######## alu_mem_port_flat ########
### Clock nets, alu_mem_port_flat

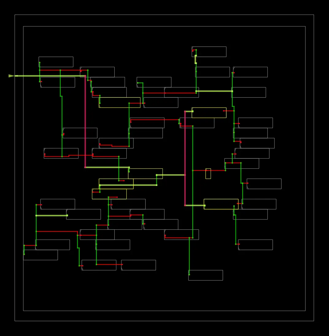
### Where the registers sit, alu_mem_port_flat

Bar = 20 µm.
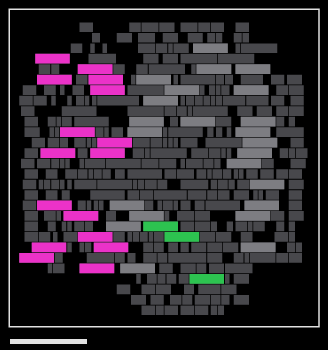
### config.mk
export PLATFORM = sky130hd
export DESIGN_NAME = alu_mem_port_flat
export DESIGN_NICKNAME = d
export VERILOG_FILES = /design/src/rtl/alu_mem_port_pkg.sv /design/src/rtl/alu_mem_port_if.sv /design/src/rtl/alu_mem_port_shifter.sv /design/src/rtl/alu_mem_port.sv /design/src/flat_wrapper.sv
export SDC_FILE = /design/constraint.sdc
export NUM_CORES = 1
export LEC_CHECK = 0
export CAP_MARGIN = 10
export CORE_AREA = 2 2 78 80
export CTS_BUF_LIST = sky130_fd_sc_hd__clkbuf_16
export DETAILED_ROUTE_END_ITERATION = 6
export DIE_AREA = 0 0 80 82
export PLACE_DENSITY = 0.77
export SYNTH_ARGS = -nofsm -noshare
export SYNTH_HDL_FRONTEND = slang
export SYNTH_SLANG_ARGS = --single-unit
### constraint.sdc
create_clock -name i_clk -period 1.7 [get_ports i_clk]
set_clock_uncertainty 0.1 [all_clocks]
set_input_delay 0.34 -clock i_clk [delete_from_list [all_inputs] [get_ports i_clk]]
set_output_delay 0.34 -clock i_clk [all_outputs]
set_load 0.005 [all_outputs]
### src/rtl/alu_mem_port_pkg.sv
// Shared definitions for the serial ALU memory port.
//   state_e   : controller states
//   alu_op_e  : ALU operation codes used by the surrounding datapath
//   shift_len : number of serial SHIFT cycles for a transfer
package alu_mem_port_pkg;

  localparam int DEF_REG_BITS = 8;
  localparam int DEF_NSHIFT   = 2;

  typedef enum logic [2:0] {
    OP_ADD,
    OP_SUB,
    OP_AND,
    OP_OR,
    OP_XOR,
    OP_SHL
  } alu_op_e;

  typedef enum logic [2:0] {
    ST_IDLE,
    ST_LOAD_REQ,
    ST_LOAD_WAIT,
    ST_SHIFT,
    ST_STORE_REQ
  } state_e;

  // Serial cycles per transfer: a pair moves twice the register width.
  function automatic int shift_len(logic pair, int reg_bits, int nshift);
    return pair ? (2 * reg_bits) / nshift : reg_bits / nshift;
  endfunction

endpackage

### src/rtl/alu_mem_port_if.sv
// Memory request/response bus plus the serial ALU link.
//   master : the alu_mem_port side (issues requests, feeds the ALU)
//   slave  : the memory / ALU side
interface alu_mem_port_if #(
  parameter int REG_BITS = 8,
  parameter int NSHIFT   = 2
);
  logic                  mem_req_valid;
  logic                  mem_req_write;
  logic [2*REG_BITS-1:0] mem_req_wdata;
  logic                  mem_req_ready;
  logic                  mem_rsp_valid;
  logic [2*REG_BITS-1:0] mem_rsp_data;
  logic                  alu_advance;
  logic [NSHIFT-1:0]     alu_data_in;
  logic [NSHIFT-1:0]     alu_data_out;
  logic                  alu_op_done;

  modport master (
    output mem_req_valid, mem_req_write, mem_req_wdata, alu_advance, alu_data_in,
    input  mem_req_ready, mem_rsp_valid, mem_rsp_data, alu_data_out, alu_op_done
  );

  modport slave (
    input  mem_req_valid, mem_req_write, mem_req_wdata, alu_advance, alu_data_in,
    output mem_req_ready, mem_rsp_valid, mem_rsp_data, alu_data_out, alu_op_done
  );
endinterface

### src/rtl/alu_mem_port_shifter.sv
// Operand shift register and result capture for the serial ALU link.
//   i_clear     : zero operand and result (transaction start)
//   i_load      : load operand from memory response data
//   i_shift     : SHIFT cycle; emit low chunk, shift right, capture ALU chunk
//   i_cnt       : SHIFT cycle index selecting the result chunk
//   i_alu_out   : serial result chunk from the ALU
//   o_data_in   : serial operand chunk to the ALU (zero outside SHIFT)
//   o_result    : captured result
module alu_mem_port_shifter #(
  parameter int REG_BITS = 8,
  parameter int NSHIFT   = 2,
  parameter int CNT_W    = 3
) (
  input  logic                  i_clk,
  input  logic                  i_rst,
  input  logic                  i_clear,
  input  logic                  i_load,
  input  logic [2*REG_BITS-1:0] i_load_data,
  input  logic                  i_shift,
  input  logic [CNT_W-1:0]      i_cnt,
  input  logic [NSHIFT-1:0]     i_alu_out,
  output logic [NSHIFT-1:0]     o_data_in,
  output logic [2*REG_BITS-1:0] o_result
);
  localparam int W      = 2 * REG_BITS;
  localparam int NCHUNK = W / NSHIFT;

  logic [W-1:0] r_op;
  logic [W-1:0] r_res;

  always_ff @(posedge i_clk or posedge i_rst) begin
    if (i_rst) begin
      r_op  <= '0;
      r_res <= '0;
    end else if (i_clear) begin
      r_op  <= '0;
      r_res <= '0;
    end else if (i_load) begin
      r_op <= i_load_data;
    end else if (i_shift) begin
      r_op <= r_op >> NSHIFT;
      // Decoded chunk write keeps the part-select index constant.
      for (int k = 0; k < NCHUNK; k++) begin
        if (i_cnt == CNT_W'(k)) r_res[k*NSHIFT +: NSHIFT] <= i_alu_out;
      end
    end
  end

  assign o_data_in = i_shift ? r_op[NSHIFT-1:0] : '0;
  assign o_result  = r_res;

endmodule

### src/rtl/alu_mem_port.sv
// Sequences an optional memory load, a serial ALU pass and an optional
// memory store.
//   i_clk, i_rst    : clock, asynchronous active-high reset
//   i_start         : begin transaction (sampled in IDLE only)
//   i_pair          : 1 = 2*REG_BITS transfer, 0 = REG_BITS transfer
//   i_need_load     : fetch operand from memory first
//   i_need_store    : write result to memory afterwards
//   bus             : memory request/response and serial ALU link
//   o_busy          : not IDLE
//   o_done          : one-cycle completion pulse
//   o_result        : captured result, stable from done until next start
//   o_sync_error    : sticky ALU last-cycle disagreement
module alu_mem_port
  import alu_mem_port_pkg::*;
#(
  parameter int REG_BITS = DEF_REG_BITS,
  parameter int NSHIFT   = DEF_NSHIFT
) (
  input  logic                  i_clk,
  input  logic                  i_rst,
  input  logic                  i_start,
  input  logic                  i_pair,
  input  logic                  i_need_load,
  input  logic                  i_need_store,
  alu_mem_port_if.master        bus,
  output logic                  o_busy,
  output logic                  o_done,
  output logic [2*REG_BITS-1:0] o_result,
  output logic                  o_sync_error
);
  localparam int W      = 2 * REG_BITS;
  localparam int NCHUNK = W / NSHIFT;
  localparam int CNT_W  = (NCHUNK > 1) ? $clog2(NCHUNK) : 1;

  if ((REG_BITS % NSHIFT) != 0) begin : g_bad_cfg
    $error("REG_BITS must be a multiple of NSHIFT");
  end

  state_e           r_state, w_next;
  logic             r_pair, r_need_store;
  logic [CNT_W-1:0] r_cnt;
  logic             r_done, r_sync_err;

  logic             w_clear, w_load, w_shift, w_last, w_done_set;
  logic [CNT_W-1:0] w_last_idx;
  logic [W-1:0]     w_result;

  assign w_shift    = (r_state == ST_SHIFT);
  assign w_last_idx = CNT_W'(shift_len(r_pair, REG_BITS, NSHIFT) - 1);
  assign w_last     = (r_cnt == w_last_idx);

  always_comb begin
    w_next     = r_state;
    w_clear    = 1'b0;
    w_load     = 1'b0;
    w_done_set = 1'b0;
    case (r_state)
      ST_IDLE: begin
        if (i_start) begin
          w_clear = 1'b1;
          w_next  = i_need_load ? ST_LOAD_REQ : ST_SHIFT;
        end
      end
      ST_LOAD_REQ: begin
        if (bus.mem_req_ready) w_next = ST_LOAD_WAIT;
      end
      ST_LOAD_WAIT: begin
        if (bus.mem_rsp_valid) begin
          w_load = 1'b1;
          w_next = ST_SHIFT;
        end
      end
      ST_SHIFT: begin
        if (w_last) begin
          w_next     = r_need_store ? ST_STORE_REQ : ST_IDLE;
          w_done_set = ~r_need_store;
        end
      end
      ST_STORE_REQ: begin
        if (bus.mem_req_ready) begin
          w_next     = ST_IDLE;
          w_done_set = 1'b1;
        end
      end
      default: w_next = ST_IDLE;
    endcase
  end

  always_ff @(posedge i_clk or posedge i_rst) begin
    if (i_rst) begin
      r_state      <= ST_IDLE;
      r_pair       <= 1'b0;
      r_need_store <= 1'b0;
      r_cnt        <= '0;
      r_done       <= 1'b0;
      r_sync_err   <= 1'b0;
    end else begin
      r_state <= w_next;
      r_done  <= w_done_set;
      if (w_clear) begin
        r_pair       <= i_pair;
        r_need_store <= i_need_store;
        r_cnt        <= '0;
      end else if (w_shift) begin
        r_cnt <= w_last ? '0 : r_cnt + 1'b1;
      end
      // ALU must flag exactly the final serial cycle.
      if (w_shift && (bus.alu_op_done != w_last)) r_sync_err <= 1'b1;
    end
  end

  alu_mem_port_shifter #(
    .REG_BITS (REG_BITS),
    .NSHIFT   (NSHIFT),
    .CNT_W    (CNT_W)
  ) u_shifter (
    .i_clk       (i_clk),
    .i_rst       (i_rst),
    .i_clear     (w_clear),
    .i_load      (w_load),
    .i_load_data (bus.mem_rsp_data),
    .i_shift     (w_shift),
    .i_cnt       (r_cnt),
    .i_alu_out   (bus.alu_data_out),
    .o_data_in   (bus.alu_data_in),
    .o_result    (w_result)
  );

  // Request outputs decode from state only, never from mem_req_ready.
  assign bus.mem_req_valid = (r_state == ST_LOAD_REQ) || (r_state == ST_STORE_REQ);
  assign bus.mem_req_write = (r_state == ST_STORE_REQ);
  assign bus.mem_req_wdata = (r_state == ST_STORE_REQ) ? w_result : '0;
  assign bus.alu_advance   = w_shift;

  assign o_busy       = (r_state != ST_IDLE);
  assign o_done       = r_done;
  assign o_result     = w_result;
  assign o_sync_error = r_sync_err;

endmodule

### src/flat_wrapper.sv
// flat-port wrapper written by rule: the top's interface ports become plain ports
module alu_mem_port_flat import alu_mem_port_pkg::*;
#(
  parameter int REG_BITS = DEF_REG_BITS,
  parameter int NSHIFT   = DEF_NSHIFT
)
  (i_clk, i_rst, i_start, i_pair, i_need_load, i_need_store, o_busy, o_done, o_result, o_sync_error, bus_mem_req_valid, bus_mem_req_write, bus_mem_req_wdata, bus_alu_advance, bus_alu_data_in, bus_mem_req_ready, bus_mem_rsp_valid, bus_mem_rsp_data, bus_alu_data_out, bus_alu_op_done);
  alu_mem_port_if #(.REG_BITS(REG_BITS), .NSHIFT(NSHIFT)) bus_i ();
  input  logic i_clk;
  input  logic i_rst;
  input  logic i_start;
  input  logic i_pair;
  input  logic i_need_load;
  input  logic i_need_store;
  output logic o_busy;
  output logic o_done;
  output logic [2*REG_BITS-1:0] o_result;
  output logic o_sync_error;
  output wire logic [$bits(bus_i.mem_req_valid)-1:0] bus_mem_req_valid;
  output wire logic [$bits(bus_i.mem_req_write)-1:0] bus_mem_req_write;
  output wire logic [$bits(bus_i.mem_req_wdata)-1:0] bus_mem_req_wdata;
  output wire logic [$bits(bus_i.alu_advance)-1:0] bus_alu_advance;
  output wire logic [$bits(bus_i.alu_data_in)-1:0] bus_alu_data_in;
  input wire logic [$bits(bus_i.mem_req_ready)-1:0] bus_mem_req_ready;
  input wire logic [$bits(bus_i.mem_rsp_valid)-1:0] bus_mem_rsp_valid;
  input wire logic [$bits(bus_i.mem_rsp_data)-1:0] bus_mem_rsp_data;
  input wire logic [$bits(bus_i.alu_data_out)-1:0] bus_alu_data_out;
  input wire logic [$bits(bus_i.alu_op_done)-1:0] bus_alu_op_done;
  assign bus_mem_req_valid = bus_i.mem_req_valid;
  assign bus_mem_req_write = bus_i.mem_req_write;
  assign bus_mem_req_wdata = bus_i.mem_req_wdata;
  assign bus_alu_advance = bus_i.alu_advance;
  assign bus_alu_data_in = bus_i.alu_data_in;
  assign bus_i.mem_req_ready = bus_mem_req_ready;
  assign bus_i.mem_rsp_valid = bus_mem_rsp_valid;
  assign bus_i.mem_rsp_data = bus_mem_rsp_data;
  assign bus_i.alu_data_out = bus_alu_data_out;
  assign bus_i.alu_op_done = bus_alu_op_done;
  alu_mem_port #(.REG_BITS(REG_BITS), .NSHIFT(NSHIFT)) u_core (.i_clk(i_clk), .i_rst(i_rst), .i_start(i_start), .i_pair(i_pair), .i_need_load(i_need_load), .i_need_store(i_need_store), .bus(bus_i), .o_busy(o_busy), .o_done(o_done), .o_result(o_result), .o_sync_error(o_sync_error));
endmodule
==> flow_summary_export.csv <==
group,metric,value,unit
setup_path,cp_common_cell,"buf_6",
power_and_ir_drop,p_clk,1.05,mW
worst_hold_path,min_path_type,"in -> async",
setup_path,reg2reg_from,"u_core.r_state[1]",
global_routing,grt.met1_usage,0.244,
detailed_routing,drc,0,
timing,setup_viol,60,
cells_and_area,nClkBuffers,5,
outcome,status,"complete, but fails checks",
timing,post-route-period-util,1.21,
outcome,violations,"setup timing",
cells_and_area,flop_area,1050,µm²
timing,hold_viol,0,
setup_path,rr_endpoint,"u_core.u_shifter.o_result[2]",
floorplanning,die_w,80,µm
synthesis,syn-cell-area,2230,µm²
power_and_ir_drop,comb_power_share,0.572,
timing,layout_setup_ws,-0.355,ns
timing,hold_slack,0.322,ns
detailed_routing,drt-wirelength-per-cell,18.2,µm
Notes on 'Clock nets' of alu_mem_port_flat above:
clk sinks: 42
flop count: 42

Notes on 'Where the registers sit' of alu_mem_port_flat above:
Key: magenta = u_core.u_shifter.r_op [placed flops 16]; green = u_core.r_state [placed flops 3]
Another 23 sequential cells are not coloured.


######## jk_cmd_sequencer ########
### Clock nets, jk_cmd_sequencer

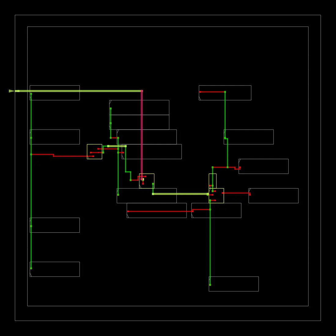
### Where the registers sit, jk_cmd_sequencer

Bar = 20 µm.
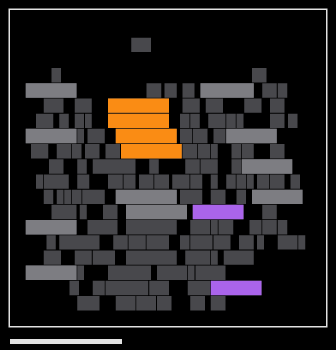
### Zoomed window, jk_cmd_sequencer

Window x 27 to 57, y 0 to 30 µm. Cells in grey, sequential cells in the stronger grey; small squares are vias.
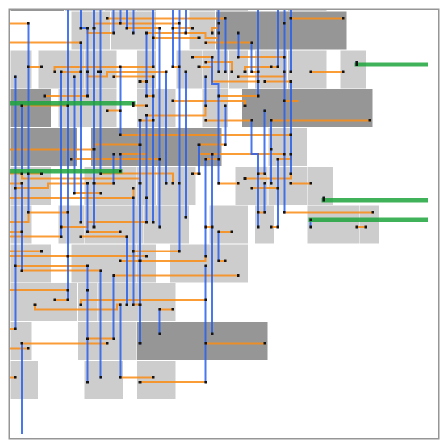
$ cat src/rtl/jk_seq_pkg.sv
// Shared opcodes and FSM state encoding for the JK command sequencer.
package jk_seq_pkg;

    localparam logic [1:0] OP_LOAD   = 2'b00;
    localparam logic [1:0] OP_CLEAR  = 2'b01;
    localparam logic [1:0] OP_TOGGLE = 2'b10;
    localparam logic [1:0] OP_COUNT  = 2'b11;

    typedef enum logic [1:0] {
        ST_IDLE  = 2'b00,
        ST_APPLY = 2'b01,
        ST_COUNT = 2'b10,
        ST_DONE  = 2'b11
    } state_t;

endpackage

$ cat src/rtl/jk_cell.sv
// Single JK flip-flop with enable and asynchronous active-high clear.
module jk_cell (
    input  logic clk,
    input  logic reset,
    input  logic En,
    input  logic J,
    input  logic K,
    output logic Q
);

    always_ff @(posedge clk or posedge reset) begin
        if (reset) begin
            Q <= 1'b0;
        end else if (En) begin
            case ({J, K})
                2'b10:   Q <= 1'b1;
                2'b01:   Q <= 1'b0;
                2'b11:   Q <= ~Q;
                default: Q <= Q;
            endcase
        end
    end

endmodule

$ cat src/rtl/jk_cmd_sequencer.sv
// Command sequencer driving a bank of WIDTH JK cells (load/clear/toggle/count).
// Optional wrap pulse output enabled by defining JK_SEQ_WRAP_FLAG_EN.
module jk_cmd_sequencer
    import jk_seq_pkg::*;
#(
    parameter int WIDTH = 4
) (
    input  logic             clk,
    input  logic             reset,
    input  logic             cmd_valid,
    output logic             cmd_ready,
    input  logic [1:0]       cmd_op,
    input  logic [WIDTH-1:0] cmd_data,
    output logic [WIDTH-1:0] q,
    output logic             busy,
    output logic             done
`ifdef JK_SEQ_WRAP_FLAG_EN
    ,
    output logic             wrap
`endif
);

    state_t           state, state_nxt;
    logic [1:0]       op_q;
    logic [WIDTH-1:0] data_q;
    logic [WIDTH-1:0] remaining, remaining_nxt;
    logic [WIDTH-1:0] en, j, k;
    logic [WIDTH-1:0] inc_t;
    logic             accept;

    assign cmd_ready = (state == ST_IDLE);
    assign busy      = (state != ST_IDLE);
    assign done      = (state == ST_DONE);
    assign accept    = cmd_valid && cmd_ready;

    // Ripple-carry toggle terms: bit i flips when all lower bits are one.
    assign inc_t[0] = 1'b1;
    for (genvar i = 1; i < WIDTH; i++) begin : g_inc
        assign inc_t[i] = &q[i-1:0];
    end

    always_ff @(posedge clk or posedge reset) begin
        if (reset) begin
            state     <= ST_IDLE;
            remaining <= '0;
        end else begin
            state     <= state_nxt;
            remaining <= remaining_nxt;
        end
    end

    // Command payload needs no reset: it is only consumed after an accept.
    always_ff @(posedge clk) begin
        if (accept) begin
            op_q   <= cmd_op;
            data_q <= cmd_data;
        end
    end

    always_comb begin
        state_nxt     = state;
        remaining_nxt = remaining;
        en            = '0;
        j             = '0;
        k             = '0;
        case (state)
            ST_IDLE: begin
                if (accept) begin
                    if (cmd_op != OP_COUNT) begin
                        state_nxt = ST_APPLY;
                    end else if (cmd_data == '0) begin
                        state_nxt = ST_DONE;
                    end else begin
                        state_nxt     = ST_COUNT;
                        remaining_nxt = cmd_data;
                    end
                end
            end
            ST_APPLY: begin
                en = '1;
                case (op_q)
                    OP_LOAD: begin
                        j = data_q;
                        k = ~data_q;
                    end
                    OP_CLEAR: k = '1;
                    OP_TOGGLE: begin
                        j = data_q;
                        k = data_q;
                    end
                    default: ;
                endcase
                state_nxt = ST_DONE;
            end
            ST_COUNT: begin
                en            = '1;
                j             = inc_t;
                k             = inc_t;
                remaining_nxt = remaining - WIDTH'(1);
                if (remaining == WIDTH'(1)) begin
                    state_nxt = ST_DONE;
                end
            end
            ST_DONE: state_nxt = ST_IDLE;
            default: state_nxt = ST_IDLE;
        endcase
    end

    for (genvar i = 0; i < WIDTH; i++) begin : g_cell
        jk_cell u_cell (
            .clk   (clk),
            .reset (reset),
            .En    (en[i]),
            .J     (j[i]),
            .K     (k[i]),
            .Q     (q[i])
        );
    end

`ifdef JK_SEQ_WRAP_FLAG_EN
    // Flags the increment that rolls the bank over from all-ones to zero.
    always_ff @(posedge clk or posedge reset) begin
        if (reset) begin
            wrap <= 1'b0;
        end else begin
            wrap <= (state == ST_COUNT) && (&q);
        end
    end
`endif

endmodule

$ cat config.mk
export PLATFORM = sky130hd
export DESIGN_NAME = jk_cmd_sequencer
export DESIGN_NICKNAME = d
export VERILOG_FILES = /design/src/rtl/jk_seq_pkg.sv /design/src/rtl/jk_cell.sv /design/src/rtl/jk_cmd_sequencer.sv
export SDC_FILE = /design/constraint.sdc
export NUM_CORES = 1
export LEC_CHECK = 0
export CELL_PAD_IN_SITES_DETAIL_PLACEMENT = 0
export CELL_PAD_IN_SITES_GLOBAL_PLACEMENT = 1
export CORE_MARGIN = 2
export CORE_UTILIZATION = 36
export DETAILED_ROUTE_END_ITERATION = 16
export GPL_TIMING_DRIVEN = 0
export HOLD_SLACK_MARGIN = 0.03
export PLACE_DENSITY = 0.84
export SLEW_MARGIN = 20
export SYNTH_ARGS = -nofsm -noshare
export SYNTH_HDL_FRONTEND = slang
export SYNTH_SLANG_ARGS = --single-unit
$ cat constraint.sdc
create_clock -name clk -period 1.4 [get_ports clk]
set_clock_uncertainty 0.05 [all_clocks]
set_input_delay 0.28 -clock clk [delete_from_list [all_inputs] [get_ports clk]]
set_output_delay 0.28 -clock clk [all_outputs]
set_load 0.02 [all_outputs]
==> flow_summary_export.csv <==
group,metric,value,unit
outcome,status,"complete, but fails checks",
outcome,violations,"setup timing",
cells_and_area,n_all_inverters,10,
power_and_ir_drop,power_frac_clock,0.076,
setup_path,path_depth,5,
cells_and_area,reg_top3,"data_q x4, g_cell.u_cell.Q x4, remaining x4",
timing,post-route-period-util,1.12,
timing,setup_viol,13,
timing,layout_setup_ws,-0.163,ns
cts,clockRootBuffer,"clkbuf_4",
timing,max_freq,640,MHz
detailed_routing,route.met2.wl,1340,µm
floorplanning,std_cell_rows,19,
cells_and_area,final_common_cell,"buf_4",
synthesis,syn_inst,99,
setup_path,reg2reg_slack,-0.15,ns
global_routing,grt_pass1_vias,888,
synthesis,logic_family,"AND-OR/OR-AND gates",
synthesis,synth_area_per_cell,10.0,µm²
About 'Clock nets' of jk_cmd_sequencer:
clk sinks: 16
Layout clock buffers: 3
flop count: 16
CTS buffer count: 3
clk latency late pin: 0.28 ns

About 'Where the registers sit' of jk_cmd_sequencer:
Key: orange = data_q [placed flops 4]; purple = state [placed flops 2]

About 'Zoomed window' of jk_cmd_sequencer:
Key: orange = met1; blue = met2; green = met3
Netlist names of flops here include g_cell.u_cell.Q (2), state (2). Sequential cells in the window: 4. Most frequent: buf_4 (8), dfrtp_1 (4). 44 logic cells have their middle in the window.


######## vin_frequency_scheduler ########
$ cat src/rtl/vin_pkg.sv
// Shared types and constants for the vin period-measurement scheduler.
package vin_pkg;

    localparam int CNT_W  = 32;
    localparam int CHAN_W = 4;

    typedef enum logic [1:0] {
        IDLE,
        ARM,
        MEAS,
        STORE
    } vin_state_t;

    function automatic logic [CHAN_W-1:0] next_chan(input logic [CHAN_W-1:0] cur, input int channels);
        return (cur == CHAN_W'(channels - 1)) ? '0 : cur + 1'b1;
    endfunction

endpackage

$ cat src/rtl/vin_edge_sync.sv
// Three-flop synchroniser for one raw vin pin with rising-edge detect on the synchronised copy.
module vin_edge_sync (
    input  logic clk,
    input  logic rst_n,
    input  logic i_sig,
    output logic o_rise
);

    logic [2:0] r_sig;

    always_ff @(posedge clk or negedge rst_n) begin
        if (!rst_n) begin
            r_sig <= '0;
        end else begin
            r_sig <= {r_sig[1:0], i_sig};
        end
    end

    assign o_rise = (r_sig[2:1] == 2'b01);

endmodule

$ cat src/rtl/vin_frequency_scheduler.sv
// Round-robin period measurement: one shared counter walks the channels, arming on a rising
// edge, counting clk cycles to the next rising edge and storing the result per channel.
module vin_frequency_scheduler
    import vin_pkg::*;
#(
    parameter int          CHANNELS  = 4,
    parameter int unsigned RESET_CNT = 25000000
) (
    input  logic                      clk,
    input  logic                      rst_n,
    input  logic                      enable,
    input  logic [CHANNELS-1:0]       SIGNAL,
    output logic [CNT_W*CHANNELS-1:0] period,
    output logic [CHANNELS-1:0]       valid,
    output logic [CHANNELS-1:0]       timeout,
    output logic                      update,
    output logic [CHAN_W-1:0]         chan
);

    localparam logic [CNT_W-1:0] LP_TMO = CNT_W'(RESET_CNT);

    logic [CHANNELS-1:0] w_rise;

    vin_state_t        r_state;
    vin_state_t        w_state_nxt;
    logic [CNT_W-1:0]  r_cnt;
    logic [CNT_W-1:0]  w_cnt_nxt;
    logic [CNT_W-1:0]  w_cnt_inc;
    logic [CNT_W-1:0]  r_result;
    logic [CNT_W-1:0]  w_result_nxt;
    logic [CHAN_W-1:0] r_chan;
    logic [CHAN_W-1:0] w_chan_nxt;
    logic              w_rise_sel;
    logic              w_tmo;
    logic              w_store;

    logic [CHANNELS-1:0][CNT_W-1:0] r_period;
    logic [CHANNELS-1:0]            r_valid;
    logic [CHANNELS-1:0]            r_timeout;
    logic                           r_update;

    // Every pin is synchronised continuously, so switching channels needs no settle time.
    for (genvar g = 0; g < CHANNELS; g++) begin : g_sync
        vin_edge_sync u_sync (
            .clk    (clk),
            .rst_n  (rst_n),
            .i_sig  (SIGNAL[g]),
            .o_rise (w_rise[g])
        );
    end

    always_comb begin
        w_rise_sel = 1'b0;
        for (int i = 0; i < CHANNELS; i++) begin
            if (r_chan == CHAN_W'(i)) begin
                w_rise_sel = w_rise[i];
            end
        end
    end

    // Counter saturates at the timeout value so it can never wrap.
    assign w_tmo     = (r_cnt == LP_TMO);
    assign w_cnt_inc = w_tmo ? r_cnt : r_cnt + 1'b1;

    always_ff @(posedge clk or negedge rst_n) begin
        if (!rst_n) begin
            r_state  <= IDLE;
            r_cnt    <= '0;
            r_result <= '0;
            r_chan   <= '0;
        end else begin
            r_state  <= w_state_nxt;
            r_cnt    <= w_cnt_nxt;
            r_result <= w_result_nxt;
            r_chan   <= w_chan_nxt;
        end
    end

    // A rise on the selected channel takes priority over a coincident timeout.
    always_comb begin
        w_state_nxt  = r_state;
        w_cnt_nxt    = r_cnt;
        w_result_nxt = r_result;
        w_chan_nxt   = r_chan;
        w_store      = 1'b0;
        case (r_state)
            IDLE: begin
                w_cnt_nxt = '0;
                if (enable) begin
                    w_state_nxt = ARM;
                end
            end
            ARM: begin
                w_cnt_nxt = w_cnt_inc;
                if (w_rise_sel) begin
                    w_state_nxt = MEAS;
                    w_cnt_nxt   = CNT_W'(1);
                end else if (w_tmo) begin
                    w_state_nxt  = STORE;
                    w_result_nxt = '0;
                end
            end
            MEAS: begin
                w_cnt_nxt = w_cnt_inc;
                if (w_rise_sel) begin
                    w_state_nxt  = STORE;
                    w_result_nxt = r_cnt;
                end else if (w_tmo) begin
                    w_state_nxt  = STORE;
                    w_result_nxt = '0;
                end
            end
            STORE: begin
                w_store     = 1'b1;
                w_cnt_nxt   = '0;
                w_chan_nxt  = next_chan(r_chan, CHANNELS);
                w_state_nxt = enable ? ARM : IDLE;
            end
            default: begin
                w_state_nxt = IDLE;
                w_cnt_nxt   = '0;
            end
        endcase
    end

    // Result file: entries hold until the channel is measured again.
    always_ff @(posedge clk or negedge rst_n) begin
        if (!rst_n) begin
            r_period  <= '0;
            r_valid   <= '0;
            r_timeout <= '0;
            r_update  <= 1'b0;
        end else begin
            r_update <= w_store;
            if (w_store) begin
                for (int i = 0; i < CHANNELS; i++) begin
                    if (r_chan == CHAN_W'(i)) begin
                        r_period[i]  <= r_result;
                        r_valid[i]   <= 1'b1;
                        r_timeout[i] <= (r_result == '0);
                    end
                end
            end
        end
    end

    assign period  = r_period;
    assign valid   = r_valid;
    assign timeout = r_timeout;
    assign update  = r_update;
    assign chan    = r_chan;

endmodule

$ cat config.mk
export PLATFORM = sky130hd
export DESIGN_NAME = vin_frequency_scheduler
export DESIGN_NICKNAME = d
export VERILOG_FILES = /design/src/rtl/vin_pkg.sv /design/src/rtl/vin_edge_sync.sv /design/src/rtl/vin_frequency_scheduler.sv
export SDC_FILE = /design/constraint.sdc
export NUM_CORES = 1
export LEC_CHECK = 0
export ABC_AREA = 0
export CORE_AREA = 10 10 135 137
export CTS_CLUSTER_DIAMETER = 60
export DETAILED_ROUTE_END_ITERATION = 10
export DIE_AREA = 0 0 145 147
export PLACE_DENSITY = 0.81
export SKIP_LAST_GASP = 1
export SLEW_MARGIN = 20
export SYNTH_ARGS = -nofsm -noshare
export SYNTH_HDL_FRONTEND = slang
export SYNTH_SLANG_ARGS = --single-unit
$ cat constraint.sdc
create_clock -name clk -period 3.7 [get_ports clk]
set_clock_uncertainty 0.15 [all_clocks]
set_input_delay 0.555 -clock clk [delete_from_list [all_inputs] [get_ports clk]]
set_output_delay 0.555 -clock clk [all_outputs]
set_load 0.005 [all_outputs]
==> flow_summary_export.csv <==
group,metric,value,unit
detailed_routing,ant_nets,0,
global_routing,top_usage_layer,"met2",
synthesis,topCellsByArea,"dfrtp_1 63%, mux2_2 17%, a22o_1 3.0%",
detailed_routing,wirelength,20800,µm
power_and_ir_drop,top_power_group,"sequential cells",
synthesis,syn-cell-area,8710,µm²
cells_and_area,fin_cells,998,
cts,cts-buffers-inserted,23,
timing,hold_slack,-0.0186,ns
outcome,status,"complete, but fails checks",
run,max_cap_viol_count,0,
detailed_routing,drt-wirelength-per-cell,20.8,µm
cells_and_area,comb_area_share,0.270,
cts,insertion_delay,0.50,ns
setup_path,crit_arrival,2.93,ns
cells_and_area,nets,780,
outcome,violations,"hold timing",
cells_and_area,layout-drive-gt1-share,0.240,
setup_path,max_stage_delay,0.43,ns
timing,hold_viol,12,
power_and_ir_drop,power_density,524,nW/µm²
synthesis,ys_sh_xor,0.0312,
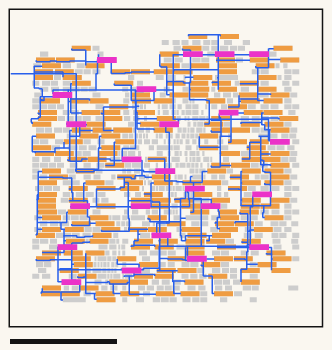
*Clock distribution, vin_frequency_scheduler*
Bar = 50 µm.
Key: magenta = cells driving clock nets [count 23]; orange = flip-flops [count 219]; blue = clock wires [length 2530 µm]
There are 24 routed clock nets.

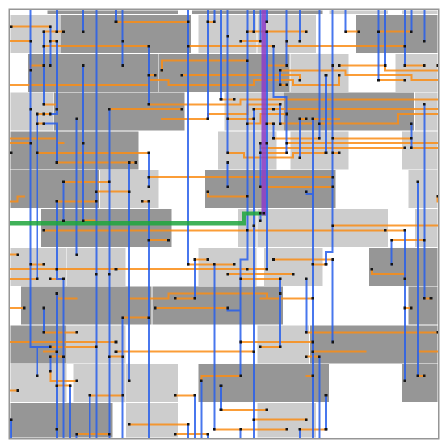
*Zoomed window, vin_frequency_scheduler*
Window x 94 to 124, y 22 to 52 µm. Cells in grey, sequential cells in the stronger grey; small squares are vias.
Key: green = met3; orange = met1; purple = met4; blue = met2
Netlist names of flops here include period (15), r_result (1). Sequential cells in the window: 16. Most frequent: mux2_2 (18), dfrtp_1 (16), clkdlybuf4s50_1 (5). 41 logic cells have their middle in the window.


######## split_arbiter ########
### Clock nets, split_arbiter

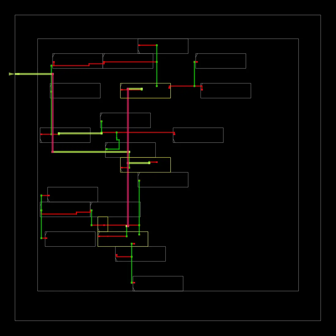
### Zoomed window, split_arbiter

Window x 26 to 56, y 0 to 30 µm. Cells in grey, sequential cells in the stronger grey; small squares are vias.
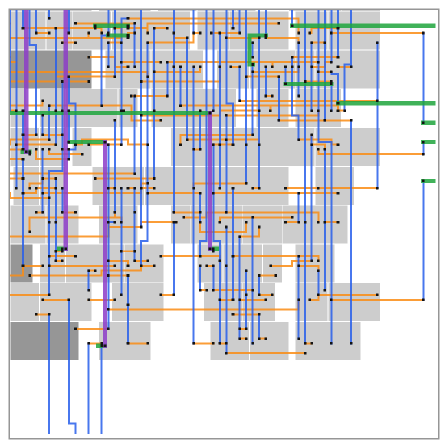
==> config.mk <==
export PLATFORM = sky130hd
export DESIGN_NAME = split_arbiter
export DESIGN_NICKNAME = d
export VERILOG_FILES = /design/src/rtl/bus_arb_pkg.sv /design/src/rtl/arb_watchdog.sv /design/src/rtl/split_arbiter.sv
export SDC_FILE = /design/constraint.sdc
export NUM_CORES = 1
export LEC_CHECK = 0
export CAP_MARGIN = 20
export CORE_MARGIN = 4
export CORE_UTILIZATION = 52
export CTS_BUF_LIST = sky130_fd_sc_hd__clkbuf_16
export DETAILED_ROUTE_END_ITERATION = 16
export PLACE_DENSITY = 0.88
export SETUP_SLACK_MARGIN = 0.2
export SLEW_MARGIN = 30
export SYNTH_ARGS = -nofsm -noshare
export SYNTH_HDL_FRONTEND = slang
export SYNTH_SLANG_ARGS = --single-unit
==> constraint.sdc <==
create_clock -name clk -period 2.64 [get_ports clk]
set_clock_uncertainty 0.2 [all_clocks]
set_input_delay 0.66 -clock clk [delete_from_list [all_inputs] [get_ports clk]]
set_output_delay 0.66 -clock clk [all_outputs]
set_load 0.05 [all_outputs]
==> src/rtl/bus_arb_pkg.sv <==
// Shared definitions for the split-capable two-master bus arbiter: FSM encoding,
// slave-select constants, default watchdog limit and a split-enable lookup helper.
package bus_arb_pkg;

  typedef enum logic [1:0] {
    IDLE   = 2'd0,
    M1_OWN = 2'd1,
    M2_OWN = 2'd2
  } arb_state_e;

  localparam int unsigned S1          = 0;
  localparam int unsigned S2          = 1;
  localparam int unsigned S3          = 2;
  localparam int unsigned SEL_INVALID = 3;

  localparam int DEFAULT_TIMEOUT = 255;

  // Split request of the slave addressed by sel; the invalid select never splits.
  function automatic logic split_of(input int unsigned sel, input logic [2:0] en);
    case (sel)
      S1:      return en[0];
      S2:      return en[1];
      S3:      return en[2];
      default: return 1'b0;
    endcase
  endfunction

endpackage

==> src/rtl/arb_watchdog.sv <==
// Grant watchdog: counts owned cycles and flags expiry on the TIMEOUT-th cycle.
module arb_watchdog #(
  parameter int TIMEOUT = bus_arb_pkg::DEFAULT_TIMEOUT
) (
  input  logic clk,
  input  logic rst,
  input  logic clear,
  input  logic run,
  output logic expired
);

  localparam int CW = (TIMEOUT < 2) ? 1 : $clog2(TIMEOUT);

  logic [CW-1:0] cnt_q, cnt_d;

  // cnt_q holds the number of owned cycles already completed.
  assign expired = run && (cnt_q == CW'(TIMEOUT - 1));

  always_comb begin
    cnt_d = cnt_q;
    if (clear)
      cnt_d = '0;
    else if (run && !expired)
      cnt_d = cnt_q + CW'(1);
  end

  always_ff @(posedge clk or negedge rst) begin
    if (!rst) cnt_q <= '0;
    else      cnt_q <= cnt_d;
  end

endmodule

==> src/rtl/split_arbiter.sv <==
// Two-master bus arbiter with single pending split, resume-first policy and grant watchdog.
// Define SPLIT_ARB_ROUND_ROBIN_EN for round-robin contest resolution (default: M1 priority).
module split_arbiter
  import bus_arb_pkg::*;
#(
  parameter int SLAVE_LEN = 2,
  parameter int TIMEOUT   = DEFAULT_TIMEOUT
) (
  input  logic                 clk,
  input  logic                 rst,
  input  logic                 m1_request,
  input  logic                 m2_request,
  input  logic [SLAVE_LEN-1:0] m1_slave_sel,
  input  logic [SLAVE_LEN-1:0] m2_slave_sel,
  input  logic                 trans_done,
  input  logic                 s1_split_en,
  input  logic                 s2_split_en,
  input  logic                 s3_split_en,
  output logic                 m1_grant,
  output logic                 m2_grant,
  output logic                 arbiter_busy,
  output logic                 bus_busy,
  output logic                 bus_master_sel,
  output logic [SLAVE_LEN-1:0] bus_slave_sel,
  output logic                 arb_timeout
);

  arb_state_e           state_q, state_d;
  logic [SLAVE_LEN-1:0] sel_q, sel_d;
  logic                 spv_q, spv_d;     // split_valid
  logic                 spm_q, spm_d;     // split_master: 0=M1, 1=M2
  logic [SLAVE_LEN-1:0] sps_q, sps_d;     // split_slave
  logic                 tmo_q, tmo_d;
`ifdef SPLIT_ARB_ROUND_ROBIN_EN
  logic                 rr_q, rr_d;       // 1 = M2 preferred in the next contest
`endif

  logic [2:0] split_en;
  logic       elig1, elig2, pick_m2, owner_req;
  logic       gnt_new, gnt_m2;
  logic       wd_expired;

  assign split_en  = {s3_split_en, s2_split_en, s1_split_en};
  assign owner_req = (state_q == M2_OWN) ? m2_request : m1_request;

  // A parked master, or anyone targeting the parked slave, waits for the resume.
  assign elig1 = m1_request && (m1_slave_sel < SLAVE_LEN'(SEL_INVALID)) &&
                 !(spv_q && (!spm_q || (m1_slave_sel == sps_q)));
  assign elig2 = m2_request && (m2_slave_sel < SLAVE_LEN'(SEL_INVALID)) &&
                 !(spv_q && (spm_q || (m2_slave_sel == sps_q)));

`ifdef SPLIT_ARB_ROUND_ROBIN_EN
  assign pick_m2 = elig2 && (!elig1 || rr_q);
`else
  assign pick_m2 = elig2 && !elig1;
`endif

  always_comb begin
    state_d = state_q;
    sel_d   = sel_q;
    spv_d   = spv_q;
    spm_d   = spm_q;
    sps_d   = sps_q;
    tmo_d   = 1'b0;
    gnt_new = 1'b0;
    gnt_m2  = 1'b0;
`ifdef SPLIT_ARB_ROUND_ROBIN_EN
    rr_d    = rr_q;
`endif
    unique case (state_q)
      IDLE: begin
        if (spv_q && !split_of(32'(sps_q), split_en)) begin
          gnt_new = 1'b1;
          gnt_m2  = spm_q;
          sel_d   = sps_q;
          spv_d   = 1'b0;
        end else if (elig1 || elig2) begin
          gnt_new = 1'b1;
          gnt_m2  = pick_m2;
          sel_d   = pick_m2 ? m2_slave_sel : m1_slave_sel;
        end
      end
      M1_OWN, M2_OWN: begin
        // trans_done outranks a same-cycle split, so no split is recorded then.
        if (trans_done || !owner_req) begin
          state_d = IDLE;
        end else if (split_of(32'(sel_q), split_en) && !spv_q) begin
          state_d = IDLE;
          spv_d   = 1'b1;
          spm_d   = (state_q == M2_OWN);
          sps_d   = sel_q;
        end else if (wd_expired) begin
          state_d = IDLE;
          tmo_d   = 1'b1;
        end
      end
      default: state_d = IDLE;
    endcase

    if (gnt_new) begin
      state_d = gnt_m2 ? M2_OWN : M1_OWN;
`ifdef SPLIT_ARB_ROUND_ROBIN_EN
      rr_d    = !gnt_m2;
`endif
    end
  end

  always_ff @(posedge clk or negedge rst) begin
    if (!rst) begin
      state_q <= IDLE;
      sel_q   <= '0;
      spv_q   <= 1'b0;
      spm_q   <= 1'b0;
      sps_q   <= '0;
      tmo_q   <= 1'b0;
`ifdef SPLIT_ARB_ROUND_ROBIN_EN
      rr_q    <= 1'b0;
`endif
    end else begin
      state_q <= state_d;
      sel_q   <= sel_d;
      spv_q   <= spv_d;
      spm_q   <= spm_d;
      sps_q   <= sps_d;
      tmo_q   <= tmo_d;
`ifdef SPLIT_ARB_ROUND_ROBIN_EN
      rr_q    <= rr_d;
`endif
    end
  end

  arb_watchdog #(.TIMEOUT(TIMEOUT)) u_wd (
    .clk     (clk),
    .rst     (rst),
    .clear   (gnt_new),
    .run     (state_q != IDLE),
    .expired (wd_expired)
  );

  assign m1_grant       = (state_q == M1_OWN);
  assign m2_grant       = (state_q == M2_OWN);
  assign bus_busy       = m1_grant || m2_grant;
  assign bus_master_sel = m2_grant;
  assign bus_slave_sel  = sel_q;
  assign arbiter_busy   = (state_q != IDLE) || spv_q;
  assign arb_timeout    = tmo_q;

endmodule

==> flow_summary_export.csv <==
group,metric,value,unit
outcome,status,"completed",
timing,rsz0062_at_grt,"no",
cells_and_area,utilization,0.737,
setup_path,reg2reg_slack,0.45,ns
synthesis,synth_top_cell_by_count,"dfrtp_1",
synthesis,yosysWarnings,0,
global_routing,grtUsageMet2,0.367,
global_routing,top_usage_layer,"met2",
detailed_routing,top_layer_used,"met4",
timing,max_freq,417,MHz
setup_path,crit_required,2.57,ns
placement,port_buffers,19,
global_routing,grt_first_pass_wirelength,5340,µm
placement,dp.cells,178,
cells_and_area,antenna-diode-count,0,
cells_and_area,fillers,161,
cells_and_area,comb_area_share,0.492,
setup_path,cp_max_fo,5,
cts,cts_tree,"built",
detailed_routing,ant_nets,0,
Notes on 'Clock nets' of split_arbiter above:
flop count: 17
CTS buffer count: 3

Notes on 'Zoomed window' of split_arbiter above:
Key: purple = met4; orange = met1; green = met3; blue = met2
Sequential cells in the window: 2. Most frequent: nand2b_1 (6), clkdlybuf4s50_1 (6), buf_4 (5). 56 logic cells have their middle in the window. Netlist names of flops here include bus_slave_sel (1), sps_q (1).


######## rx_frame_controller ########
$ cat config.mk
export PLATFORM = sky130hd
export DESIGN_NAME = rx_frame_controller
export DESIGN_NICKNAME = d
export VERILOG_FILES = /design/src/rtl/rx_frame_controller.sv
export SDC_FILE = /design/constraint.sdc
export NUM_CORES = 1
export LEC_CHECK = 0
export CAP_MARGIN = 10
export CELL_PAD_IN_SITES_DETAIL_PLACEMENT = 2
export CELL_PAD_IN_SITES_GLOBAL_PLACEMENT = 2
export CORE_MARGIN = 4
export CORE_UTILIZATION = 25
export CTS_CLUSTER_DIAMETER = 60
export CTS_CLUSTER_SIZE = 30
export DETAILED_ROUTE_END_ITERATION = 10
export PLACE_DENSITY_LB_ADDON = 0.1
export SYNTH_ARGS = -nofsm -noshare
export SYNTH_HDL_FRONTEND = slang
export SYNTH_SLANG_ARGS = --single-unit
$ cat constraint.sdc
create_clock -name clk -period 2.5 [get_ports clk]
set_input_delay 0.75 -clock clk [delete_from_list [all_inputs] [get_ports clk]]
set_output_delay 0.75 -clock clk [all_outputs]
set_load 0.01 [all_outputs]
$ cat src/rtl/rx_frame_controller.sv
module rx_frame_controller #(
  parameter int unsigned GUARD_CYCLES   = 16,
  parameter int unsigned TIMEOUT_CYCLES = 4096,
  parameter int unsigned MAX_BITS       = 128,
  parameter int unsigned BANK_WIDTH     = 4
) (
  input  logic                  clk,
  input  logic                  rst_n,
  input  logic                  start,
  input  logic                  abort,
  input  logic [7:0]            num_bits,
  output logic                  det_rst,
  input  logic                  det_dat,
  input  logic                  det_vld,
  input  logic                  det_found,
  input  logic [BANK_WIDTH-1:0] det_bank,
  output logic [MAX_BITS-1:0]   frame_data,
  output logic [7:0]            frame_len,
  output logic [BANK_WIDTH-1:0] frame_bank,
  output logic                  frame_vld,
  output logic                  timeout,
  output logic                  busy
);

  // One shared timer serves guard, preamble search and inter-bit gap.
  localparam int unsigned CNT_MAX = (TIMEOUT_CYCLES > GUARD_CYCLES) ? TIMEOUT_CYCLES : GUARD_CYCLES;
  localparam int unsigned CW      = $clog2(CNT_MAX + 1);
  localparam logic [CW-1:0] GUARD_LAST   = CW'(GUARD_CYCLES - 1);
  localparam logic [CW-1:0] TIMEOUT_LAST = CW'(TIMEOUT_CYCLES - 1);
  localparam logic [7:0]    MAX_LEN      = 8'(MAX_BITS);

  typedef enum logic [2:0] {
    S_IDLE,
    S_GUARD,
    S_SEARCH,
    S_COLLECT,
    S_DONE
  } state_e;

  state_e                state_q, state_d;
  logic [CW-1:0]         cnt_q, cnt_d;
  logic [7:0]            bit_cnt_q, bit_cnt_d;
  logic [7:0]            nbits_q, nbits_d;
  logic [MAX_BITS-1:0]   data_q, data_d;
  logic [7:0]            len_q, len_d;
  logic [BANK_WIDTH-1:0] bank_q, bank_d;
  logic                  timeout_q, timeout_d;

  always_ff @(posedge clk or negedge rst_n) begin
    if (!rst_n) begin
      state_q   <= S_IDLE;
      cnt_q     <= '0;
      bit_cnt_q <= '0;
      nbits_q   <= '0;
      data_q    <= '0;
      len_q     <= '0;
      bank_q    <= '0;
      timeout_q <= 1'b0;
    end else begin
      state_q   <= state_d;
      cnt_q     <= cnt_d;
      bit_cnt_q <= bit_cnt_d;
      nbits_q   <= nbits_d;
      data_q    <= data_d;
      len_q     <= len_d;
      bank_q    <= bank_d;
      timeout_q <= timeout_d;
    end
  end

  always_comb begin
    state_d   = state_q;
    cnt_d     = cnt_q;
    bit_cnt_d = bit_cnt_q;
    nbits_d   = nbits_q;
    data_d    = data_q;
    len_d     = len_q;
    bank_d    = bank_q;
    timeout_d = 1'b0;

    // Abort overrides every other transition, including a completing bit.
    if (abort && (state_q != S_IDLE)) begin
      state_d = S_IDLE;
      cnt_d   = '0;
    end else begin
      case (state_q)
        S_IDLE: begin
          if (start) begin
            state_d = S_GUARD;
            cnt_d   = '0;
            if (num_bits == 8'd0)        nbits_d = 8'd1;
            else if (num_bits > MAX_LEN) nbits_d = MAX_LEN;
            else                         nbits_d = num_bits;
          end
        end
        S_GUARD: begin
          if (cnt_q == GUARD_LAST) begin
            state_d = S_SEARCH;
            cnt_d   = '0;
          end else begin
            cnt_d = cnt_q + CW'(1);
          end
        end
        S_SEARCH: begin
          if (det_found) begin
            state_d   = S_COLLECT;
            cnt_d     = '0;
            bank_d    = det_bank;
            data_d    = '0;
            bit_cnt_d = '0;
          end else if (cnt_q == TIMEOUT_LAST) begin
            state_d   = S_IDLE;
            cnt_d     = '0;
            timeout_d = 1'b1;
          end else begin
            cnt_d = cnt_q + CW'(1);
          end
        end
        S_COLLECT: begin
          if (det_vld) begin
            data_d    = {data_q[MAX_BITS-2:0], det_dat};
            bit_cnt_d = bit_cnt_q + 8'd1;
            cnt_d     = '0;
            if ((bit_cnt_q + 8'd1) == nbits_q) begin
              state_d = S_DONE;
              len_d   = bit_cnt_q + 8'd1;
            end
          end else if (cnt_q == TIMEOUT_LAST) begin
            state_d   = S_IDLE;
            cnt_d     = '0;
            timeout_d = 1'b1;
          end else begin
            cnt_d = cnt_q + CW'(1);
          end
        end
        S_DONE: begin
          state_d = S_IDLE;
          cnt_d   = '0;
        end
        default: begin
          state_d = S_IDLE;
          cnt_d   = '0;
        end
      endcase
    end
  end

  assign det_rst    = !((state_q == S_SEARCH) || (state_q == S_COLLECT));
  assign busy       = (state_q != S_IDLE);
  assign frame_vld  = (state_q == S_DONE);
  assign timeout    = timeout_q;
  assign frame_data = data_q;
  assign frame_len  = len_q;
  assign frame_bank = bank_q;

endmodule

==> flow_summary_export.csv <==
group,metric,value,unit
outcome,status,"completed",
cells_and_area,n_all_buffers,198,
cells_and_area,largest_class,"sequential cells",
setup_path,crit_chain,"nor2_2 > and2_1 > dlygate4sd2_1",
setup_path,cp-end-kind,"primary output",
cells_and_area,fillers,3197,
detailed_routing,dr_total_vias,6374,
setup_path,reg2reg_slack,0.25,ns
worst_hold_path,min_path_type,"in -> async",
run,warning_count,26,
detailed_routing,via_per_inst,4.63,
detailed_routing,first_iter_violations,329,
cells_and_area,final_common_cell,"nand2_1",
setup_path,cp_max_fo,6,
cts,h-tree-depth,4,
floorplanning,core,29000,µm²
global_routing,grt_overflow_total,0,
global_routing,grt.met1_usage,0.195,
timing,setup_tns,0,ns
synthesis,ys_seq_frac,0.582,
synthesis,synthesis.nets,835,
synthesis,ys_sh_xor,0.0254,
synthesis,ff_type,"dfrtp_1",
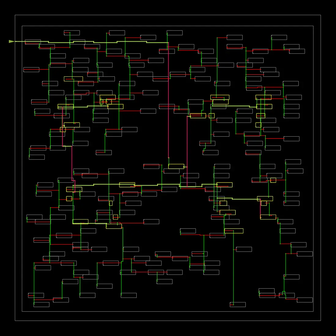
*Clock nets, rx_frame_controller*
flop count: 173
clock-net power: 2.84 mW
clk sinks: 173


######## pmem_burst_adapter_flat ########
### Sizing map, pmem_burst_adapter_flat

Bar = 100 µm.
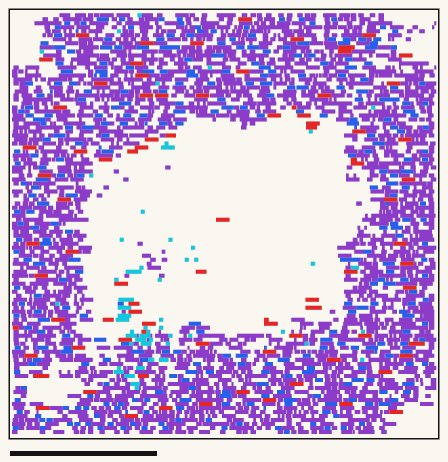
## src/rtl/pmem_burst_adapter_if.sv

```systemverilog
// Bundles the cache-side pmem_* line port and the 64-bit burst port of the adapter.
// The slave modport is the adapter; the master modport is its environment (cache plus memory).
interface pmem_burst_adapter_if #(
  parameter int s_line = 256,
  parameter int s_beat = 64
);
  logic [31:0]       pmem_address;
  logic              pmem_read;
  logic              pmem_write;
  logic [s_line-1:0] pmem_wdata;
  logic [s_line-1:0] pmem_rdata;
  logic              pmem_resp;

  logic [31:0]       burst_address_o;
  logic              burst_read_o;
  logic              burst_write_o;
  logic [s_beat-1:0] burst_wdata_o;
  logic [s_beat-1:0] burst_rdata_i;
  logic              burst_resp_i;

  modport slave (
    input  pmem_address, pmem_read, pmem_write, pmem_wdata,
    input  burst_rdata_i, burst_resp_i,
    output pmem_rdata, pmem_resp,
    output burst_address_o, burst_read_o, burst_write_o, burst_wdata_o
  );

  modport master (
    output pmem_address, pmem_read, pmem_write, pmem_wdata,
    output burst_rdata_i, burst_resp_i,
    input  pmem_rdata, pmem_resp,
    input  burst_address_o, burst_read_o, burst_write_o, burst_wdata_o
  );
endinterface

```

## src/rtl/pmem_burst_adapter.sv

```systemverilog
// Converts one cache line read/write into a burst of s_line/s_beat beats on the memory bus.
// All outputs come straight from registers, so they are Moore and drop at once on reset.
module pmem_burst_adapter #(
  parameter int s_offset = 5,
  parameter int s_line   = 256,
  parameter int s_beat   = 64
) (
  input  logic                  clk,
  input  logic                  rst,
  pmem_burst_adapter_if.slave   bus
);

  localparam int BEATS = s_line / s_beat;
  localparam int CNT_W = $clog2(BEATS);

  typedef enum logic [2:0] {
    IDLE,
    RD_BURST,
    RD_DONE,
    WR_BURST,
    WR_DONE
  } state_t;

  state_t                        state_q, state_d;
  logic [CNT_W-1:0]              cnt_q, cnt_d;
  logic [31:0]                   addr_q, addr_d;
  logic [BEATS-1:0][s_beat-1:0]  line_q, line_d;
  logic [BEATS-1:0][s_beat-1:0]  rdata_q, rdata_d;
  logic                          rd_q, rd_d;
  logic                          wr_q, wr_d;
  logic                          resp_q, resp_d;
  logic                          last_beat;

  always_comb begin
    state_d   = state_q;
    cnt_d     = cnt_q;
    addr_d    = addr_q;
    line_d    = line_q;
    rdata_d   = rdata_q;
    last_beat = bus.burst_resp_i && (cnt_q == CNT_W'(BEATS - 1));

    unique case (state_q)
      IDLE: begin
        if (bus.pmem_read) begin
          addr_d  = {bus.pmem_address[31:s_offset], {s_offset{1'b0}}};
          state_d = RD_BURST;
        end else if (bus.pmem_write) begin
          addr_d  = {bus.pmem_address[31:s_offset], {s_offset{1'b0}}};
          line_d  = bus.pmem_wdata;
          state_d = WR_BURST;
        end
      end
      RD_BURST: begin
        if (bus.burst_resp_i) begin
          line_d[cnt_q] = bus.burst_rdata_i;
          cnt_d         = cnt_q + 1'b1;
          // The visible line only changes once a complete line is assembled.
          if (last_beat) begin
            rdata_d = line_d;
            state_d = RD_DONE;
          end
        end
      end
      WR_BURST: begin
        if (bus.burst_resp_i) begin
          cnt_d = cnt_q + 1'b1;
          if (last_beat) state_d = WR_DONE;
        end
      end
      RD_DONE, WR_DONE: state_d = IDLE;
      default:          state_d = IDLE;
    endcase

    rd_d   = (state_d == RD_BURST);
    wr_d   = (state_d == WR_BURST);
    resp_d = (state_d == RD_DONE) || (state_d == WR_DONE);
  end

  always_ff @(posedge clk or posedge rst) begin
    if (rst) begin
      state_q <= IDLE;
      cnt_q   <= '0;
      addr_q  <= '0;
      line_q  <= '0;
      rdata_q <= '0;
      rd_q    <= 1'b0;
      wr_q    <= 1'b0;
      resp_q  <= 1'b0;
    end else begin
      state_q <= state_d;
      cnt_q   <= cnt_d;
      addr_q  <= addr_d;
      line_q  <= line_d;
      rdata_q <= rdata_d;
      rd_q    <= rd_d;
      wr_q    <= wr_d;
      resp_q  <= resp_d;
    end
  end

  assign bus.pmem_rdata      = rdata_q;
  assign bus.pmem_resp       = resp_q;
  assign bus.burst_address_o = addr_q;
  assign bus.burst_read_o    = rd_q;
  assign bus.burst_write_o   = wr_q;
  assign bus.burst_wdata_o   = line_q[cnt_q];

endmodule

```

## src/flat_wrapper.sv

```systemverilog
// flat-port wrapper written by rule: the top's interface ports become plain ports
module pmem_burst_adapter_flat 
#(
  parameter int s_offset = 5,
  parameter int s_line   = 256,
  parameter int s_beat   = 64
)
  (clk, rst, bus_pmem_address, bus_pmem_read, bus_pmem_write, bus_pmem_wdata, bus_burst_rdata_i, bus_burst_resp_i, bus_pmem_rdata, bus_pmem_resp, bus_burst_address_o, bus_burst_read_o, bus_burst_write_o, bus_burst_wdata_o);
  pmem_burst_adapter_if #(.s_line(s_line), .s_beat(s_beat)) bus_i ();
  input  logic clk;
  input  logic rst;
  input wire logic [$bits(bus_i.pmem_address)-1:0] bus_pmem_address;
  input wire logic [$bits(bus_i.pmem_read)-1:0] bus_pmem_read;
  input wire logic [$bits(bus_i.pmem_write)-1:0] bus_pmem_write;
  input wire logic [$bits(bus_i.pmem_wdata)-1:0] bus_pmem_wdata;
  input wire logic [$bits(bus_i.burst_rdata_i)-1:0] bus_burst_rdata_i;
  input wire logic [$bits(bus_i.burst_resp_i)-1:0] bus_burst_resp_i;
  output wire logic [$bits(bus_i.pmem_rdata)-1:0] bus_pmem_rdata;
  output wire logic [$bits(bus_i.pmem_resp)-1:0] bus_pmem_resp;
  output wire logic [$bits(bus_i.burst_address_o)-1:0] bus_burst_address_o;
  output wire logic [$bits(bus_i.burst_read_o)-1:0] bus_burst_read_o;
  output wire logic [$bits(bus_i.burst_write_o)-1:0] bus_burst_write_o;
  output wire logic [$bits(bus_i.burst_wdata_o)-1:0] bus_burst_wdata_o;
  assign bus_i.pmem_address = bus_pmem_address;
  assign bus_i.pmem_read = bus_pmem_read;
  assign bus_i.pmem_write = bus_pmem_write;
  assign bus_i.pmem_wdata = bus_pmem_wdata;
  assign bus_i.burst_rdata_i = bus_burst_rdata_i;
  assign bus_i.burst_resp_i = bus_burst_resp_i;
  assign bus_pmem_rdata = bus_i.pmem_rdata;
  assign bus_pmem_resp = bus_i.pmem_resp;
  assign bus_burst_address_o = bus_i.burst_address_o;
  assign bus_burst_read_o = bus_i.burst_read_o;
  assign bus_burst_write_o = bus_i.burst_write_o;
  assign bus_burst_wdata_o = bus_i.burst_wdata_o;
  pmem_burst_adapter #(.s_offset(s_offset), .s_line(s_line), .s_beat(s_beat)) u_core (.clk(clk), .rst(rst), .bus(bus_i));
endmodule
```

## config.mk

```make
export PLATFORM = sky130hd
export DESIGN_NAME = pmem_burst_adapter_flat
export DESIGN_NICKNAME = d
export VERILOG_FILES = /design/src/rtl/pmem_burst_adapter_if.sv /design/src/rtl/pmem_burst_adapter.sv /design/src/flat_wrapper.sv
export SDC_FILE = /design/constraint.sdc
export NUM_CORES = 1
export LEC_CHECK = 0
export CORE_UTILIZATION = 35
export CTS_BUF_LIST = sky130_fd_sc_hd__clkbuf_16
export DETAILED_ROUTE_END_ITERATION = 7
export PLACE_DENSITY = 0.72
export SETUP_SLACK_MARGIN = 0.5
export SLEW_MARGIN = 0
export SYNTH_ARGS = -nofsm -noshare
export SYNTH_HDL_FRONTEND = slang
export SYNTH_SLANG_ARGS = --single-unit
```

## constraint.sdc

```tcl
create_clock -name clk -period 60.3 [get_ports clk]
set_input_delay 12.06 -clock clk [delete_from_list [all_inputs] [get_ports clk]]
set_output_delay 12.06 -clock clk [all_outputs]
set_load 0.005 [all_outputs]
```

==> flow_summary_export.csv <==
group,metric,value,unit
outcome,status,"completed",
cts,ctsResizeCount,0,
cells_and_area,n_all_buffers,739,
cells_and_area,fillers,7450,
synthesis,synth_top_cell_by_count,"dfrtp_1",
cts,path_clk_slew,0.06,ns
global_routing,grt_overflow_total,0,
cts,h-tree-depth,3,
setup_path,crit_chain,"buf_4 > mux4_2 > clkdlybuf4s50_1",
power_and_ir_drop,vdd_ir_drop_max,37.1,µV
synthesis,mux_share,0.239,
placement,hpwlAfterDp,63500,µm
placement,port_buffers,701,
detailed_routing,met3_length,7760,µm
synthesis,yosysTopAreaCellShare,0.470,
setup_path,crit_buf_inv,2,
power_and_ir_drop,top_power_group,"combinational logic",
Notes on 'Sizing map' of pmem_burst_adapter_flat above:
Key: blue = drive 2 [cells 347, share 12%, most used a2bb2oi_2]; red = drive 6 and up [cells 84, share 2.8%, most used clkbuf_16]; purple = drive 1 or less [cells 2467, share 84%, most used clkdlybuf4s50_1]; cyan = drive 3 to 4 [cells 55, share 1.9%, most used buf_4]


######## game_phase_ctrl_flat ########
### src/rtl/game_pkg.sv
// ---------------------------------------------------------------------------
// game_pkg
// Shared types and constants for the Light Cycles round sequencer.
//   phase_t      : round state encoding driven out on the phase port
//   bcd_t        : one BCD digit (0..9)
//   MAX_MIN_BCD  : elapsed-minutes ceiling, two BCD digits
//   bcd2_inc     : increments a two-digit BCD value (caller handles the top)
// ---------------------------------------------------------------------------
package game_pkg;

   typedef enum logic [2:0] {
      IDLE      = 3'd0,
      COUNTDOWN = 3'd1,
      PLAY      = 3'd2,
      PAUSED    = 3'd3,
      OVER      = 3'd4
   } phase_t;

   typedef logic [3:0] bcd_t;

   localparam logic [7:0] MAX_MIN_BCD = 8'h99;
   localparam logic [7:0] MAX_SEC_BCD = 8'h59;

   // Low digit rolls 9 -> 0 and carries into the high digit. Callers never
   // pass 8'h99, so the high digit never overflows here.
   function automatic logic [7:0] bcd2_inc(input logic [7:0] value);
      logic [7:0] result;
      if (value[3:0] == 4'd9) begin
         result = {value[7:4] + 4'd1, 4'd0};
      end else begin
         result = {value[7:4], value[3:0] + 4'd1};
      end
      return result;
   endfunction

endpackage

### src/rtl/game_phase_ctrl_if.sv
// ---------------------------------------------------------------------------
// game_phase_ctrl_if
// Bundles the tick/button/crash inputs and the step/phase/display outputs
// of the round sequencer.
//   master : side that produces ticks and buttons, consumes the outputs
//   slave  : the sequencer itself
// ---------------------------------------------------------------------------
interface game_phase_ctrl_if;
   import game_pkg::*;

   logic          game_tick;
   logic          sec_tick;
   logic          start;
   logic          pause;
   logic          crash;
   logic          step;
   phase_t        phase;
   bcd_t          cd_digit;
   logic [7:0]    min_bcd;
   logic [7:0]    sec_bcd;
   logic          round_clr;

   modport master (
      output game_tick, sec_tick, start, pause, crash,
      input  step, phase, cd_digit, min_bcd, sec_bcd, round_clr
   );

   modport slave (
      input  game_tick, sec_tick, start, pause, crash,
      output step, phase, cd_digit, min_bcd, sec_bcd, round_clr
   );

endinterface

### src/rtl/bcd_mmss_counter.sv
// ---------------------------------------------------------------------------
// bcd_mmss_counter
// Elapsed-time counter in mm:ss BCD, saturating at 99:59.
//   clk, rst  : clock, asynchronous active-high reset
//   inc       : count one second
//   clr       : return to 00:00 (wins over inc)
//   freeze    : ignore inc
//   min_bcd   : minutes, two BCD digits
//   sec_bcd   : seconds, two BCD digits
// ---------------------------------------------------------------------------
module bcd_mmss_counter
   import game_pkg::*;
(
   input  logic       clk,
   input  logic       rst,
   input  logic       inc,
   input  logic       clr,
   input  logic       freeze,
   output logic [7:0] min_bcd,
   output logic [7:0] sec_bcd
);

   logic [7:0] min_q;
   logic [7:0] sec_q;

   // Seconds roll 59 -> 00 with a minute carry; at 99:59 the count holds
   // rather than wrapping so a long round never shows a bogus short time.
   always_ff @(posedge clk or posedge rst) begin
      if (rst) begin
         min_q <= '0;
         sec_q <= '0;
      end else if (clr) begin
         min_q <= '0;
         sec_q <= '0;
      end else if (inc && !freeze) begin
         if (min_q == MAX_MIN_BCD && sec_q == MAX_SEC_BCD) begin
            min_q <= min_q;
            sec_q <= sec_q;
         end else if (sec_q == MAX_SEC_BCD) begin
            sec_q <= '0;
            min_q <= bcd2_inc(min_q);
         end else begin
            sec_q <= bcd2_inc(sec_q);
         end
      end
   end

   assign min_bcd = min_q;
   assign sec_bcd = sec_q;

endmodule

### src/rtl/game_phase_ctrl.sv
// ---------------------------------------------------------------------------
// game_phase_ctrl
// Round sequencer for Light Cycles: IDLE -> COUNTDOWN -> PLAY <-> PAUSED
// -> OVER. Turns game ticks into gated step pulses with a step divider that
// speeds up over time, and produces countdown / elapsed-time BCD digits.
//   clk, rst   : 100 MHz clock, asynchronous active-high reset
//   bus.slave  : game_tick, sec_tick, start, pause, crash in;
//                step, phase, cd_digit, min_bcd, sec_bcd, round_clr out
// ---------------------------------------------------------------------------
module game_phase_ctrl
   import game_pkg::*;
#(
   parameter int COUNTDOWN_SEC = 3,
   parameter int STEP_DIV_INIT = 2,
   parameter int SPEEDUP_SEC   = 30
) (
   input  logic                clk,
   input  logic                rst,
   game_phase_ctrl_if.slave    bus
);

   localparam int              SPD_W    = $clog2(SPEEDUP_SEC + 1);
   localparam logic [SPD_W-1:0] SPD_LAST = SPD_W'(SPEEDUP_SEC - 1);
   localparam logic [3:0]      DIV_INIT = 4'(STEP_DIV_INIT);
   localparam bcd_t            CD_INIT  = bcd_t'(COUNTDOWN_SEC);

   phase_t           phase_q;
   logic             step_q;
   logic             round_clr_q;
   bcd_t             cd_q;
   logic [3:0]       step_div;
   logic [3:0]       tick_cnt;
   logic [SPD_W-1:0] speed_cnt;
   logic             start_q;
   logic             pause_q;

   logic             start_edge;
   logic             pause_edge;
   logic             new_round;
   logic             elapsed_inc;
   logic             elapsed_freeze;

   assign start_edge = bus.start & ~start_q;
   assign pause_edge = bus.pause & ~pause_q;

   // A round (re)starts only from IDLE or OVER; start edges elsewhere are
   // dropped. The elapsed counter clears in the same cycle as round_clr.
   assign new_round      = start_edge && (phase_q == IDLE || phase_q == OVER);
   assign elapsed_inc    = (phase_q == PLAY) && bus.sec_tick && !bus.crash;
   assign elapsed_freeze = (phase_q != PLAY);

   // Round state machine. step and round_clr default low every cycle so
   // they are single-cycle strobes. A crash in PLAY ends the round before
   // any tick or pause is looked at. The tick compare uses >= so a step_div
   // decrement that lands below the current tick_cnt still fires at once
   // instead of letting tick_cnt run on past the divider. step is also
   // suppressed when it was high last cycle so it never lasts two cycles.
   always_ff @(posedge clk or posedge rst) begin
      if (rst) begin
         phase_q     <= IDLE;
         step_q      <= 1'b0;
         round_clr_q <= 1'b0;
         cd_q        <= '0;
         step_div    <= DIV_INIT;
         tick_cnt    <= '0;
         speed_cnt   <= '0;
         start_q     <= 1'b0;
         pause_q     <= 1'b0;
      end else begin
         start_q     <= bus.start;
         pause_q     <= bus.pause;
         step_q      <= 1'b0;
         round_clr_q <= 1'b0;
         case (phase_q)
            IDLE, OVER: begin
               if (start_edge) begin
                  phase_q     <= COUNTDOWN;
                  round_clr_q <= 1'b1;
                  cd_q        <= CD_INIT;
                  step_div    <= DIV_INIT;
                  tick_cnt    <= '0;
                  speed_cnt   <= '0;
               end
            end
            COUNTDOWN: begin
               if (bus.sec_tick) begin
                  if (cd_q <= 4'd1) begin
                     cd_q    <= '0;
                     phase_q <= PLAY;
                  end else begin
                     cd_q <= cd_q - 4'd1;
                  end
               end
            end
            PLAY: begin
               if (bus.crash) begin
                  phase_q <= OVER;
               end else begin
                  if (bus.game_tick) begin
                     if (tick_cnt >= step_div - 4'd1) begin
                        tick_cnt <= '0;
                        step_q   <= ~step_q;
                     end else begin
                        tick_cnt <= tick_cnt + 4'd1;
                     end
                  end
                  if (bus.sec_tick) begin
                     if (speed_cnt == SPD_LAST) begin
                        speed_cnt <= '0;
                        if (step_div > 4'd1) begin
                           step_div <= step_div - 4'd1;
                        end
                     end else begin
                        speed_cnt <= speed_cnt + 1'b1;
                     end
                  end
                  if (pause_edge) begin
                     phase_q <= PAUSED;
                  end
               end
            end
            PAUSED: begin
               if (bus.crash) begin
                  phase_q <= OVER;
               end else if (pause_edge) begin
                  phase_q <= PLAY;
               end
            end
            default: begin
               phase_q <= IDLE;
            end
         endcase
      end
   end

   bcd_mmss_counter u_elapsed (
      .clk     (clk),
      .rst     (rst),
      .inc     (elapsed_inc),
      .clr     (new_round),
      .freeze  (elapsed_freeze),
      .min_bcd (bus.min_bcd),
      .sec_bcd (bus.sec_bcd)
   );

   assign bus.step      = step_q;
   assign bus.phase     = phase_q;
   assign bus.cd_digit  = cd_q;
   assign bus.round_clr = round_clr_q;

endmodule
### src/flat_wrapper.sv
// flat-port wrapper written by rule: the top's interface ports become plain ports
module game_phase_ctrl_flat import game_pkg::*;
#(
   parameter int COUNTDOWN_SEC = 3,
   parameter int STEP_DIV_INIT = 2,
   parameter int SPEEDUP_SEC   = 30
)
  (clk, rst, bus_game_tick, bus_sec_tick, bus_start, bus_pause, bus_crash, bus_step, bus_phase, bus_cd_digit, bus_min_bcd, bus_sec_bcd, bus_round_clr);
  game_phase_ctrl_if bus_i ();
  input  logic clk;
  input  logic rst;
  input wire logic [$bits(bus_i.game_tick)-1:0] bus_game_tick;
  input wire logic [$bits(bus_i.sec_tick)-1:0] bus_sec_tick;
  input wire logic [$bits(bus_i.start)-1:0] bus_start;
  input wire logic [$bits(bus_i.pause)-1:0] bus_pause;
  input wire logic [$bits(bus_i.crash)-1:0] bus_crash;
  output wire logic [$bits(bus_i.step)-1:0] bus_step;
  output wire logic [$bits(bus_i.phase)-1:0] bus_phase;
  output wire logic [$bits(bus_i.cd_digit)-1:0] bus_cd_digit;
  output wire logic [$bits(bus_i.min_bcd)-1:0] bus_min_bcd;
  output wire logic [$bits(bus_i.sec_bcd)-1:0] bus_sec_bcd;
  output wire logic [$bits(bus_i.round_clr)-1:0] bus_round_clr;
  assign bus_i.game_tick = bus_game_tick;
  assign bus_i.sec_tick = bus_sec_tick;
  assign bus_i.start = bus_start;
  assign bus_i.pause = bus_pause;
  assign bus_i.crash = bus_crash;
  assign bus_step = bus_i.step;
  assign bus_phase = bus_i.phase;
  assign bus_cd_digit = bus_i.cd_digit;
  assign bus_min_bcd = bus_i.min_bcd;
  assign bus_sec_bcd = bus_i.sec_bcd;
  assign bus_round_clr = bus_i.round_clr;
  game_phase_ctrl #(.COUNTDOWN_SEC(COUNTDOWN_SEC), .STEP_DIV_INIT(STEP_DIV_INIT), .SPEEDUP_SEC(SPEEDUP_SEC)) u_core (.clk(clk), .rst(rst), .bus(bus_i));
endmodule
### config.mk
export PLATFORM = sky130hd
export DESIGN_NAME = game_phase_ctrl_flat
export DESIGN_NICKNAME = d
export VERILOG_FILES = /design/src/rtl/game_pkg.sv /design/src/rtl/game_phase_ctrl_if.sv /design/src/rtl/bcd_mmss_counter.sv /design/src/rtl/game_phase_ctrl.sv /design/src/flat_wrapper.sv
export SDC_FILE = /design/constraint.sdc
export NUM_CORES = 1
export LEC_CHECK = 0
export CORE_MARGIN = 5
export CORE_UTILIZATION = 50
export DETAILED_ROUTE_END_ITERATION = 7
export GPL_ROUTABILITY_DRIVEN = 1
export PLACE_DENSITY = 0.86
export REMOVE_ABC_BUFFERS = 1
export SLEW_MARGIN = 20
export SYNTH_ARGS = -nofsm -noshare
export SYNTH_HDL_FRONTEND = slang
export SYNTH_SLANG_ARGS = --single-unit
### constraint.sdc
create_clock -name clk -period 2.4 [get_ports clk]
set_clock_uncertainty 0.15 [all_clocks]
set_input_delay 0.6 -clock clk [delete_from_list [all_inputs] [get_ports clk]]
set_output_delay 0.6 -clock clk [all_outputs]
set_load 0.005 [all_outputs]
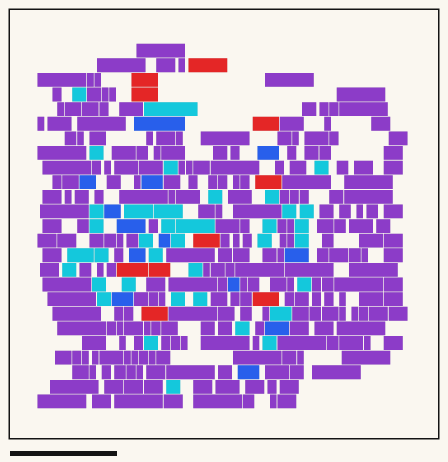
*Sizing map, game_phase_ctrl_flat*
Bar = 20 µm.
Key: cyan = drive 3 to 4 [cells 37, share 12%, most used buf_4]; purple = drive 1 or less [cells 256, share 81%, most used dfrtp_1]; blue = drive 2 [cells 13, share 4.1%, most used mux2_2]; red = drive 6 and up [cells 10, share 3.2%, most used clkbuf_8]

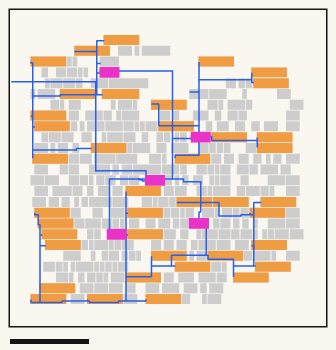
*Clock distribution, game_phase_ctrl_flat*
Bar = 20 µm.
Key: orange = flip-flops [count 40]; blue = clock wires [length 519 µm]; magenta = cells driving clock nets [count 5]
There are 6 routed clock nets.

==> flow_summary_export.csv <==
group,metric,value,unit
outcome,status,"completed",
global_routing,grt_pass1_vias,2161,
cts,holdBufCountCts,0,
run,warning_count,32,
cells_and_area,n_all_buffers,64,
global_routing,top_usage_layer,"met2",
detailed_routing,drt-met1-wl,2440,µm
power_and_ir_drop,vdd_ir_drop_max,575,µV
cells_and_area,nets,342,
synthesis,mux_share,0.0485,
floorplanning,ios,32,
detailed_routing,wirelength,5630,µm
floorplanning,die_area,6340,µm²
placement,hpwlAfterDp,4220,µm
timing,slew-limit-headroom,0.640,
synthesis,yosysWarnings,0,
power_and_ir_drop,seq_power,943,µW
setup_path,reg2reg_slack,0.13,ns
timing,hold_slack,0.334,ns
floorplanning,taps,67,
timing,post-route-period-util,0.976,
detailed_routing,top_layer_used,"met4",
setup_path,crit_family,"buffers and inverters",
setup_path,crit_required,2.43,ns
cts,clockBufferDepth,2,
power_and_ir_drop,power_density,811,nW/µm²
synthesis,ys_ff,40,
synthesis,aoi_share,0.173,
synthesis,simple_gate_area_frac,0.203,

######## control_sequencer ########
$ cat src/rtl/control_sequencer_pkg.sv
// Shared definitions for the control sequencer: opcodes, ALU function-select codes,
// FSM state encoding, instruction classes and control-word field positions.
package control_sequencer_pkg;

    localparam logic [3:0] OP_NOP = 4'h0;
    localparam logic [3:0] OP_ADD = 4'h1;
    localparam logic [3:0] OP_SUB = 4'h2;
    localparam logic [3:0] OP_AND = 4'h3;
    localparam logic [3:0] OP_OR  = 4'h4;
    localparam logic [3:0] OP_XOR = 4'h5;
    localparam logic [3:0] OP_NOT = 4'h6;
    localparam logic [3:0] OP_ADI = 4'h7;
    localparam logic [3:0] OP_LD  = 4'h8;
    localparam logic [3:0] OP_ST  = 4'h9;
    localparam logic [3:0] OP_BRZ = 4'hA;
    localparam logic [3:0] OP_BRN = 4'hB;
    localparam logic [3:0] OP_JMP = 4'hC;
    localparam logic [3:0] OP_ILD = 4'hD;
    localparam logic [3:0] OP_ILE = 4'hE;
    localparam logic [3:0] OP_HLT = 4'hF;

    localparam logic [3:0] FS_PASS = 4'b0000;
    localparam logic [3:0] FS_ADD  = 4'b0010;
    localparam logic [3:0] FS_SUB  = 4'b0101;
    localparam logic [3:0] FS_AND  = 4'b1000;
    localparam logic [3:0] FS_OR   = 4'b1001;
    localparam logic [3:0] FS_XOR  = 4'b1010;
    localparam logic [3:0] FS_NOT  = 4'b1110;

    localparam int CW_DA_LSB = 13;
    localparam int CW_AA_LSB = 10;
    localparam int CW_BA_LSB = 7;
    localparam int CW_MB_BIT = 6;
    localparam int CW_FS_LSB = 2;
    localparam int CW_MD_BIT = 1;
    localparam int CW_RW_BIT = 0;

    typedef enum logic [1:0] {
        ST_FETCH = 2'd0,
        ST_EX1   = 2'd1,
        ST_EX2   = 2'd2,
        ST_HALT  = 2'd3
    } seq_state_t;

    typedef enum logic [3:0] {
        CLS_NOP     = 4'd0,
        CLS_ALU     = 4'd1,
        CLS_LOAD    = 4'd2,
        CLS_STORE   = 4'd3,
        CLS_BRZ     = 4'd4,
        CLS_BRN     = 4'd5,
        CLS_JMP     = 4'd6,
        CLS_HLT     = 4'd7,
        CLS_ILLEGAL = 4'd8
    } instr_class_t;

    function automatic logic [15:0] sextImm6(input logic [5:0] imm);
        return {{10{imm[5]}}, imm};
    endfunction

    function automatic logic [15:0] packCtrl(
        input logic [2:0] da,
        input logic [2:0] aa,
        input logic [2:0] ba,
        input logic       mb,
        input logic [3:0] fs,
        input logic       md,
        input logic       rw
    );
        logic [15:0] w;
        w                 = '0;
        w[CW_DA_LSB +: 3] = da;
        w[CW_AA_LSB +: 3] = aa;
        w[CW_BA_LSB +: 3] = ba;
        w[CW_MB_BIT]      = mb;
        w[CW_FS_LSB +: 4] = fs;
        w[CW_MD_BIT]      = md;
        w[CW_RW_BIT]      = rw;
        return w;
    endfunction

endpackage

$ cat src/rtl/ctl_decode.sv
// Opcode-to-control decode: purely combinational mapping from the instruction
// register to datapath function selects, write enables and instruction class.
module ctl_decode
    import control_sequencer_pkg::*;
(
    input  logic [15:0]  ir_i,
    output logic [3:0]   fs_o,
    output logic         mb_o,
    output logic         md_o,
    output logic         rw_en_o,
    output logic         mw_en_o,
    output instr_class_t iclass_o
);

    logic [3:0]  opcode;
    logic [11:0] unused_fields;

    assign opcode        = ir_i[15:12];
    assign unused_fields = ir_i[11:0];

    always_comb begin
        fs_o     = FS_PASS;
        mb_o     = 1'b0;
        md_o     = 1'b0;
        rw_en_o  = 1'b0;
        mw_en_o  = 1'b0;
        iclass_o = CLS_NOP;
        unique case (opcode)
            OP_NOP: iclass_o = CLS_NOP;
            OP_ADD: begin fs_o = FS_ADD; rw_en_o = 1'b1; iclass_o = CLS_ALU; end
            OP_SUB: begin fs_o = FS_SUB; rw_en_o = 1'b1; iclass_o = CLS_ALU; end
            OP_AND: begin fs_o = FS_AND; rw_en_o = 1'b1; iclass_o = CLS_ALU; end
            OP_OR:  begin fs_o = FS_OR;  rw_en_o = 1'b1; iclass_o = CLS_ALU; end
            OP_XOR: begin fs_o = FS_XOR; rw_en_o = 1'b1; iclass_o = CLS_ALU; end
            OP_NOT: begin fs_o = FS_NOT; rw_en_o = 1'b1; iclass_o = CLS_ALU; end
            OP_ADI: begin
                fs_o     = FS_ADD;
                mb_o     = 1'b1;
                rw_en_o  = 1'b1;
                iclass_o = CLS_ALU;
            end
            OP_LD: begin
                md_o     = 1'b1;
                rw_en_o  = 1'b1;
                iclass_o = CLS_LOAD;
            end
            OP_ST: begin
                mw_en_o  = 1'b1;
                iclass_o = CLS_STORE;
            end
            OP_BRZ: iclass_o = CLS_BRZ;
            OP_BRN: iclass_o = CLS_BRN;
            OP_JMP: iclass_o = CLS_JMP;
            // D and E behave as NOP; the class only tells the sequencer to flag them
            OP_ILD, OP_ILE: iclass_o = CLS_ILLEGAL;
            OP_HLT: iclass_o = CLS_HLT;
            default: iclass_o = CLS_NOP;
        endcase
    end

endmodule

$ cat src/rtl/control_sequencer.sv
// Multi-cycle control sequencer: FETCH -> EX1 -> EX2 per instruction, with a HALT
// state released by Go. Drives the datapath control word and program counter.
module control_sequencer
    import control_sequencer_pkg::*;
(
    input  logic        CLK,
    input  logic        RESET,
    input  logic [15:0] Instr,
    input  logic        V,
    input  logic        C,
    input  logic        N,
    input  logic        Z,
    input  logic [15:0] Adrin,
    input  logic        Go,
    output logic [15:0] PC,
    output logic [15:0] CTRWRD,
    output logic [15:0] Cin,
    output logic        MW,
    output logic        Halted,
    output logic        Illegal
);

    seq_state_t   state_q, state_d;
    logic [15:0]  pc_q, pc_d;
    logic [15:0]  ir_q, ir_d;
    logic         illegal_q, illegal_d;

    logic [3:0]   dec_fs;
    logic         dec_mb;
    logic         dec_md;
    logic         dec_rw_en;
    logic         dec_mw_en;
    instr_class_t dec_class;

    logic [15:0]  pc_plus_one;
    logic [15:0]  pc_branch;
    logic [15:0]  pc_after_ex2;
    logic         in_exec;
    logic         unused_flags;

    // Overflow and carry play no part in sequencing.
    assign unused_flags = V ^ C;

    ctl_decode u_decode (
        .ir_i     (ir_q),
        .fs_o     (dec_fs),
        .mb_o     (dec_mb),
        .md_o     (dec_md),
        .rw_en_o  (dec_rw_en),
        .mw_en_o  (dec_mw_en),
        .iclass_o (dec_class)
    );

    always_ff @(posedge CLK or posedge RESET) begin
        if (RESET) begin
            state_q   <= ST_FETCH;
            pc_q      <= 16'h0000;
            ir_q      <= 16'h0000;
            illegal_q <= 1'b0;
        end else begin
            state_q   <= state_d;
            pc_q      <= pc_d;
            ir_q      <= ir_d;
            illegal_q <= illegal_d;
        end
    end

    assign pc_plus_one = pc_q + 16'd1;
    assign pc_branch   = pc_plus_one + sextImm6(ir_q[5:0]);

    // Flags are consulted only while in EX2, which is the only place this is used.
    always_comb begin
        pc_after_ex2 = pc_plus_one;
        unique case (dec_class)
            CLS_BRZ: pc_after_ex2 = Z ? pc_branch : pc_plus_one;
            CLS_BRN: pc_after_ex2 = N ? pc_branch : pc_plus_one;
            CLS_JMP: pc_after_ex2 = Adrin;
            CLS_HLT: pc_after_ex2 = pc_q;
            default: pc_after_ex2 = pc_plus_one;
        endcase
    end

    always_comb begin
        state_d   = state_q;
        pc_d      = pc_q;
        ir_d      = ir_q;
        illegal_d = illegal_q;
        unique case (state_q)
            ST_FETCH: begin
                ir_d    = Instr;
                state_d = ST_EX1;
            end
            ST_EX1: state_d = ST_EX2;
            ST_EX2: begin
                pc_d    = pc_after_ex2;
                state_d = (dec_class == CLS_HLT) ? ST_HALT : ST_FETCH;
                if (dec_class == CLS_ILLEGAL) begin
                    illegal_d = 1'b1;
                end
            end
            ST_HALT: begin
                if (Go) begin
                    state_d = ST_FETCH;
                end
            end
            default: state_d = ST_FETCH;
        endcase
    end

    // Outputs decode only registered state and IR, never the live Instr bus.
    assign in_exec = (state_q == ST_EX1) || (state_q == ST_EX2);

    always_comb begin
        CTRWRD = 16'h0000;
        Cin    = 16'h0000;
        MW     = 1'b0;
        if (in_exec) begin
            CTRWRD = packCtrl(ir_q[11:9], ir_q[8:6], ir_q[5:3], dec_mb, dec_fs, dec_md,
                              dec_rw_en && (state_q == ST_EX2));
            Cin    = {10'b0, ir_q[5:0]};
            MW     = dec_mw_en && (state_q == ST_EX2);
        end
    end

    assign PC      = pc_q;
    assign Halted  = (state_q == ST_HALT);
    assign Illegal = illegal_q;

endmodule

$ cat config.mk
export PLATFORM = sky130hd
export DESIGN_NAME = control_sequencer
export DESIGN_NICKNAME = d
export VERILOG_FILES = /design/src/rtl/control_sequencer_pkg.sv /design/src/rtl/ctl_decode.sv /design/src/rtl/control_sequencer.sv
export SDC_FILE = /design/constraint.sdc
export NUM_CORES = 1
export LEC_CHECK = 0
export ABC_AREA = 1
export CORE_ASPECT_RATIO = 1.75
export CORE_MARGIN = 2
export CORE_UTILIZATION = 50
export DETAILED_ROUTE_END_ITERATION = 12
export HOLD_SLACK_MARGIN = 0.06
export PLACE_DENSITY = 0.79
export SKIP_LAST_GASP = 1
export SYNTH_ARGS = -nofsm -noshare
export SYNTH_HDL_FRONTEND = slang
export SYNTH_HIERARCHICAL = 1
export SYNTH_SLANG_ARGS = --single-unit
$ cat constraint.sdc
create_clock -name CLK -period 3 [get_ports CLK]
set_input_delay 0.6 -clock CLK [delete_from_list [all_inputs] [get_ports CLK]]
set_output_delay 0.6 -clock CLK [all_outputs]
set_load 0.05 [all_outputs]
==> flow_summary_export.csv <==
group,metric,value,unit
synthesis,top_cells_by_count,"156 x nand2_1, 81 x inv_1, 46 x nor2_1",
synthesis,simple_gate_area_frac,0.325,
setup_path,crit_family,"simple AND/OR/NAND/NOR gates",
cts,holdBufCountCts,0,
floorplanning,die_h,114,µm
cells_and_area,fin_cells,701,
floorplanning,ios,90,
outcome,status,"completed",
cts,h-tree-depth,2,
detailed_routing,first_iter_violations,272,
worst_hold_path,min_path_type,"reg -> reg",
detailed_routing,dr.pass1.iters,5,
cells_and_area,logic_gates,399,
global_routing,grt_first_pass_wirelength,15800,µm
synthesis,yosys-stat-cells,545,
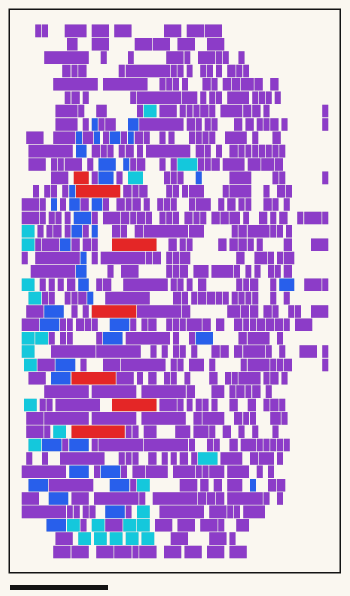
*Sizing map, control_sequencer*
Bar = 20 µm.
Key: red = drive 6 and up [cells 7, share 1.1%, most used clkbuf_16]; blue = drive 2 [cells 41, share 6.6%, most used mux2_2]; purple = drive 1 or less [cells 543, share 88%, most used nand2_1]; cyan = drive 3 to 4 [cells 26, share 4.2%, most used buf_4]

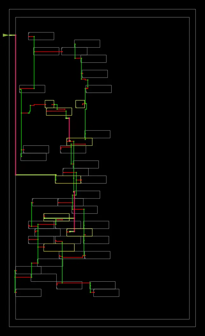
*Clock nets, control_sequencer*
clk sinks: 35
clk latency late pin: 0.28 ns
CTS buffer count: 5


######## ram_port_arbiter_flat ########
--- config.mk ---
export PLATFORM = sky130hd
export DESIGN_NAME = ram_port_arbiter_flat
export DESIGN_NICKNAME = d
export VERILOG_FILES = /design/src/rtl/ram_port_arbiter_if.sv /design/src/rtl/ram_port_arbiter.sv /design/src/flat_wrapper.sv
export SDC_FILE = /design/constraint.sdc
export NUM_CORES = 1
export LEC_CHECK = 0
export CORE_MARGIN = 3
export CORE_UTILIZATION = 41
export DETAILED_ROUTE_END_ITERATION = 8
export PLACE_DENSITY = 0.82
export SYNTH_ARGS = -nofsm -noshare
export SYNTH_HDL_FRONTEND = slang
export SYNTH_SLANG_ARGS = --single-unit
--- constraint.sdc ---
create_clock -name i_clk -period 6 [get_ports i_clk]
set_clock_uncertainty 0.15 [all_clocks]
set_input_delay 1.2 -clock i_clk [delete_from_list [all_inputs] [get_ports i_clk]]
set_output_delay 1.2 -clock i_clk [all_outputs]
set_load 0.02 [all_outputs]
--- src/rtl/ram_port_arbiter_if.sv ---
// Signal bundle between the two RAM requesters, the arbiter and the RAM.
// Names follow the arbiter's point of view: i_ = into the arbiter, o_ = out of it.
`ifndef RAM_NONE
`define RAM_NONE  2'b00
`endif
`ifndef RAM_READ
`define RAM_READ  2'b01
`endif
`ifndef RAM_WRITE
`define RAM_WRITE 2'b10
`endif

interface ram_port_arbiter_if #(
  parameter int unsigned AW = 32,
  parameter int unsigned DW = 32
);
  logic          i_f_req;
  logic [AW-1:0] i_f_addr;
  logic          o_f_gnt;
  logic          o_f_valid;
  logic [DW-1:0] o_f_data;
  logic          i_d_req;
  logic [1:0]    i_d_action;
  logic [AW-1:0] i_d_addr;
  logic [DW-1:0] i_d_wdata;
  logic          o_d_gnt;
  logic          o_d_valid;
  logic [DW-1:0] o_d_rdata;
  logic [1:0]    o_ram_action;
  logic [AW-1:0] o_ram_addr;
  logic [DW-1:0] o_ram_wdata;
  logic [DW-1:0] i_ram_rdata;
  logic          o_busy;

  // Requester/RAM side.
  modport master (
    output i_f_req, i_f_addr, i_d_req, i_d_action, i_d_addr, i_d_wdata, i_ram_rdata,
    input  o_f_gnt, o_f_valid, o_f_data, o_d_gnt, o_d_valid, o_d_rdata,
    input  o_ram_action, o_ram_addr, o_ram_wdata, o_busy
  );

  // Arbiter side.
  modport slave (
    input  i_f_req, i_f_addr, i_d_req, i_d_action, i_d_addr, i_d_wdata, i_ram_rdata,
    output o_f_gnt, o_f_valid, o_f_data, o_d_gnt, o_d_valid, o_d_rdata,
    output o_ram_action, o_ram_addr, o_ram_wdata, o_busy
  );
endinterface

--- src/rtl/ram_port_arbiter.sv ---
// Shares one RAM port between a read-only fetch requester and a read/write data requester.
// One transaction at a time, alternating priority on contention; all outputs registered.
`ifndef RAM_NONE
`define RAM_NONE  2'b00
`endif
`ifndef RAM_READ
`define RAM_READ  2'b01
`endif
`ifndef RAM_WRITE
`define RAM_WRITE 2'b10
`endif

module ram_port_arbiter #(
  parameter int unsigned AW      = 32,
  parameter int unsigned DW      = 32,
  parameter int unsigned RAM_LAT = 1
) (
  input  logic                 i_clk,
  input  logic                 i_rst,
  ram_port_arbiter_if.slave    io_bus
);

  typedef enum logic [1:0] {StIdle, StCmd, StWait, StResp} state_e;

  state_e     r_state;
  logic       r_owner_data;
  logic       r_last_data;
  logic [3:0] r_cnt;

  logic w_f_qual;
  logic w_d_qual;
  logic w_pick_data;

  assign w_f_qual    = io_bus.i_f_req;
  assign w_d_qual    = io_bus.i_d_req &&
                       (io_bus.i_d_action == `RAM_READ || io_bus.i_d_action == `RAM_WRITE);
  // On a tie the port that did not own the previous transaction wins.
  assign w_pick_data = w_d_qual && (!w_f_qual || !r_last_data);

  always_ff @(posedge i_clk or posedge i_rst) begin
    if (i_rst) begin
      r_state             <= StIdle;
      r_owner_data        <= 1'b0;
      r_last_data         <= 1'b0;
      r_cnt               <= 4'd0;
      io_bus.o_f_gnt      <= 1'b0;
      io_bus.o_f_valid    <= 1'b0;
      io_bus.o_f_data     <= {DW{1'b0}};
      io_bus.o_d_gnt      <= 1'b0;
      io_bus.o_d_valid    <= 1'b0;
      io_bus.o_d_rdata    <= {DW{1'b0}};
      io_bus.o_ram_action <= `RAM_NONE;
      io_bus.o_ram_addr   <= {AW{1'b0}};
      io_bus.o_ram_wdata  <= {DW{1'b0}};
      io_bus.o_busy       <= 1'b0;
    end else begin
      io_bus.o_f_gnt   <= 1'b0;
      io_bus.o_d_gnt   <= 1'b0;
      io_bus.o_f_valid <= 1'b0;
      io_bus.o_d_valid <= 1'b0;
      unique case (r_state)
        StIdle: begin
          if (w_f_qual || w_d_qual) begin
            r_owner_data        <= w_pick_data;
            r_last_data         <= w_pick_data;
            io_bus.o_f_gnt      <= !w_pick_data;
            io_bus.o_d_gnt      <= w_pick_data;
            io_bus.o_ram_action <= w_pick_data ? io_bus.i_d_action : `RAM_READ;
            io_bus.o_ram_addr   <= w_pick_data ? io_bus.i_d_addr : io_bus.i_f_addr;
            io_bus.o_ram_wdata  <= w_pick_data ? io_bus.i_d_wdata : {DW{1'b0}};
            io_bus.o_busy       <= 1'b1;
            r_state             <= StCmd;
          end
        end
        StCmd: begin
          io_bus.o_ram_action <= `RAM_NONE;
          // Only the data port can write, so a write always completes on the data side.
          if (io_bus.o_ram_action == `RAM_WRITE) begin
            io_bus.o_d_valid <= 1'b1;
            r_state          <= StResp;
          end else begin
            r_cnt   <= 4'(RAM_LAT);
            r_state <= StWait;
          end
        end
        StWait: begin
          r_cnt <= r_cnt - 4'd1;
          if (r_cnt == 4'd1) begin
            if (r_owner_data) begin
              io_bus.o_d_rdata <= io_bus.i_ram_rdata;
              io_bus.o_d_valid <= 1'b1;
            end else begin
              io_bus.o_f_data  <= io_bus.i_ram_rdata;
              io_bus.o_f_valid <= 1'b1;
            end
            r_state <= StResp;
          end
        end
        StResp: begin
          io_bus.o_busy <= 1'b0;
          r_state       <= StIdle;
        end
        default: r_state <= StIdle;
      endcase
    end
  end

endmodule

--- src/flat_wrapper.sv ---
// flat-port wrapper written by rule: the top's interface ports become plain ports
module ram_port_arbiter_flat 
#(
  parameter int unsigned AW      = 32,
  parameter int unsigned DW      = 32,
  parameter int unsigned RAM_LAT = 1
)
  (i_clk, i_rst, io_bus_i_f_req, io_bus_i_f_addr, io_bus_i_d_req, io_bus_i_d_action, io_bus_i_d_addr, io_bus_i_d_wdata, io_bus_i_ram_rdata, io_bus_o_f_gnt, io_bus_o_f_valid, io_bus_o_f_data, io_bus_o_d_gnt, io_bus_o_d_valid, io_bus_o_d_rdata, io_bus_o_ram_action, io_bus_o_ram_addr, io_bus_o_ram_wdata, io_bus_o_busy);
  ram_port_arbiter_if #(.AW(AW), .DW(DW)) io_bus_i ();
  input  logic i_clk;
  input  logic i_rst;
  input wire logic [$bits(io_bus_i.i_f_req)-1:0] io_bus_i_f_req;
  input wire logic [$bits(io_bus_i.i_f_addr)-1:0] io_bus_i_f_addr;
  input wire logic [$bits(io_bus_i.i_d_req)-1:0] io_bus_i_d_req;
  input wire logic [$bits(io_bus_i.i_d_action)-1:0] io_bus_i_d_action;
  input wire logic [$bits(io_bus_i.i_d_addr)-1:0] io_bus_i_d_addr;
  input wire logic [$bits(io_bus_i.i_d_wdata)-1:0] io_bus_i_d_wdata;
  input wire logic [$bits(io_bus_i.i_ram_rdata)-1:0] io_bus_i_ram_rdata;
  output wire logic [$bits(io_bus_i.o_f_gnt)-1:0] io_bus_o_f_gnt;
  output wire logic [$bits(io_bus_i.o_f_valid)-1:0] io_bus_o_f_valid;
  output wire logic [$bits(io_bus_i.o_f_data)-1:0] io_bus_o_f_data;
  output wire logic [$bits(io_bus_i.o_d_gnt)-1:0] io_bus_o_d_gnt;
  output wire logic [$bits(io_bus_i.o_d_valid)-1:0] io_bus_o_d_valid;
  output wire logic [$bits(io_bus_i.o_d_rdata)-1:0] io_bus_o_d_rdata;
  output wire logic [$bits(io_bus_i.o_ram_action)-1:0] io_bus_o_ram_action;
  output wire logic [$bits(io_bus_i.o_ram_addr)-1:0] io_bus_o_ram_addr;
  output wire logic [$bits(io_bus_i.o_ram_wdata)-1:0] io_bus_o_ram_wdata;
  output wire logic [$bits(io_bus_i.o_busy)-1:0] io_bus_o_busy;
  assign io_bus_i.i_f_req = io_bus_i_f_req;
  assign io_bus_i.i_f_addr = io_bus_i_f_addr;
  assign io_bus_i.i_d_req = io_bus_i_d_req;
  assign io_bus_i.i_d_action = io_bus_i_d_action;
  assign io_bus_i.i_d_addr = io_bus_i_d_addr;
  assign io_bus_i.i_d_wdata = io_bus_i_d_wdata;
  assign io_bus_i.i_ram_rdata = io_bus_i_ram_rdata;
  assign io_bus_o_f_gnt = io_bus_i.o_f_gnt;
  assign io_bus_o_f_valid = io_bus_i.o_f_valid;
  assign io_bus_o_f_data = io_bus_i.o_f_data;
  assign io_bus_o_d_gnt = io_bus_i.o_d_gnt;
  assign io_bus_o_d_valid = io_bus_i.o_d_valid;
  assign io_bus_o_d_rdata = io_bus_i.o_d_rdata;
  assign io_bus_o_ram_action = io_bus_i.o_ram_action;
  assign io_bus_o_ram_addr = io_bus_i.o_ram_addr;
  assign io_bus_o_ram_wdata = io_bus_i.o_ram_wdata;
  assign io_bus_o_busy = io_bus_i.o_busy;
  ram_port_arbiter #(.AW(AW), .DW(DW), .RAM_LAT(RAM_LAT)) u_core (.i_clk(i_clk), .i_rst(i_rst), .io_bus(io_bus_i));
endmodule
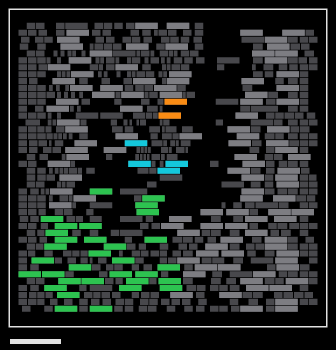
*Where the registers sit, ram_port_arbiter_flat*
Bar = 20 µm.
Key: cyan = u_core.r_cnt [placed flops 4, where middle]; green = u_core.io_bus.o_ram_wdata [placed flops 32]; orange = u_core.r_state [placed flops 2]
Another 104 sequential cells are not coloured.

==> flow_summary_export.csv <==
group,metric,value,unit
cts,clock_sinks,142,
outcome,status,"completed",
setup_path,reg2reg_slack,3.32,ns
worst_hold_path,min_to,"u_core.io_bus.o_f_data[12]",
power_and_ir_drop,top_power_group,"combinational logic",
synthesis,logic_family,"multiplexers",
detailed_routing,route.met2.wl,7490,µm
timing,setup_tns,0,ns
worst_hold_path,min_path_cells,1,
cells_and_area,flop_area,3550,µm²
cts,clockRootBuffer,"clkbuf_16",
cells_and_area,area_delta_synth_final,58.1,%
synthesis,ff_type,"dfrtp_1",
power_and_ir_drop,comb_power_share,0.454,
cells_and_area,mostFrequentLayoutCells,"268 x clkdlybuf4s50_1, 142 x dfrtp_1, 65 x mux2_1",
setup_path,rr_endpoint,"u_core.io_bus.o_ram_wdata[13]",

######## switch_egress_arbiter ########
### Where the registers sit, switch_egress_arbiter

Bar = 20 µm.
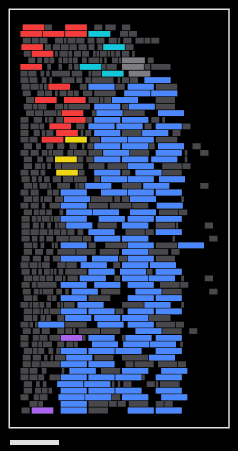
### Clock nets, switch_egress_arbiter

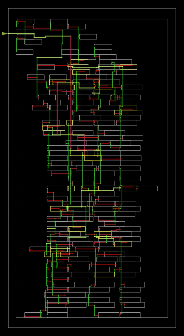
### Sizing map, switch_egress_arbiter

Bar = 20 µm.
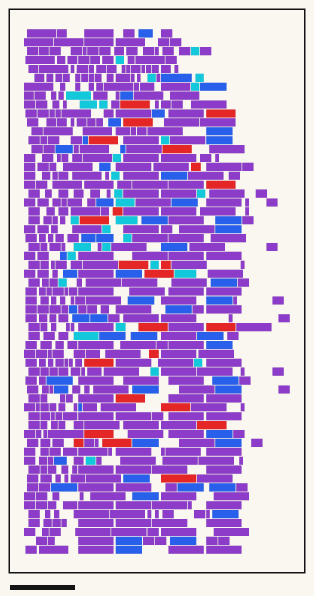
**config.mk**
```make
export PLATFORM = sky130hd
export DESIGN_NAME = switch_egress_arbiter
export DESIGN_NICKNAME = d
export VERILOG_FILES = /design/src/rtl/switch_pkg.sv /design/src/rtl/switch_rr_arb.sv /design/src/rtl/switch_egress_arbiter.sv
export SDC_FILE = /design/constraint.sdc
export NUM_CORES = 1
export LEC_CHECK = 0
export CORE_ASPECT_RATIO = 2
export CORE_MARGIN = 4
export CORE_UTILIZATION = 54
export CTS_CLUSTER_SIZE = 16
export DETAILED_ROUTE_END_ITERATION = 10
export PLACE_DENSITY = 0.88
export SYNTH_ARGS = -nofsm -noshare
export SYNTH_HDL_FRONTEND = slang
export SYNTH_SLANG_ARGS = --single-unit
```
**constraint.sdc**
```tcl
create_clock -name clk -period 5.9 [get_ports clk]
set_input_delay 0.885 -clock clk [delete_from_list [all_inputs] [get_ports clk]]
set_output_delay 0.885 -clock clk [all_outputs]
set_load 0.005 [all_outputs]
```
**src/rtl/switch_pkg.sv**
```systemverilog
// Shared types and constants for the 4-port switch egress path.
package switch_pkg;

    localparam int PORT_CNT = 4;
    localparam int ADDR_W   = 4;
    localparam int DATA_W   = 8;

    // One queued packet as stored in an egress FIFO entry.
    typedef struct packed {
        logic [ADDR_W-1:0] source;
        logic [ADDR_W-1:0] target;
        logic [DATA_W-1:0] data;
    } pkt_t;

    // Increment an index modulo n. This also covers n values that are not a power of two.
    function automatic int wrap_inc(input int idx, input int n);
        return (idx + 1 >= n) ? 0 : idx + 1;
    endfunction

endpackage

```
**src/rtl/switch_rr_arb.sv**
```systemverilog
// N-way round-robin arbiter.
// The grant is combinational and one-hot. It goes to the first request found
// by scanning from the priority pointer. The pointer then moves to the slot
// after the winner.
module switch_rr_arb
    import switch_pkg::*;
#(
    parameter int N = 4
) (
    input  logic         clk,
    input  logic         rst_n,
    input  logic [N-1:0] i_req,
    input  logic         i_en,
    output logic [N-1:0] o_grant
);

    localparam int PW = (N > 1) ? $clog2(N) : 1;

    logic [PW-1:0] r_ptr;
    logic [PW-1:0] w_next_ptr;
    logic [N-1:0]  w_grant;
    logic          w_found;

    // Scan requests starting at the priority pointer and pick the first active one.
    always_comb begin : p_grant
        int idx;
        // NOTE: every variable gets a default before any branch; a path that leaves one unassigned infers a latch.
        idx        = 0;
        w_grant    = '0;
        w_found    = 1'b0;
        w_next_ptr = r_ptr;
        if (i_en) begin
            for (int k = 0; k < N; k++) begin
                idx = (int'(r_ptr) + k) % N;
                if (!w_found && i_req[idx]) begin
                    w_grant[idx] = 1'b1;
                    w_found      = 1'b1;
                    w_next_ptr   = PW'(wrap_inc(idx, N));
                end
            end
        end
    end

    // Move priority past the winner; hold the pointer when nothing is granted.
    always_ff @(posedge clk or negedge rst_n) begin
        // NOTE: state registers use non-blocking assignment so every flop samples pre-edge values.
        if (!rst_n) begin
            r_ptr <= '0;
        end else if (w_found) begin
            r_ptr <= w_next_ptr;
        end
    end

    assign o_grant = w_grant;

endmodule

```
**src/rtl/switch_egress_arbiter.sv**
```systemverilog
// Per-output egress scheduler.
// Each cycle it grants one requester that targets PORT_ID, using round-robin
// order. The granted packet is queued in a local FIFO. Backpressure through
// req_ready means colliding requests wait rather than being dropped.
module switch_egress_arbiter
    import switch_pkg::*;
#(
    parameter int N_REQ      = 4,
    parameter int PORT_ID    = 0,
    parameter int FIFO_DEPTH = 8
) (
    input  logic                               clk,
    input  logic                               rst_n,
    input  logic [N_REQ-1:0]                   req_valid,
    input  logic [N_REQ-1:0][ADDR_W-1:0]       req_source,
    input  logic [N_REQ-1:0][ADDR_W-1:0]       req_target,
    input  logic [N_REQ-1:0][DATA_W-1:0]       req_data,
    output logic [N_REQ-1:0]                   req_ready,
    output logic                               out_valid,
    input  logic                               out_ready,
    output logic [ADDR_W-1:0]                  out_source,
    output logic [ADDR_W-1:0]                  out_target,
    output logic [DATA_W-1:0]                  out_data,
    output logic [$clog2(FIFO_DEPTH):0]        fifo_count,
    output logic                               fifo_full,
    output logic [15:0]                        pkt_count
);

    localparam int PTR_W = $clog2(FIFO_DEPTH);
    localparam int CNT_W = PTR_W + 1;
    localparam logic [CNT_W-1:0] DEPTH_C = CNT_W'(FIFO_DEPTH);

    pkt_t             r_mem [FIFO_DEPTH];
    logic [PTR_W-1:0] r_wr_ptr;
    logic [PTR_W-1:0] r_rd_ptr;
    logic [CNT_W-1:0] r_count;
    logic [15:0]      r_pkt_count;

    logic [N_REQ-1:0] w_active;
    logic [N_REQ-1:0] w_grant;
    logic             w_out_valid;
    logic             w_pop;
    logic             w_push_ok;
    logic             w_arb_en;
    logic             w_push;
    pkt_t             w_push_pkt;
    pkt_t             w_head;

    // A requester competes only when it holds a packet addressed to this output.
    always_comb begin
        w_active = '0;
        for (int i = 0; i < N_REQ; i++) begin
            w_active[i] = req_valid[i] & req_target[i][PORT_ID];
        end
    end

    assign w_out_valid = (r_count != '0);
    assign w_pop       = w_out_valid & out_ready;
    // A full FIFO can still accept a packet when a pop frees a slot in the same cycle.
    assign w_push_ok   = (r_count < DEPTH_C) | w_pop;
    // Gating with rst_n keeps req_ready low while reset is held, without waiting for a clock edge.
    assign w_arb_en    = w_push_ok & rst_n;

    switch_rr_arb #(
        .N (N_REQ)
    ) u_arb (
        .clk     (clk),
        .rst_n   (rst_n),
        .i_req   (w_active),
        .i_en    (w_arb_en),
        .o_grant (w_grant)
    );

    assign w_push = |w_grant;

    // Select the granted requester's fields. The grant is one-hot, so OR-ing the fields is safe.
    always_comb begin
        w_push_pkt = '0;
        for (int i = 0; i < N_REQ; i++) begin
            if (w_grant[i]) begin
                w_push_pkt = '{source: req_source[i], target: req_target[i], data: req_data[i]};
            end
        end
    end

    // Write the granted packet into FIFO storage.
    always_ff @(posedge clk) begin
        // NOTE: storage has no reset; the pointers and the count alone decide which entries are valid.
        if (w_push) begin
            r_mem[r_wr_ptr] <= w_push_pkt;
        end
    end

    // Pointers, occupancy and the accepted-packet counter.
    always_ff @(posedge clk or negedge rst_n) begin
        if (!rst_n) begin
            r_wr_ptr    <= '0;
            r_rd_ptr    <= '0;
            r_count     <= '0;
            r_pkt_count <= '0;
        end else begin
            if (w_push) begin
                r_wr_ptr    <= r_wr_ptr + PTR_W'(1);
                r_pkt_count <= r_pkt_count + 16'd1;
            end
            if (w_pop) begin
                r_rd_ptr <= r_rd_ptr + PTR_W'(1);
            end
            case ({w_push, w_pop})
                2'b10:   r_count <= r_count + CNT_W'(1);
                2'b01:   r_count <= r_count - CNT_W'(1);
                default: r_count <= r_count;
            endcase
        end
    end

    assign w_head = r_mem[r_rd_ptr];

    // The head is read straight from storage. Fields are forced to zero while the FIFO is empty.
    always_comb begin
        out_valid  = w_out_valid;
        out_source = '0;
        out_target = '0;
        out_data   = '0;
        if (w_out_valid) begin
            out_source = w_head.source;
            out_target = w_head.target;
            out_data   = w_head.data;
        end
    end

    assign req_ready  = w_grant;
    assign fifo_count = r_count;
    assign fifo_full  = (r_count == DEPTH_C);
    assign pkt_count  = r_pkt_count;

endmodule

```
==> flow_summary_export.csv <==
group,metric,value,unit
outcome,status,"completed",
timing,hold_slack,0.471,ns
synthesis,synthesis.nets,548,
setup_path,cp-end-kind,"primary output",
detailed_routing,first_iter_violations,423,
timing,slew_viol_final,0,
worst_hold_path,min_to,"pkt_count[15]",
timing,worst_pin_slew,1.09,ns
timing,rsz0062_at_grt,"no",
setup_path,max_stage_delay,0.64,ns
cells_and_area,fillers,804,
synthesis,yosysWarnings,0,
worst_hold_path,min_path_cells,1,
cells_and_area,flop_area,4550,µm²
synthesis,synth_area_per_cell,15.6,µm²
synthesis,ys_chip_area,7230,µm²
detailed_routing,drc,0,
cells_and_area,layout.nonclk_buf_frac,0.136,
global_routing,grt_pass1_vias,5140,
synthesis,synth_cell_types,56,
cells_and_area,nets,669,
global_routing,met3_usage,0.0508,
power_and_ir_drop,p_int,3.08,mW
setup_path,crit_arrival,3.97,ns
synthesis,ff_type,"edfxtp_1",
floorplanning,die_w,89.8,µm
global_routing,antenna_found_initial,1,
floorplanning,die_area,15400,µm²
timing,fin_worst_skew,0.0149,ns
cells_and_area,final_common_cell,"edfxtp_1",
Notes on 'Where the registers sit' of switch_egress_arbiter above:
Key: cyan = fifo_count [placed flops 4, where top middle]; red = pkt_count [placed flops 16, where top left]; purple = u_arb.r_ptr [placed flops 2]; blue = r_mem [placed flops 128]; yellow = r_wr_ptr [placed flops 3]
Another 3 sequential cells are not coloured.

Notes on 'Clock nets' of switch_egress_arbiter above:
clk sinks: 156
clk latency late pin: 0.42 ns
clock-net power: 1.03 mW
Layout clock buffers: 17
flop count: 156

Notes on 'Sizing map' of switch_egress_arbiter above:
Key: cyan = drive 3 to 4 [cells 29, share 4.8%, most used buf_4]; purple = drive 1 or less [cells 492, share 82%, most used edfxtp_1]; blue = drive 2 [cells 54, share 9.0%, most used mux4_2]; red = drive 6 and up [cells 23, share 3.8%, most used clkbuf_16]


######## wb_stage ########
$ cat config.mk
export PLATFORM = sky130hd
export DESIGN_NAME = wb_stage
export DESIGN_NICKNAME = d
export VERILOG_FILES = /design/src/rtl/wb_stage.sv
export SDC_FILE = /design/constraint.sdc
export NUM_CORES = 1
export LEC_CHECK = 0
export ABC_AREA = 1
export CAP_MARGIN = 5
export CORE_ASPECT_RATIO = 1.25
export CORE_MARGIN = 2
export CORE_UTILIZATION = 41
export DETAILED_ROUTE_END_ITERATION = 12
export PLACE_DENSITY = 0.69
export SLEW_MARGIN = 10
export SYNTH_ARGS = -nofsm -noshare
export SYNTH_HDL_FRONTEND = slang
export SYNTH_SLANG_ARGS = --single-unit
export TNS_END_PERCENT = 10
$ cat constraint.sdc
create_clock -name clk -period 3.2 [get_ports clk]
set_input_delay 0.64 -clock clk [delete_from_list [all_inputs] [get_ports clk]]
set_output_delay 0.64 -clock clk [all_outputs]
set_load 0.01 [all_outputs]
$ cat src/rtl/wb_stage.sv
// Writeback stage: queues ALU results, arbitrates the single register-file write port with the
// load unit, commits flags, serves two read ports and flags R15 writes. Option: WB_BYPASS_EN.
module wb_stage #(
   parameter int DATA_W     = 32,
   parameter int NREG       = 16,
   parameter int QDEPTH     = 2,
   parameter int STARVE_MAX = 3
) (
   input  logic                    clk,
   input  logic                    rst,
   input  logic                    alu_valid,
   output logic                    alu_ready,
   input  logic [$clog2(NREG)-1:0] alu_rd_idx,
   input  logic [DATA_W-1:0]       alu_rd_data,
   input  logic                    alu_wr,
   input  logic                    alu_s,
   input  logic                    alu_n,
   input  logic                    alu_z,
   input  logic                    alu_c,
   input  logic                    ld_valid,
   output logic                    ld_ready,
   input  logic [$clog2(NREG)-1:0] ld_idx,
   input  logic [DATA_W-1:0]       ld_data,
   input  logic [$clog2(NREG)-1:0] ra_idx,
   input  logic [$clog2(NREG)-1:0] rb_idx,
   output logic [DATA_W-1:0]       ra_data,
   output logic [DATA_W-1:0]       rb_data,
   output logic [2:0]              flags_nzc,
   output logic                    pc_wr,
   output logic [DATA_W-1:0]       pc_val,
   output logic                    busy
);
   localparam int IDX_W = $clog2(NREG);
   localparam int PTR_W = $clog2(QDEPTH);
   localparam int CNT_W = PTR_W + 1;
   localparam int ST_W  = $clog2(STARVE_MAX + 1);

   logic [DATA_W-1:0] regs_q   [NREG];
   logic [DATA_W-1:0] regs_d   [NREG];
   logic [IDX_W-1:0]  e_idx_q  [QDEPTH];
   logic [IDX_W-1:0]  e_idx_d  [QDEPTH];
   logic [DATA_W-1:0] e_data_q [QDEPTH];
   logic [DATA_W-1:0] e_data_d [QDEPTH];
   logic              e_wr_q   [QDEPTH];
   logic              e_wr_d   [QDEPTH];
   logic              e_s_q    [QDEPTH];
   logic              e_s_d    [QDEPTH];
   logic [2:0]        e_nzc_q  [QDEPTH];
   logic [2:0]        e_nzc_d  [QDEPTH];

   logic [PTR_W-1:0]  head_q, head_d, tail_q, tail_d;
   logic [CNT_W-1:0]  count_q, count_d;
   logic [ST_W-1:0]   starve_q, starve_d;
   logic [2:0]        flags_q, flags_d;
   logic              pc_wr_q, pc_wr_d;
   logic [DATA_W-1:0] pc_val_q, pc_val_d;

   logic              full, empty, load_win, pop, push;
   logic              wr_en;
   logic [IDX_W-1:0]  wr_idx;
   logic [DATA_W-1:0] wr_data;

   assign full      = (count_q == CNT_W'(QDEPTH));
   assign empty     = (count_q == '0);
   assign alu_ready = !full && !rst;
   // A load only yields to the queue once the head entry has been starved long enough.
   assign load_win  = ld_valid && (empty || (starve_q < ST_W'(STARVE_MAX)));
   assign pop       = !empty && !load_win;
   assign ld_ready  = load_win && !rst;
   assign push      = alu_valid && alu_ready;

   always_comb begin
      regs_d   = regs_q;
      e_idx_d  = e_idx_q;
      e_data_d = e_data_q;
      e_wr_d   = e_wr_q;
      e_s_d    = e_s_q;
      e_nzc_d  = e_nzc_q;
      head_d   = head_q;
      tail_d   = tail_q;
      count_d  = count_q;
      starve_d = starve_q;
      flags_d  = flags_q;
      wr_en    = 1'b0;
      wr_idx   = ld_idx;
      wr_data  = ld_data;

      if (push) begin
         e_idx_d[tail_q]  = alu_rd_idx;
         e_data_d[tail_q] = alu_rd_data;
         e_wr_d[tail_q]   = alu_wr;
         e_s_d[tail_q]    = alu_s;
         e_nzc_d[tail_q]  = {alu_n, alu_z, alu_c};
         tail_d           = tail_q + 1'b1;
      end

      if (load_win) begin
         wr_en = 1'b1;
      end else if (pop) begin
         wr_en   = e_wr_q[head_q];
         wr_idx  = e_idx_q[head_q];
         wr_data = e_data_q[head_q];
         if (e_s_q[head_q]) flags_d = e_nzc_q[head_q];
         head_d = head_q + 1'b1;
      end

      if (wr_en) regs_d[wr_idx] = wr_data;

      case ({push, pop})
         2'b10:   count_d = count_q + 1'b1;
         2'b01:   count_d = count_q - 1'b1;
         default: count_d = count_q;
      endcase

      if (pop || empty)
         starve_d = '0;
      else if (load_win && (starve_q != ST_W'(STARVE_MAX)))
         starve_d = starve_q + 1'b1;

      pc_wr_d  = wr_en && (wr_idx == IDX_W'(NREG - 1));
      pc_val_d = pc_wr_d ? wr_data : pc_val_q;
   end

   always_ff @(posedge clk) begin
      if (rst) begin
         for (int i = 0; i < NREG; i++) regs_q[i] <= '0;
         for (int i = 0; i < QDEPTH; i++) begin
            e_idx_q[i]  <= '0;
            e_data_q[i] <= '0;
            e_wr_q[i]   <= 1'b0;
            e_s_q[i]    <= 1'b0;
            e_nzc_q[i]  <= '0;
         end
         head_q   <= '0;
         tail_q   <= '0;
         count_q  <= '0;
         starve_q <= '0;
         flags_q  <= '0;
         pc_wr_q  <= 1'b0;
         pc_val_q <= '0;
      end else begin
         regs_q   <= regs_d;
         e_idx_q  <= e_idx_d;
         e_data_q <= e_data_d;
         e_wr_q   <= e_wr_d;
         e_s_q    <= e_s_d;
         e_nzc_q  <= e_nzc_d;
         head_q   <= head_d;
         tail_q   <= tail_d;
         count_q  <= count_d;
         starve_q <= starve_d;
         flags_q  <= flags_d;
         pc_wr_q  <= pc_wr_d;
         pc_val_q <= pc_val_d;
      end
   end

`ifdef WB_BYPASS_EN
   // Walk queue oldest-to-youngest so the youngest matching entry wins; queue beats load.
   always_comb begin
      logic [PTR_W-1:0] slot;
      ra_data = regs_q[ra_idx];
      rb_data = regs_q[rb_idx];
      if (ld_ready && (ld_idx == ra_idx)) ra_data = ld_data;
      if (ld_ready && (ld_idx == rb_idx)) rb_data = ld_data;
      for (int k = 0; k < QDEPTH; k++) begin
         slot = head_q + PTR_W'(k);
         if ((CNT_W'(k) < count_q) && e_wr_q[slot]) begin
            if (e_idx_q[slot] == ra_idx) ra_data = e_data_q[slot];
            if (e_idx_q[slot] == rb_idx) rb_data = e_data_q[slot];
         end
      end
   end
`else
   assign ra_data = regs_q[ra_idx];
   assign rb_data = regs_q[rb_idx];
`endif

   assign flags_nzc = flags_q;
   assign pc_wr     = pc_wr_q;
   assign pc_val    = pc_val_q;
   assign busy      = !empty;
endmodule
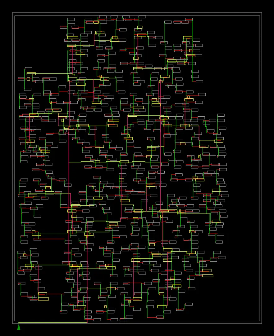
*Clock nets, wb_stage*
clk_skew: 0.0180 ns
clk sinks: 604
flop count: 604

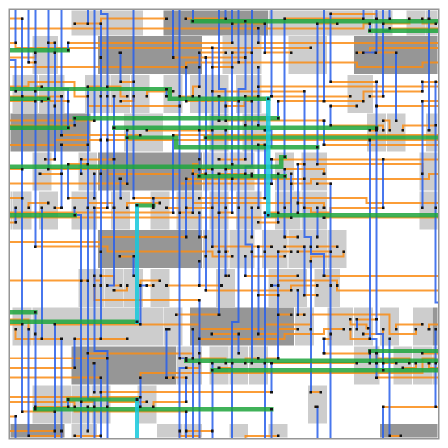
*Zoomed window, wb_stage*
Window x 182 to 212, y 67 to 97 µm. Cells in grey, sequential cells in the stronger grey; small squares are vias.
Key: cyan = met4; blue = met2; green = met3; orange = met1
Sequential cells in the window: 8. Netlist names of flops here include regs_q (8). 80 logic cells have their middle in the window. Most frequent: nor2_1 (20), nand2_1 (14), nand3_1 (13).

==> flow_summary_export.csv <==
group,metric,value,unit
cells_and_area,area_delta_synth_final,15.3,%
setup_path,critPathLaunch,"rb_idx[1]",
worst_hold_path,min_path_type,"reg -> reg",
detailed_routing,first_iter_violations,3869,
detailed_routing,met3_length,12400,µm
outcome,status,"completed",
floorplanning,ios,192,
timing,max_freq,318,MHz
run,warning_count,26,
power_and_ir_drop,top_power_group,"sequential cells",
placement,dpl-instance-area,37200,µm²
power_and_ir_drop,power_density,545,nW/µm²
synthesis,logic_family,"simple AND/OR/NAND/NOR gates",
synthesis,synth_area_per_cell,6.31,µm²
floorplanning,std_cell_rows,118,
detailed_routing,drt-met1-wl,49900,µm
cells_and_area,logic_gates,3966,
worst_hold_path,hp-start,"e_data_q[14]",
cells_and_area,seq_share,0.306,
synthesis,syn_inst,5421,

######## pzcorebus_csr_responder ########
[config.mk]
export PLATFORM = sky130hd
export DESIGN_NAME = pzcorebus_csr_responder
export DESIGN_NICKNAME = d
export VERILOG_FILES = /design/src/rtl/pzcorebus_csr_responder.sv
export SDC_FILE = /design/constraint.sdc
export NUM_CORES = 1
export LEC_CHECK = 0
export ABC_AREA = 1
export CORE_UTILIZATION = 54
export DETAILED_ROUTE_END_ITERATION = 7
export PLACE_DENSITY = 0.72
export SYNTH_ARGS = -nofsm -noshare
export SYNTH_HDL_FRONTEND = slang
export SYNTH_SLANG_ARGS = --single-unit
[constraint.sdc]
create_clock -name i_clk -period 25.3 [get_ports i_clk]
set_input_delay 3.795 -clock i_clk [delete_from_list [all_inputs] [get_ports i_clk]]
set_output_delay 3.795 -clock i_clk [all_outputs]
set_load 0.05 [all_outputs]
[src/rtl/pzcorebus_csr_responder.sv]
// pzcorebus_csr_responder
//   Single-beat CSR target on a pzcorebus-style command/response interface.
//   Holds DEPTH registers of DATA_WIDTH bits. Posted writes complete in IDLE and
//   may be accepted every cycle. Reads and non-posted commands move the FSM to
//   RESP, where one response is held until the master accepts it.
// Ports:
//   i_clk, i_rst                    clock, asynchronous active-high reset
//   i_mcmd_valid / o_scmd_accept    command handshake
//   i_mcmd, i_mid, i_maddr,
//   i_mdata, i_mbyte_enable         command payload
//   o_sresp_valid / i_mresp_accept  response handshake
//   o_sresp, o_sid, o_serror,
//   o_sdata, o_sresp_last           response payload (registered)
module pzcorebus_csr_responder #(
  parameter int ID_WIDTH      = 8,
  parameter int ADDRESS_WIDTH = 32,
  parameter int DATA_WIDTH    = 32,
  parameter int DEPTH         = 16
) (
  input  logic                      i_clk,
  input  logic                      i_rst,
  input  logic                      i_mcmd_valid,
  output logic                      o_scmd_accept,
  input  logic [3:0]                i_mcmd,
  input  logic [ID_WIDTH-1:0]       i_mid,
  input  logic [ADDRESS_WIDTH-1:0]  i_maddr,
  input  logic [DATA_WIDTH-1:0]     i_mdata,
  input  logic [DATA_WIDTH/8-1:0]   i_mbyte_enable,
  output logic                      o_sresp_valid,
  input  logic                      i_mresp_accept,
  output logic                      o_sresp,
  output logic [ID_WIDTH-1:0]       o_sid,
  output logic                      o_serror,
  output logic [DATA_WIDTH-1:0]     o_sdata,
  output logic [1:0]                o_sresp_last
);

  localparam int BE_WIDTH    = DATA_WIDTH / 8;
  localparam int OFFSET_BITS = $clog2(BE_WIDTH);
  localparam int INDEX_BITS  = $clog2(DEPTH);

  typedef enum logic [0:0] {StIdle, StResp} state_e;

  state_e                 state_q;
  logic [DATA_WIDTH-1:0]  regs_q [DEPTH];

  logic                   cmd_take;
  logic                   cmd_np;
  logic                   cmd_read;
  logic                   cmd_write;
  logic                   cmd_full;
  logic                   out_of_range;
  logic [INDEX_BITS-1:0]  index;
  logic                   write_en;
  logic                   unused_addr;

  // Held off during reset so nothing is taken while the block is being cleared.
  assign o_scmd_accept = (state_q == StIdle) && !i_rst;
  assign cmd_take      = i_mcmd_valid && o_scmd_accept;

  // bit3 = non-posted, bit2 = with-data; WRITE family is x10x, bit0 = full write.
  assign cmd_np    = i_mcmd[3];
  assign cmd_read  = (i_mcmd == 4'b1001);
  assign cmd_write = (i_mcmd[2:1] == 2'b10);
  assign cmd_full  = i_mcmd[0];

  assign index        = i_maddr[OFFSET_BITS +: INDEX_BITS];
  assign out_of_range = (i_maddr >> (OFFSET_BITS + INDEX_BITS)) != '0;
  // Byte-offset bits inside a word are deliberately ignored.
  assign unused_addr  = ^i_maddr;

  assign write_en = cmd_take && cmd_write && !out_of_range;

  always_ff @(posedge i_clk or posedge i_rst) begin
    if (i_rst) begin
      for (int i = 0; i < DEPTH; i++) begin
        regs_q[i] <= '0;
      end
    end else if (write_en) begin
      for (int b = 0; b < BE_WIDTH; b++) begin
        if (cmd_full || i_mbyte_enable[b]) begin
          regs_q[index][8*b +: 8] <= i_mdata[8*b +: 8];
        end
      end
    end
  end

  always_ff @(posedge i_clk or posedge i_rst) begin
    if (i_rst) begin
      state_q       <= StIdle;
      o_sresp_valid <= 1'b0;
      o_sresp       <= 1'b0;
      o_sid         <= '0;
      o_serror      <= 1'b0;
      o_sdata       <= '0;
      o_sresp_last  <= 2'b00;
    end else begin
      unique case (state_q)
        StIdle: begin
          // Posted commands (bit3 = 0) never produce a response.
          if (cmd_take && cmd_np) begin
            state_q       <= StResp;
            o_sresp_valid <= 1'b1;
            o_sresp       <= cmd_read;
            o_sid         <= i_mid;
            o_sresp_last  <= 2'b11;
            if (cmd_read || cmd_write) begin
              o_serror <= out_of_range;
            end else begin
              o_serror <= 1'b1;
            end
            if (cmd_read && !out_of_range) begin
              o_sdata <= regs_q[index];
            end else begin
              o_sdata <= '0;
            end
          end
        end
        StResp: begin
          if (i_mresp_accept) begin
            state_q       <= StIdle;
            o_sresp_valid <= 1'b0;
          end
        end
        default: state_q <= StIdle;
      endcase
    end
  end

endmodule

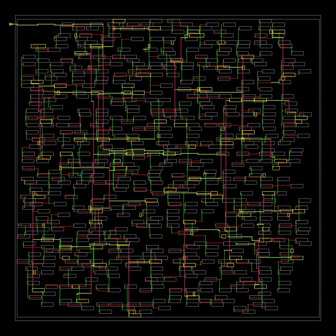
*Clock nets, pzcorebus_csr_responder*
Layout clock buffers: 90
flop count: 557

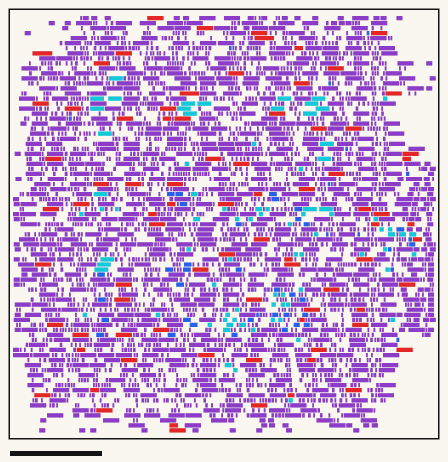
*Sizing map, pzcorebus_csr_responder*
Bar = 50 µm.
Key: red = drive 6 and up [cells 80, share 2.1%, most used clkbuf_16]; cyan = drive 3 to 4 [cells 81, share 2.1%, most used buf_4]; purple = drive 1 or less [cells 3592, share 95%, most used nand2_1]; blue = drive 2 [cells 48, share 1.3%, most used nand4_2]

==> flow_summary_export.csv <==
group,metric,value,unit
power_and_ir_drop,p_switching,500,µW
synthesis,synthesis.nets,3914,
outcome,status,"completed",
power_and_ir_drop,p_clk,858,µW
floorplanning,taps,680,
synthesis,top_cells_by_count,"1387 x nand2_1, 572 x nor2_1, 557 x dfrtp_1",
power_and_ir_drop,p_comb,182,µW
placement,hpwlAfterDp,47500,µm
detailed_routing,drt-met1-wl,36200,µm
cells_and_area,mostFrequentLayoutCells,"1387 x nand2_1, 566 x nor2_1, 557 x dfrtp_1",
cts,clockRootBuffer,"clkbuf_16",
synthesis,mux_share,0,
setup_path,path_depth,3,
cells_and_area,layout.nonclk_buf_frac,0.0518,
run,max_cap_viol_count,0,
setup_path,rr_endpoint,"regs_q[365]",
global_routing,grt_first_pass_wirelength,136000,µm
setup_path,max_stage_delay,0.82,ns
setup_path,path_class,"in -> out",
cts,h-tree-depth,2,
floorplanning,die_h,231,µm
run,warning_count,34,
synthesis,ys_chip_area,28400,µm²
floorplanning,core,51700,µm²
setup_path,crit_arrival,5.34,ns
timing,post-route-period-util,0.361,
global_routing,grt_pass1_vias,24500,
synthesis,yosysTopAreaCellShare,0.490,


==> screenshots <==
Clock nets.
panel A
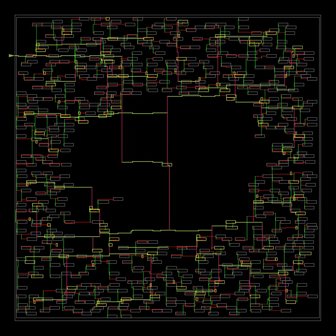
panel B
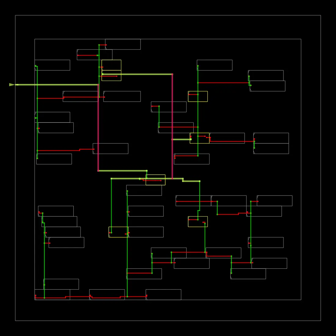
panel C
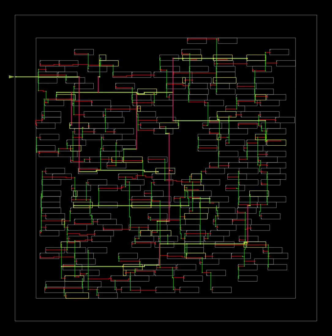
panel D
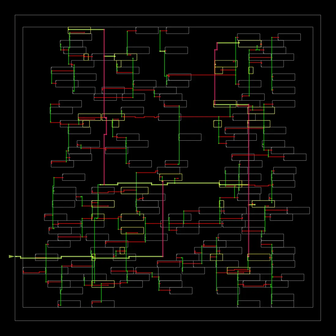
Panel D comes from ram_port_arbiter_flat.
Panel A comes from pmem_burst_adapter_flat.
Panel B comes from game_phase_ctrl_flat.
Panel C comes from vin_frequency_scheduler.


==> screenshots <==
Zoomed window.
picture 1
Window x 159 to 189, y 43 to 73 µm. Cells in grey, sequential cells in the stronger grey; small squares are vias.
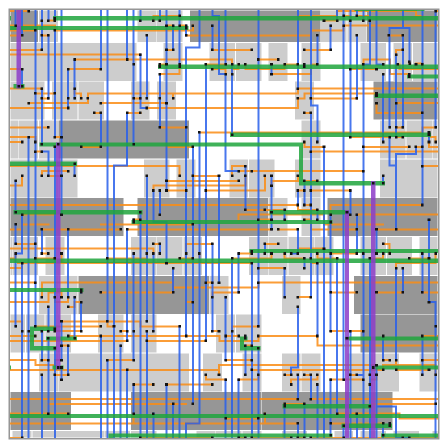
picture 2
Window x 45 to 75, y 5 to 35 µm. Cells in grey, sequential cells in the stronger grey; small squares are vias.
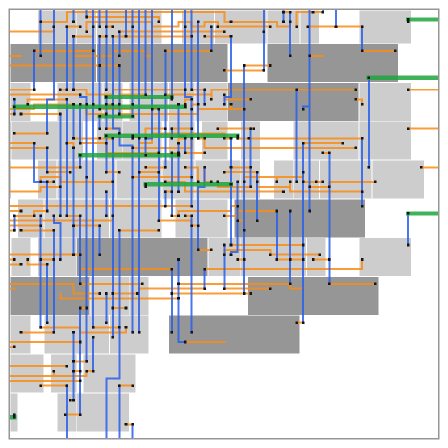
picture 3
Window x 78 to 108, y 16 to 46 µm. Cells in grey, sequential cells in the stronger grey; small squares are vias.
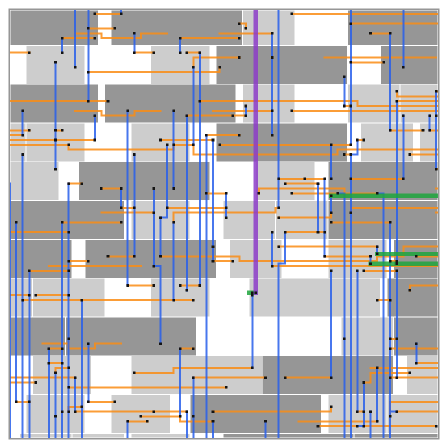
picture 4
Window x 120 to 150, y 30 to 60 µm. Cells in grey, sequential cells in the stronger grey; small squares are vias.
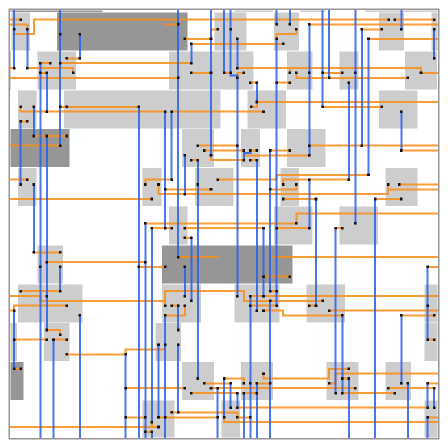
picture 5
Window x 52 to 82, y 28 to 58 µm. Cells in grey, sequential cells in the stronger grey; small squares are vias.
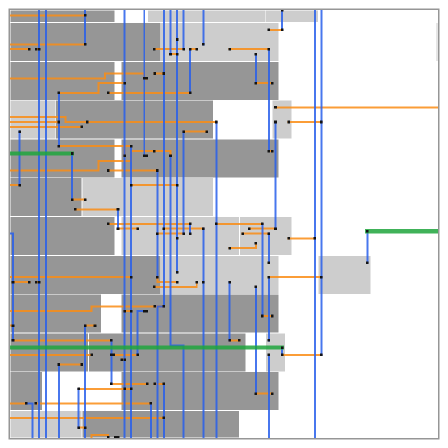
picture 6
Window x 45 to 75, y 6 to 36 µm. Cells in grey, sequential cells in the stronger grey; small squares are vias.
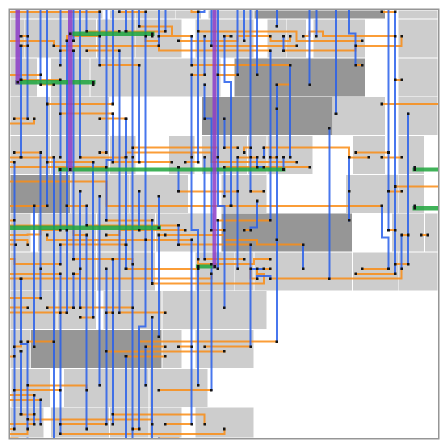
Picture 3 comes from ram_port_arbiter_flat.
Picture 2 comes from game_phase_ctrl_flat.
Picture 6 comes from alu_mem_port_flat.
Picture 4 comes from rx_frame_controller.
Picture 5 comes from switch_egress_arbiter.
Picture 1 comes from pzcorebus_csr_responder.

Key to picture 3:
Key: orange = met1; purple = met4; blue = met2; green = met3
Most frequent: dfrtp_1 (15), mux2_1 (13), clkdlybuf4s50_1 (11). Sequential cells in the window: 15. 42 logic cells have their middle in the window. Netlist names of flops here include u_core.io_bus.o_f_data (8), u_core.io_bus.o_d_rdata (6).

No activity file was given, so power comes from the tool's default toggle rates.
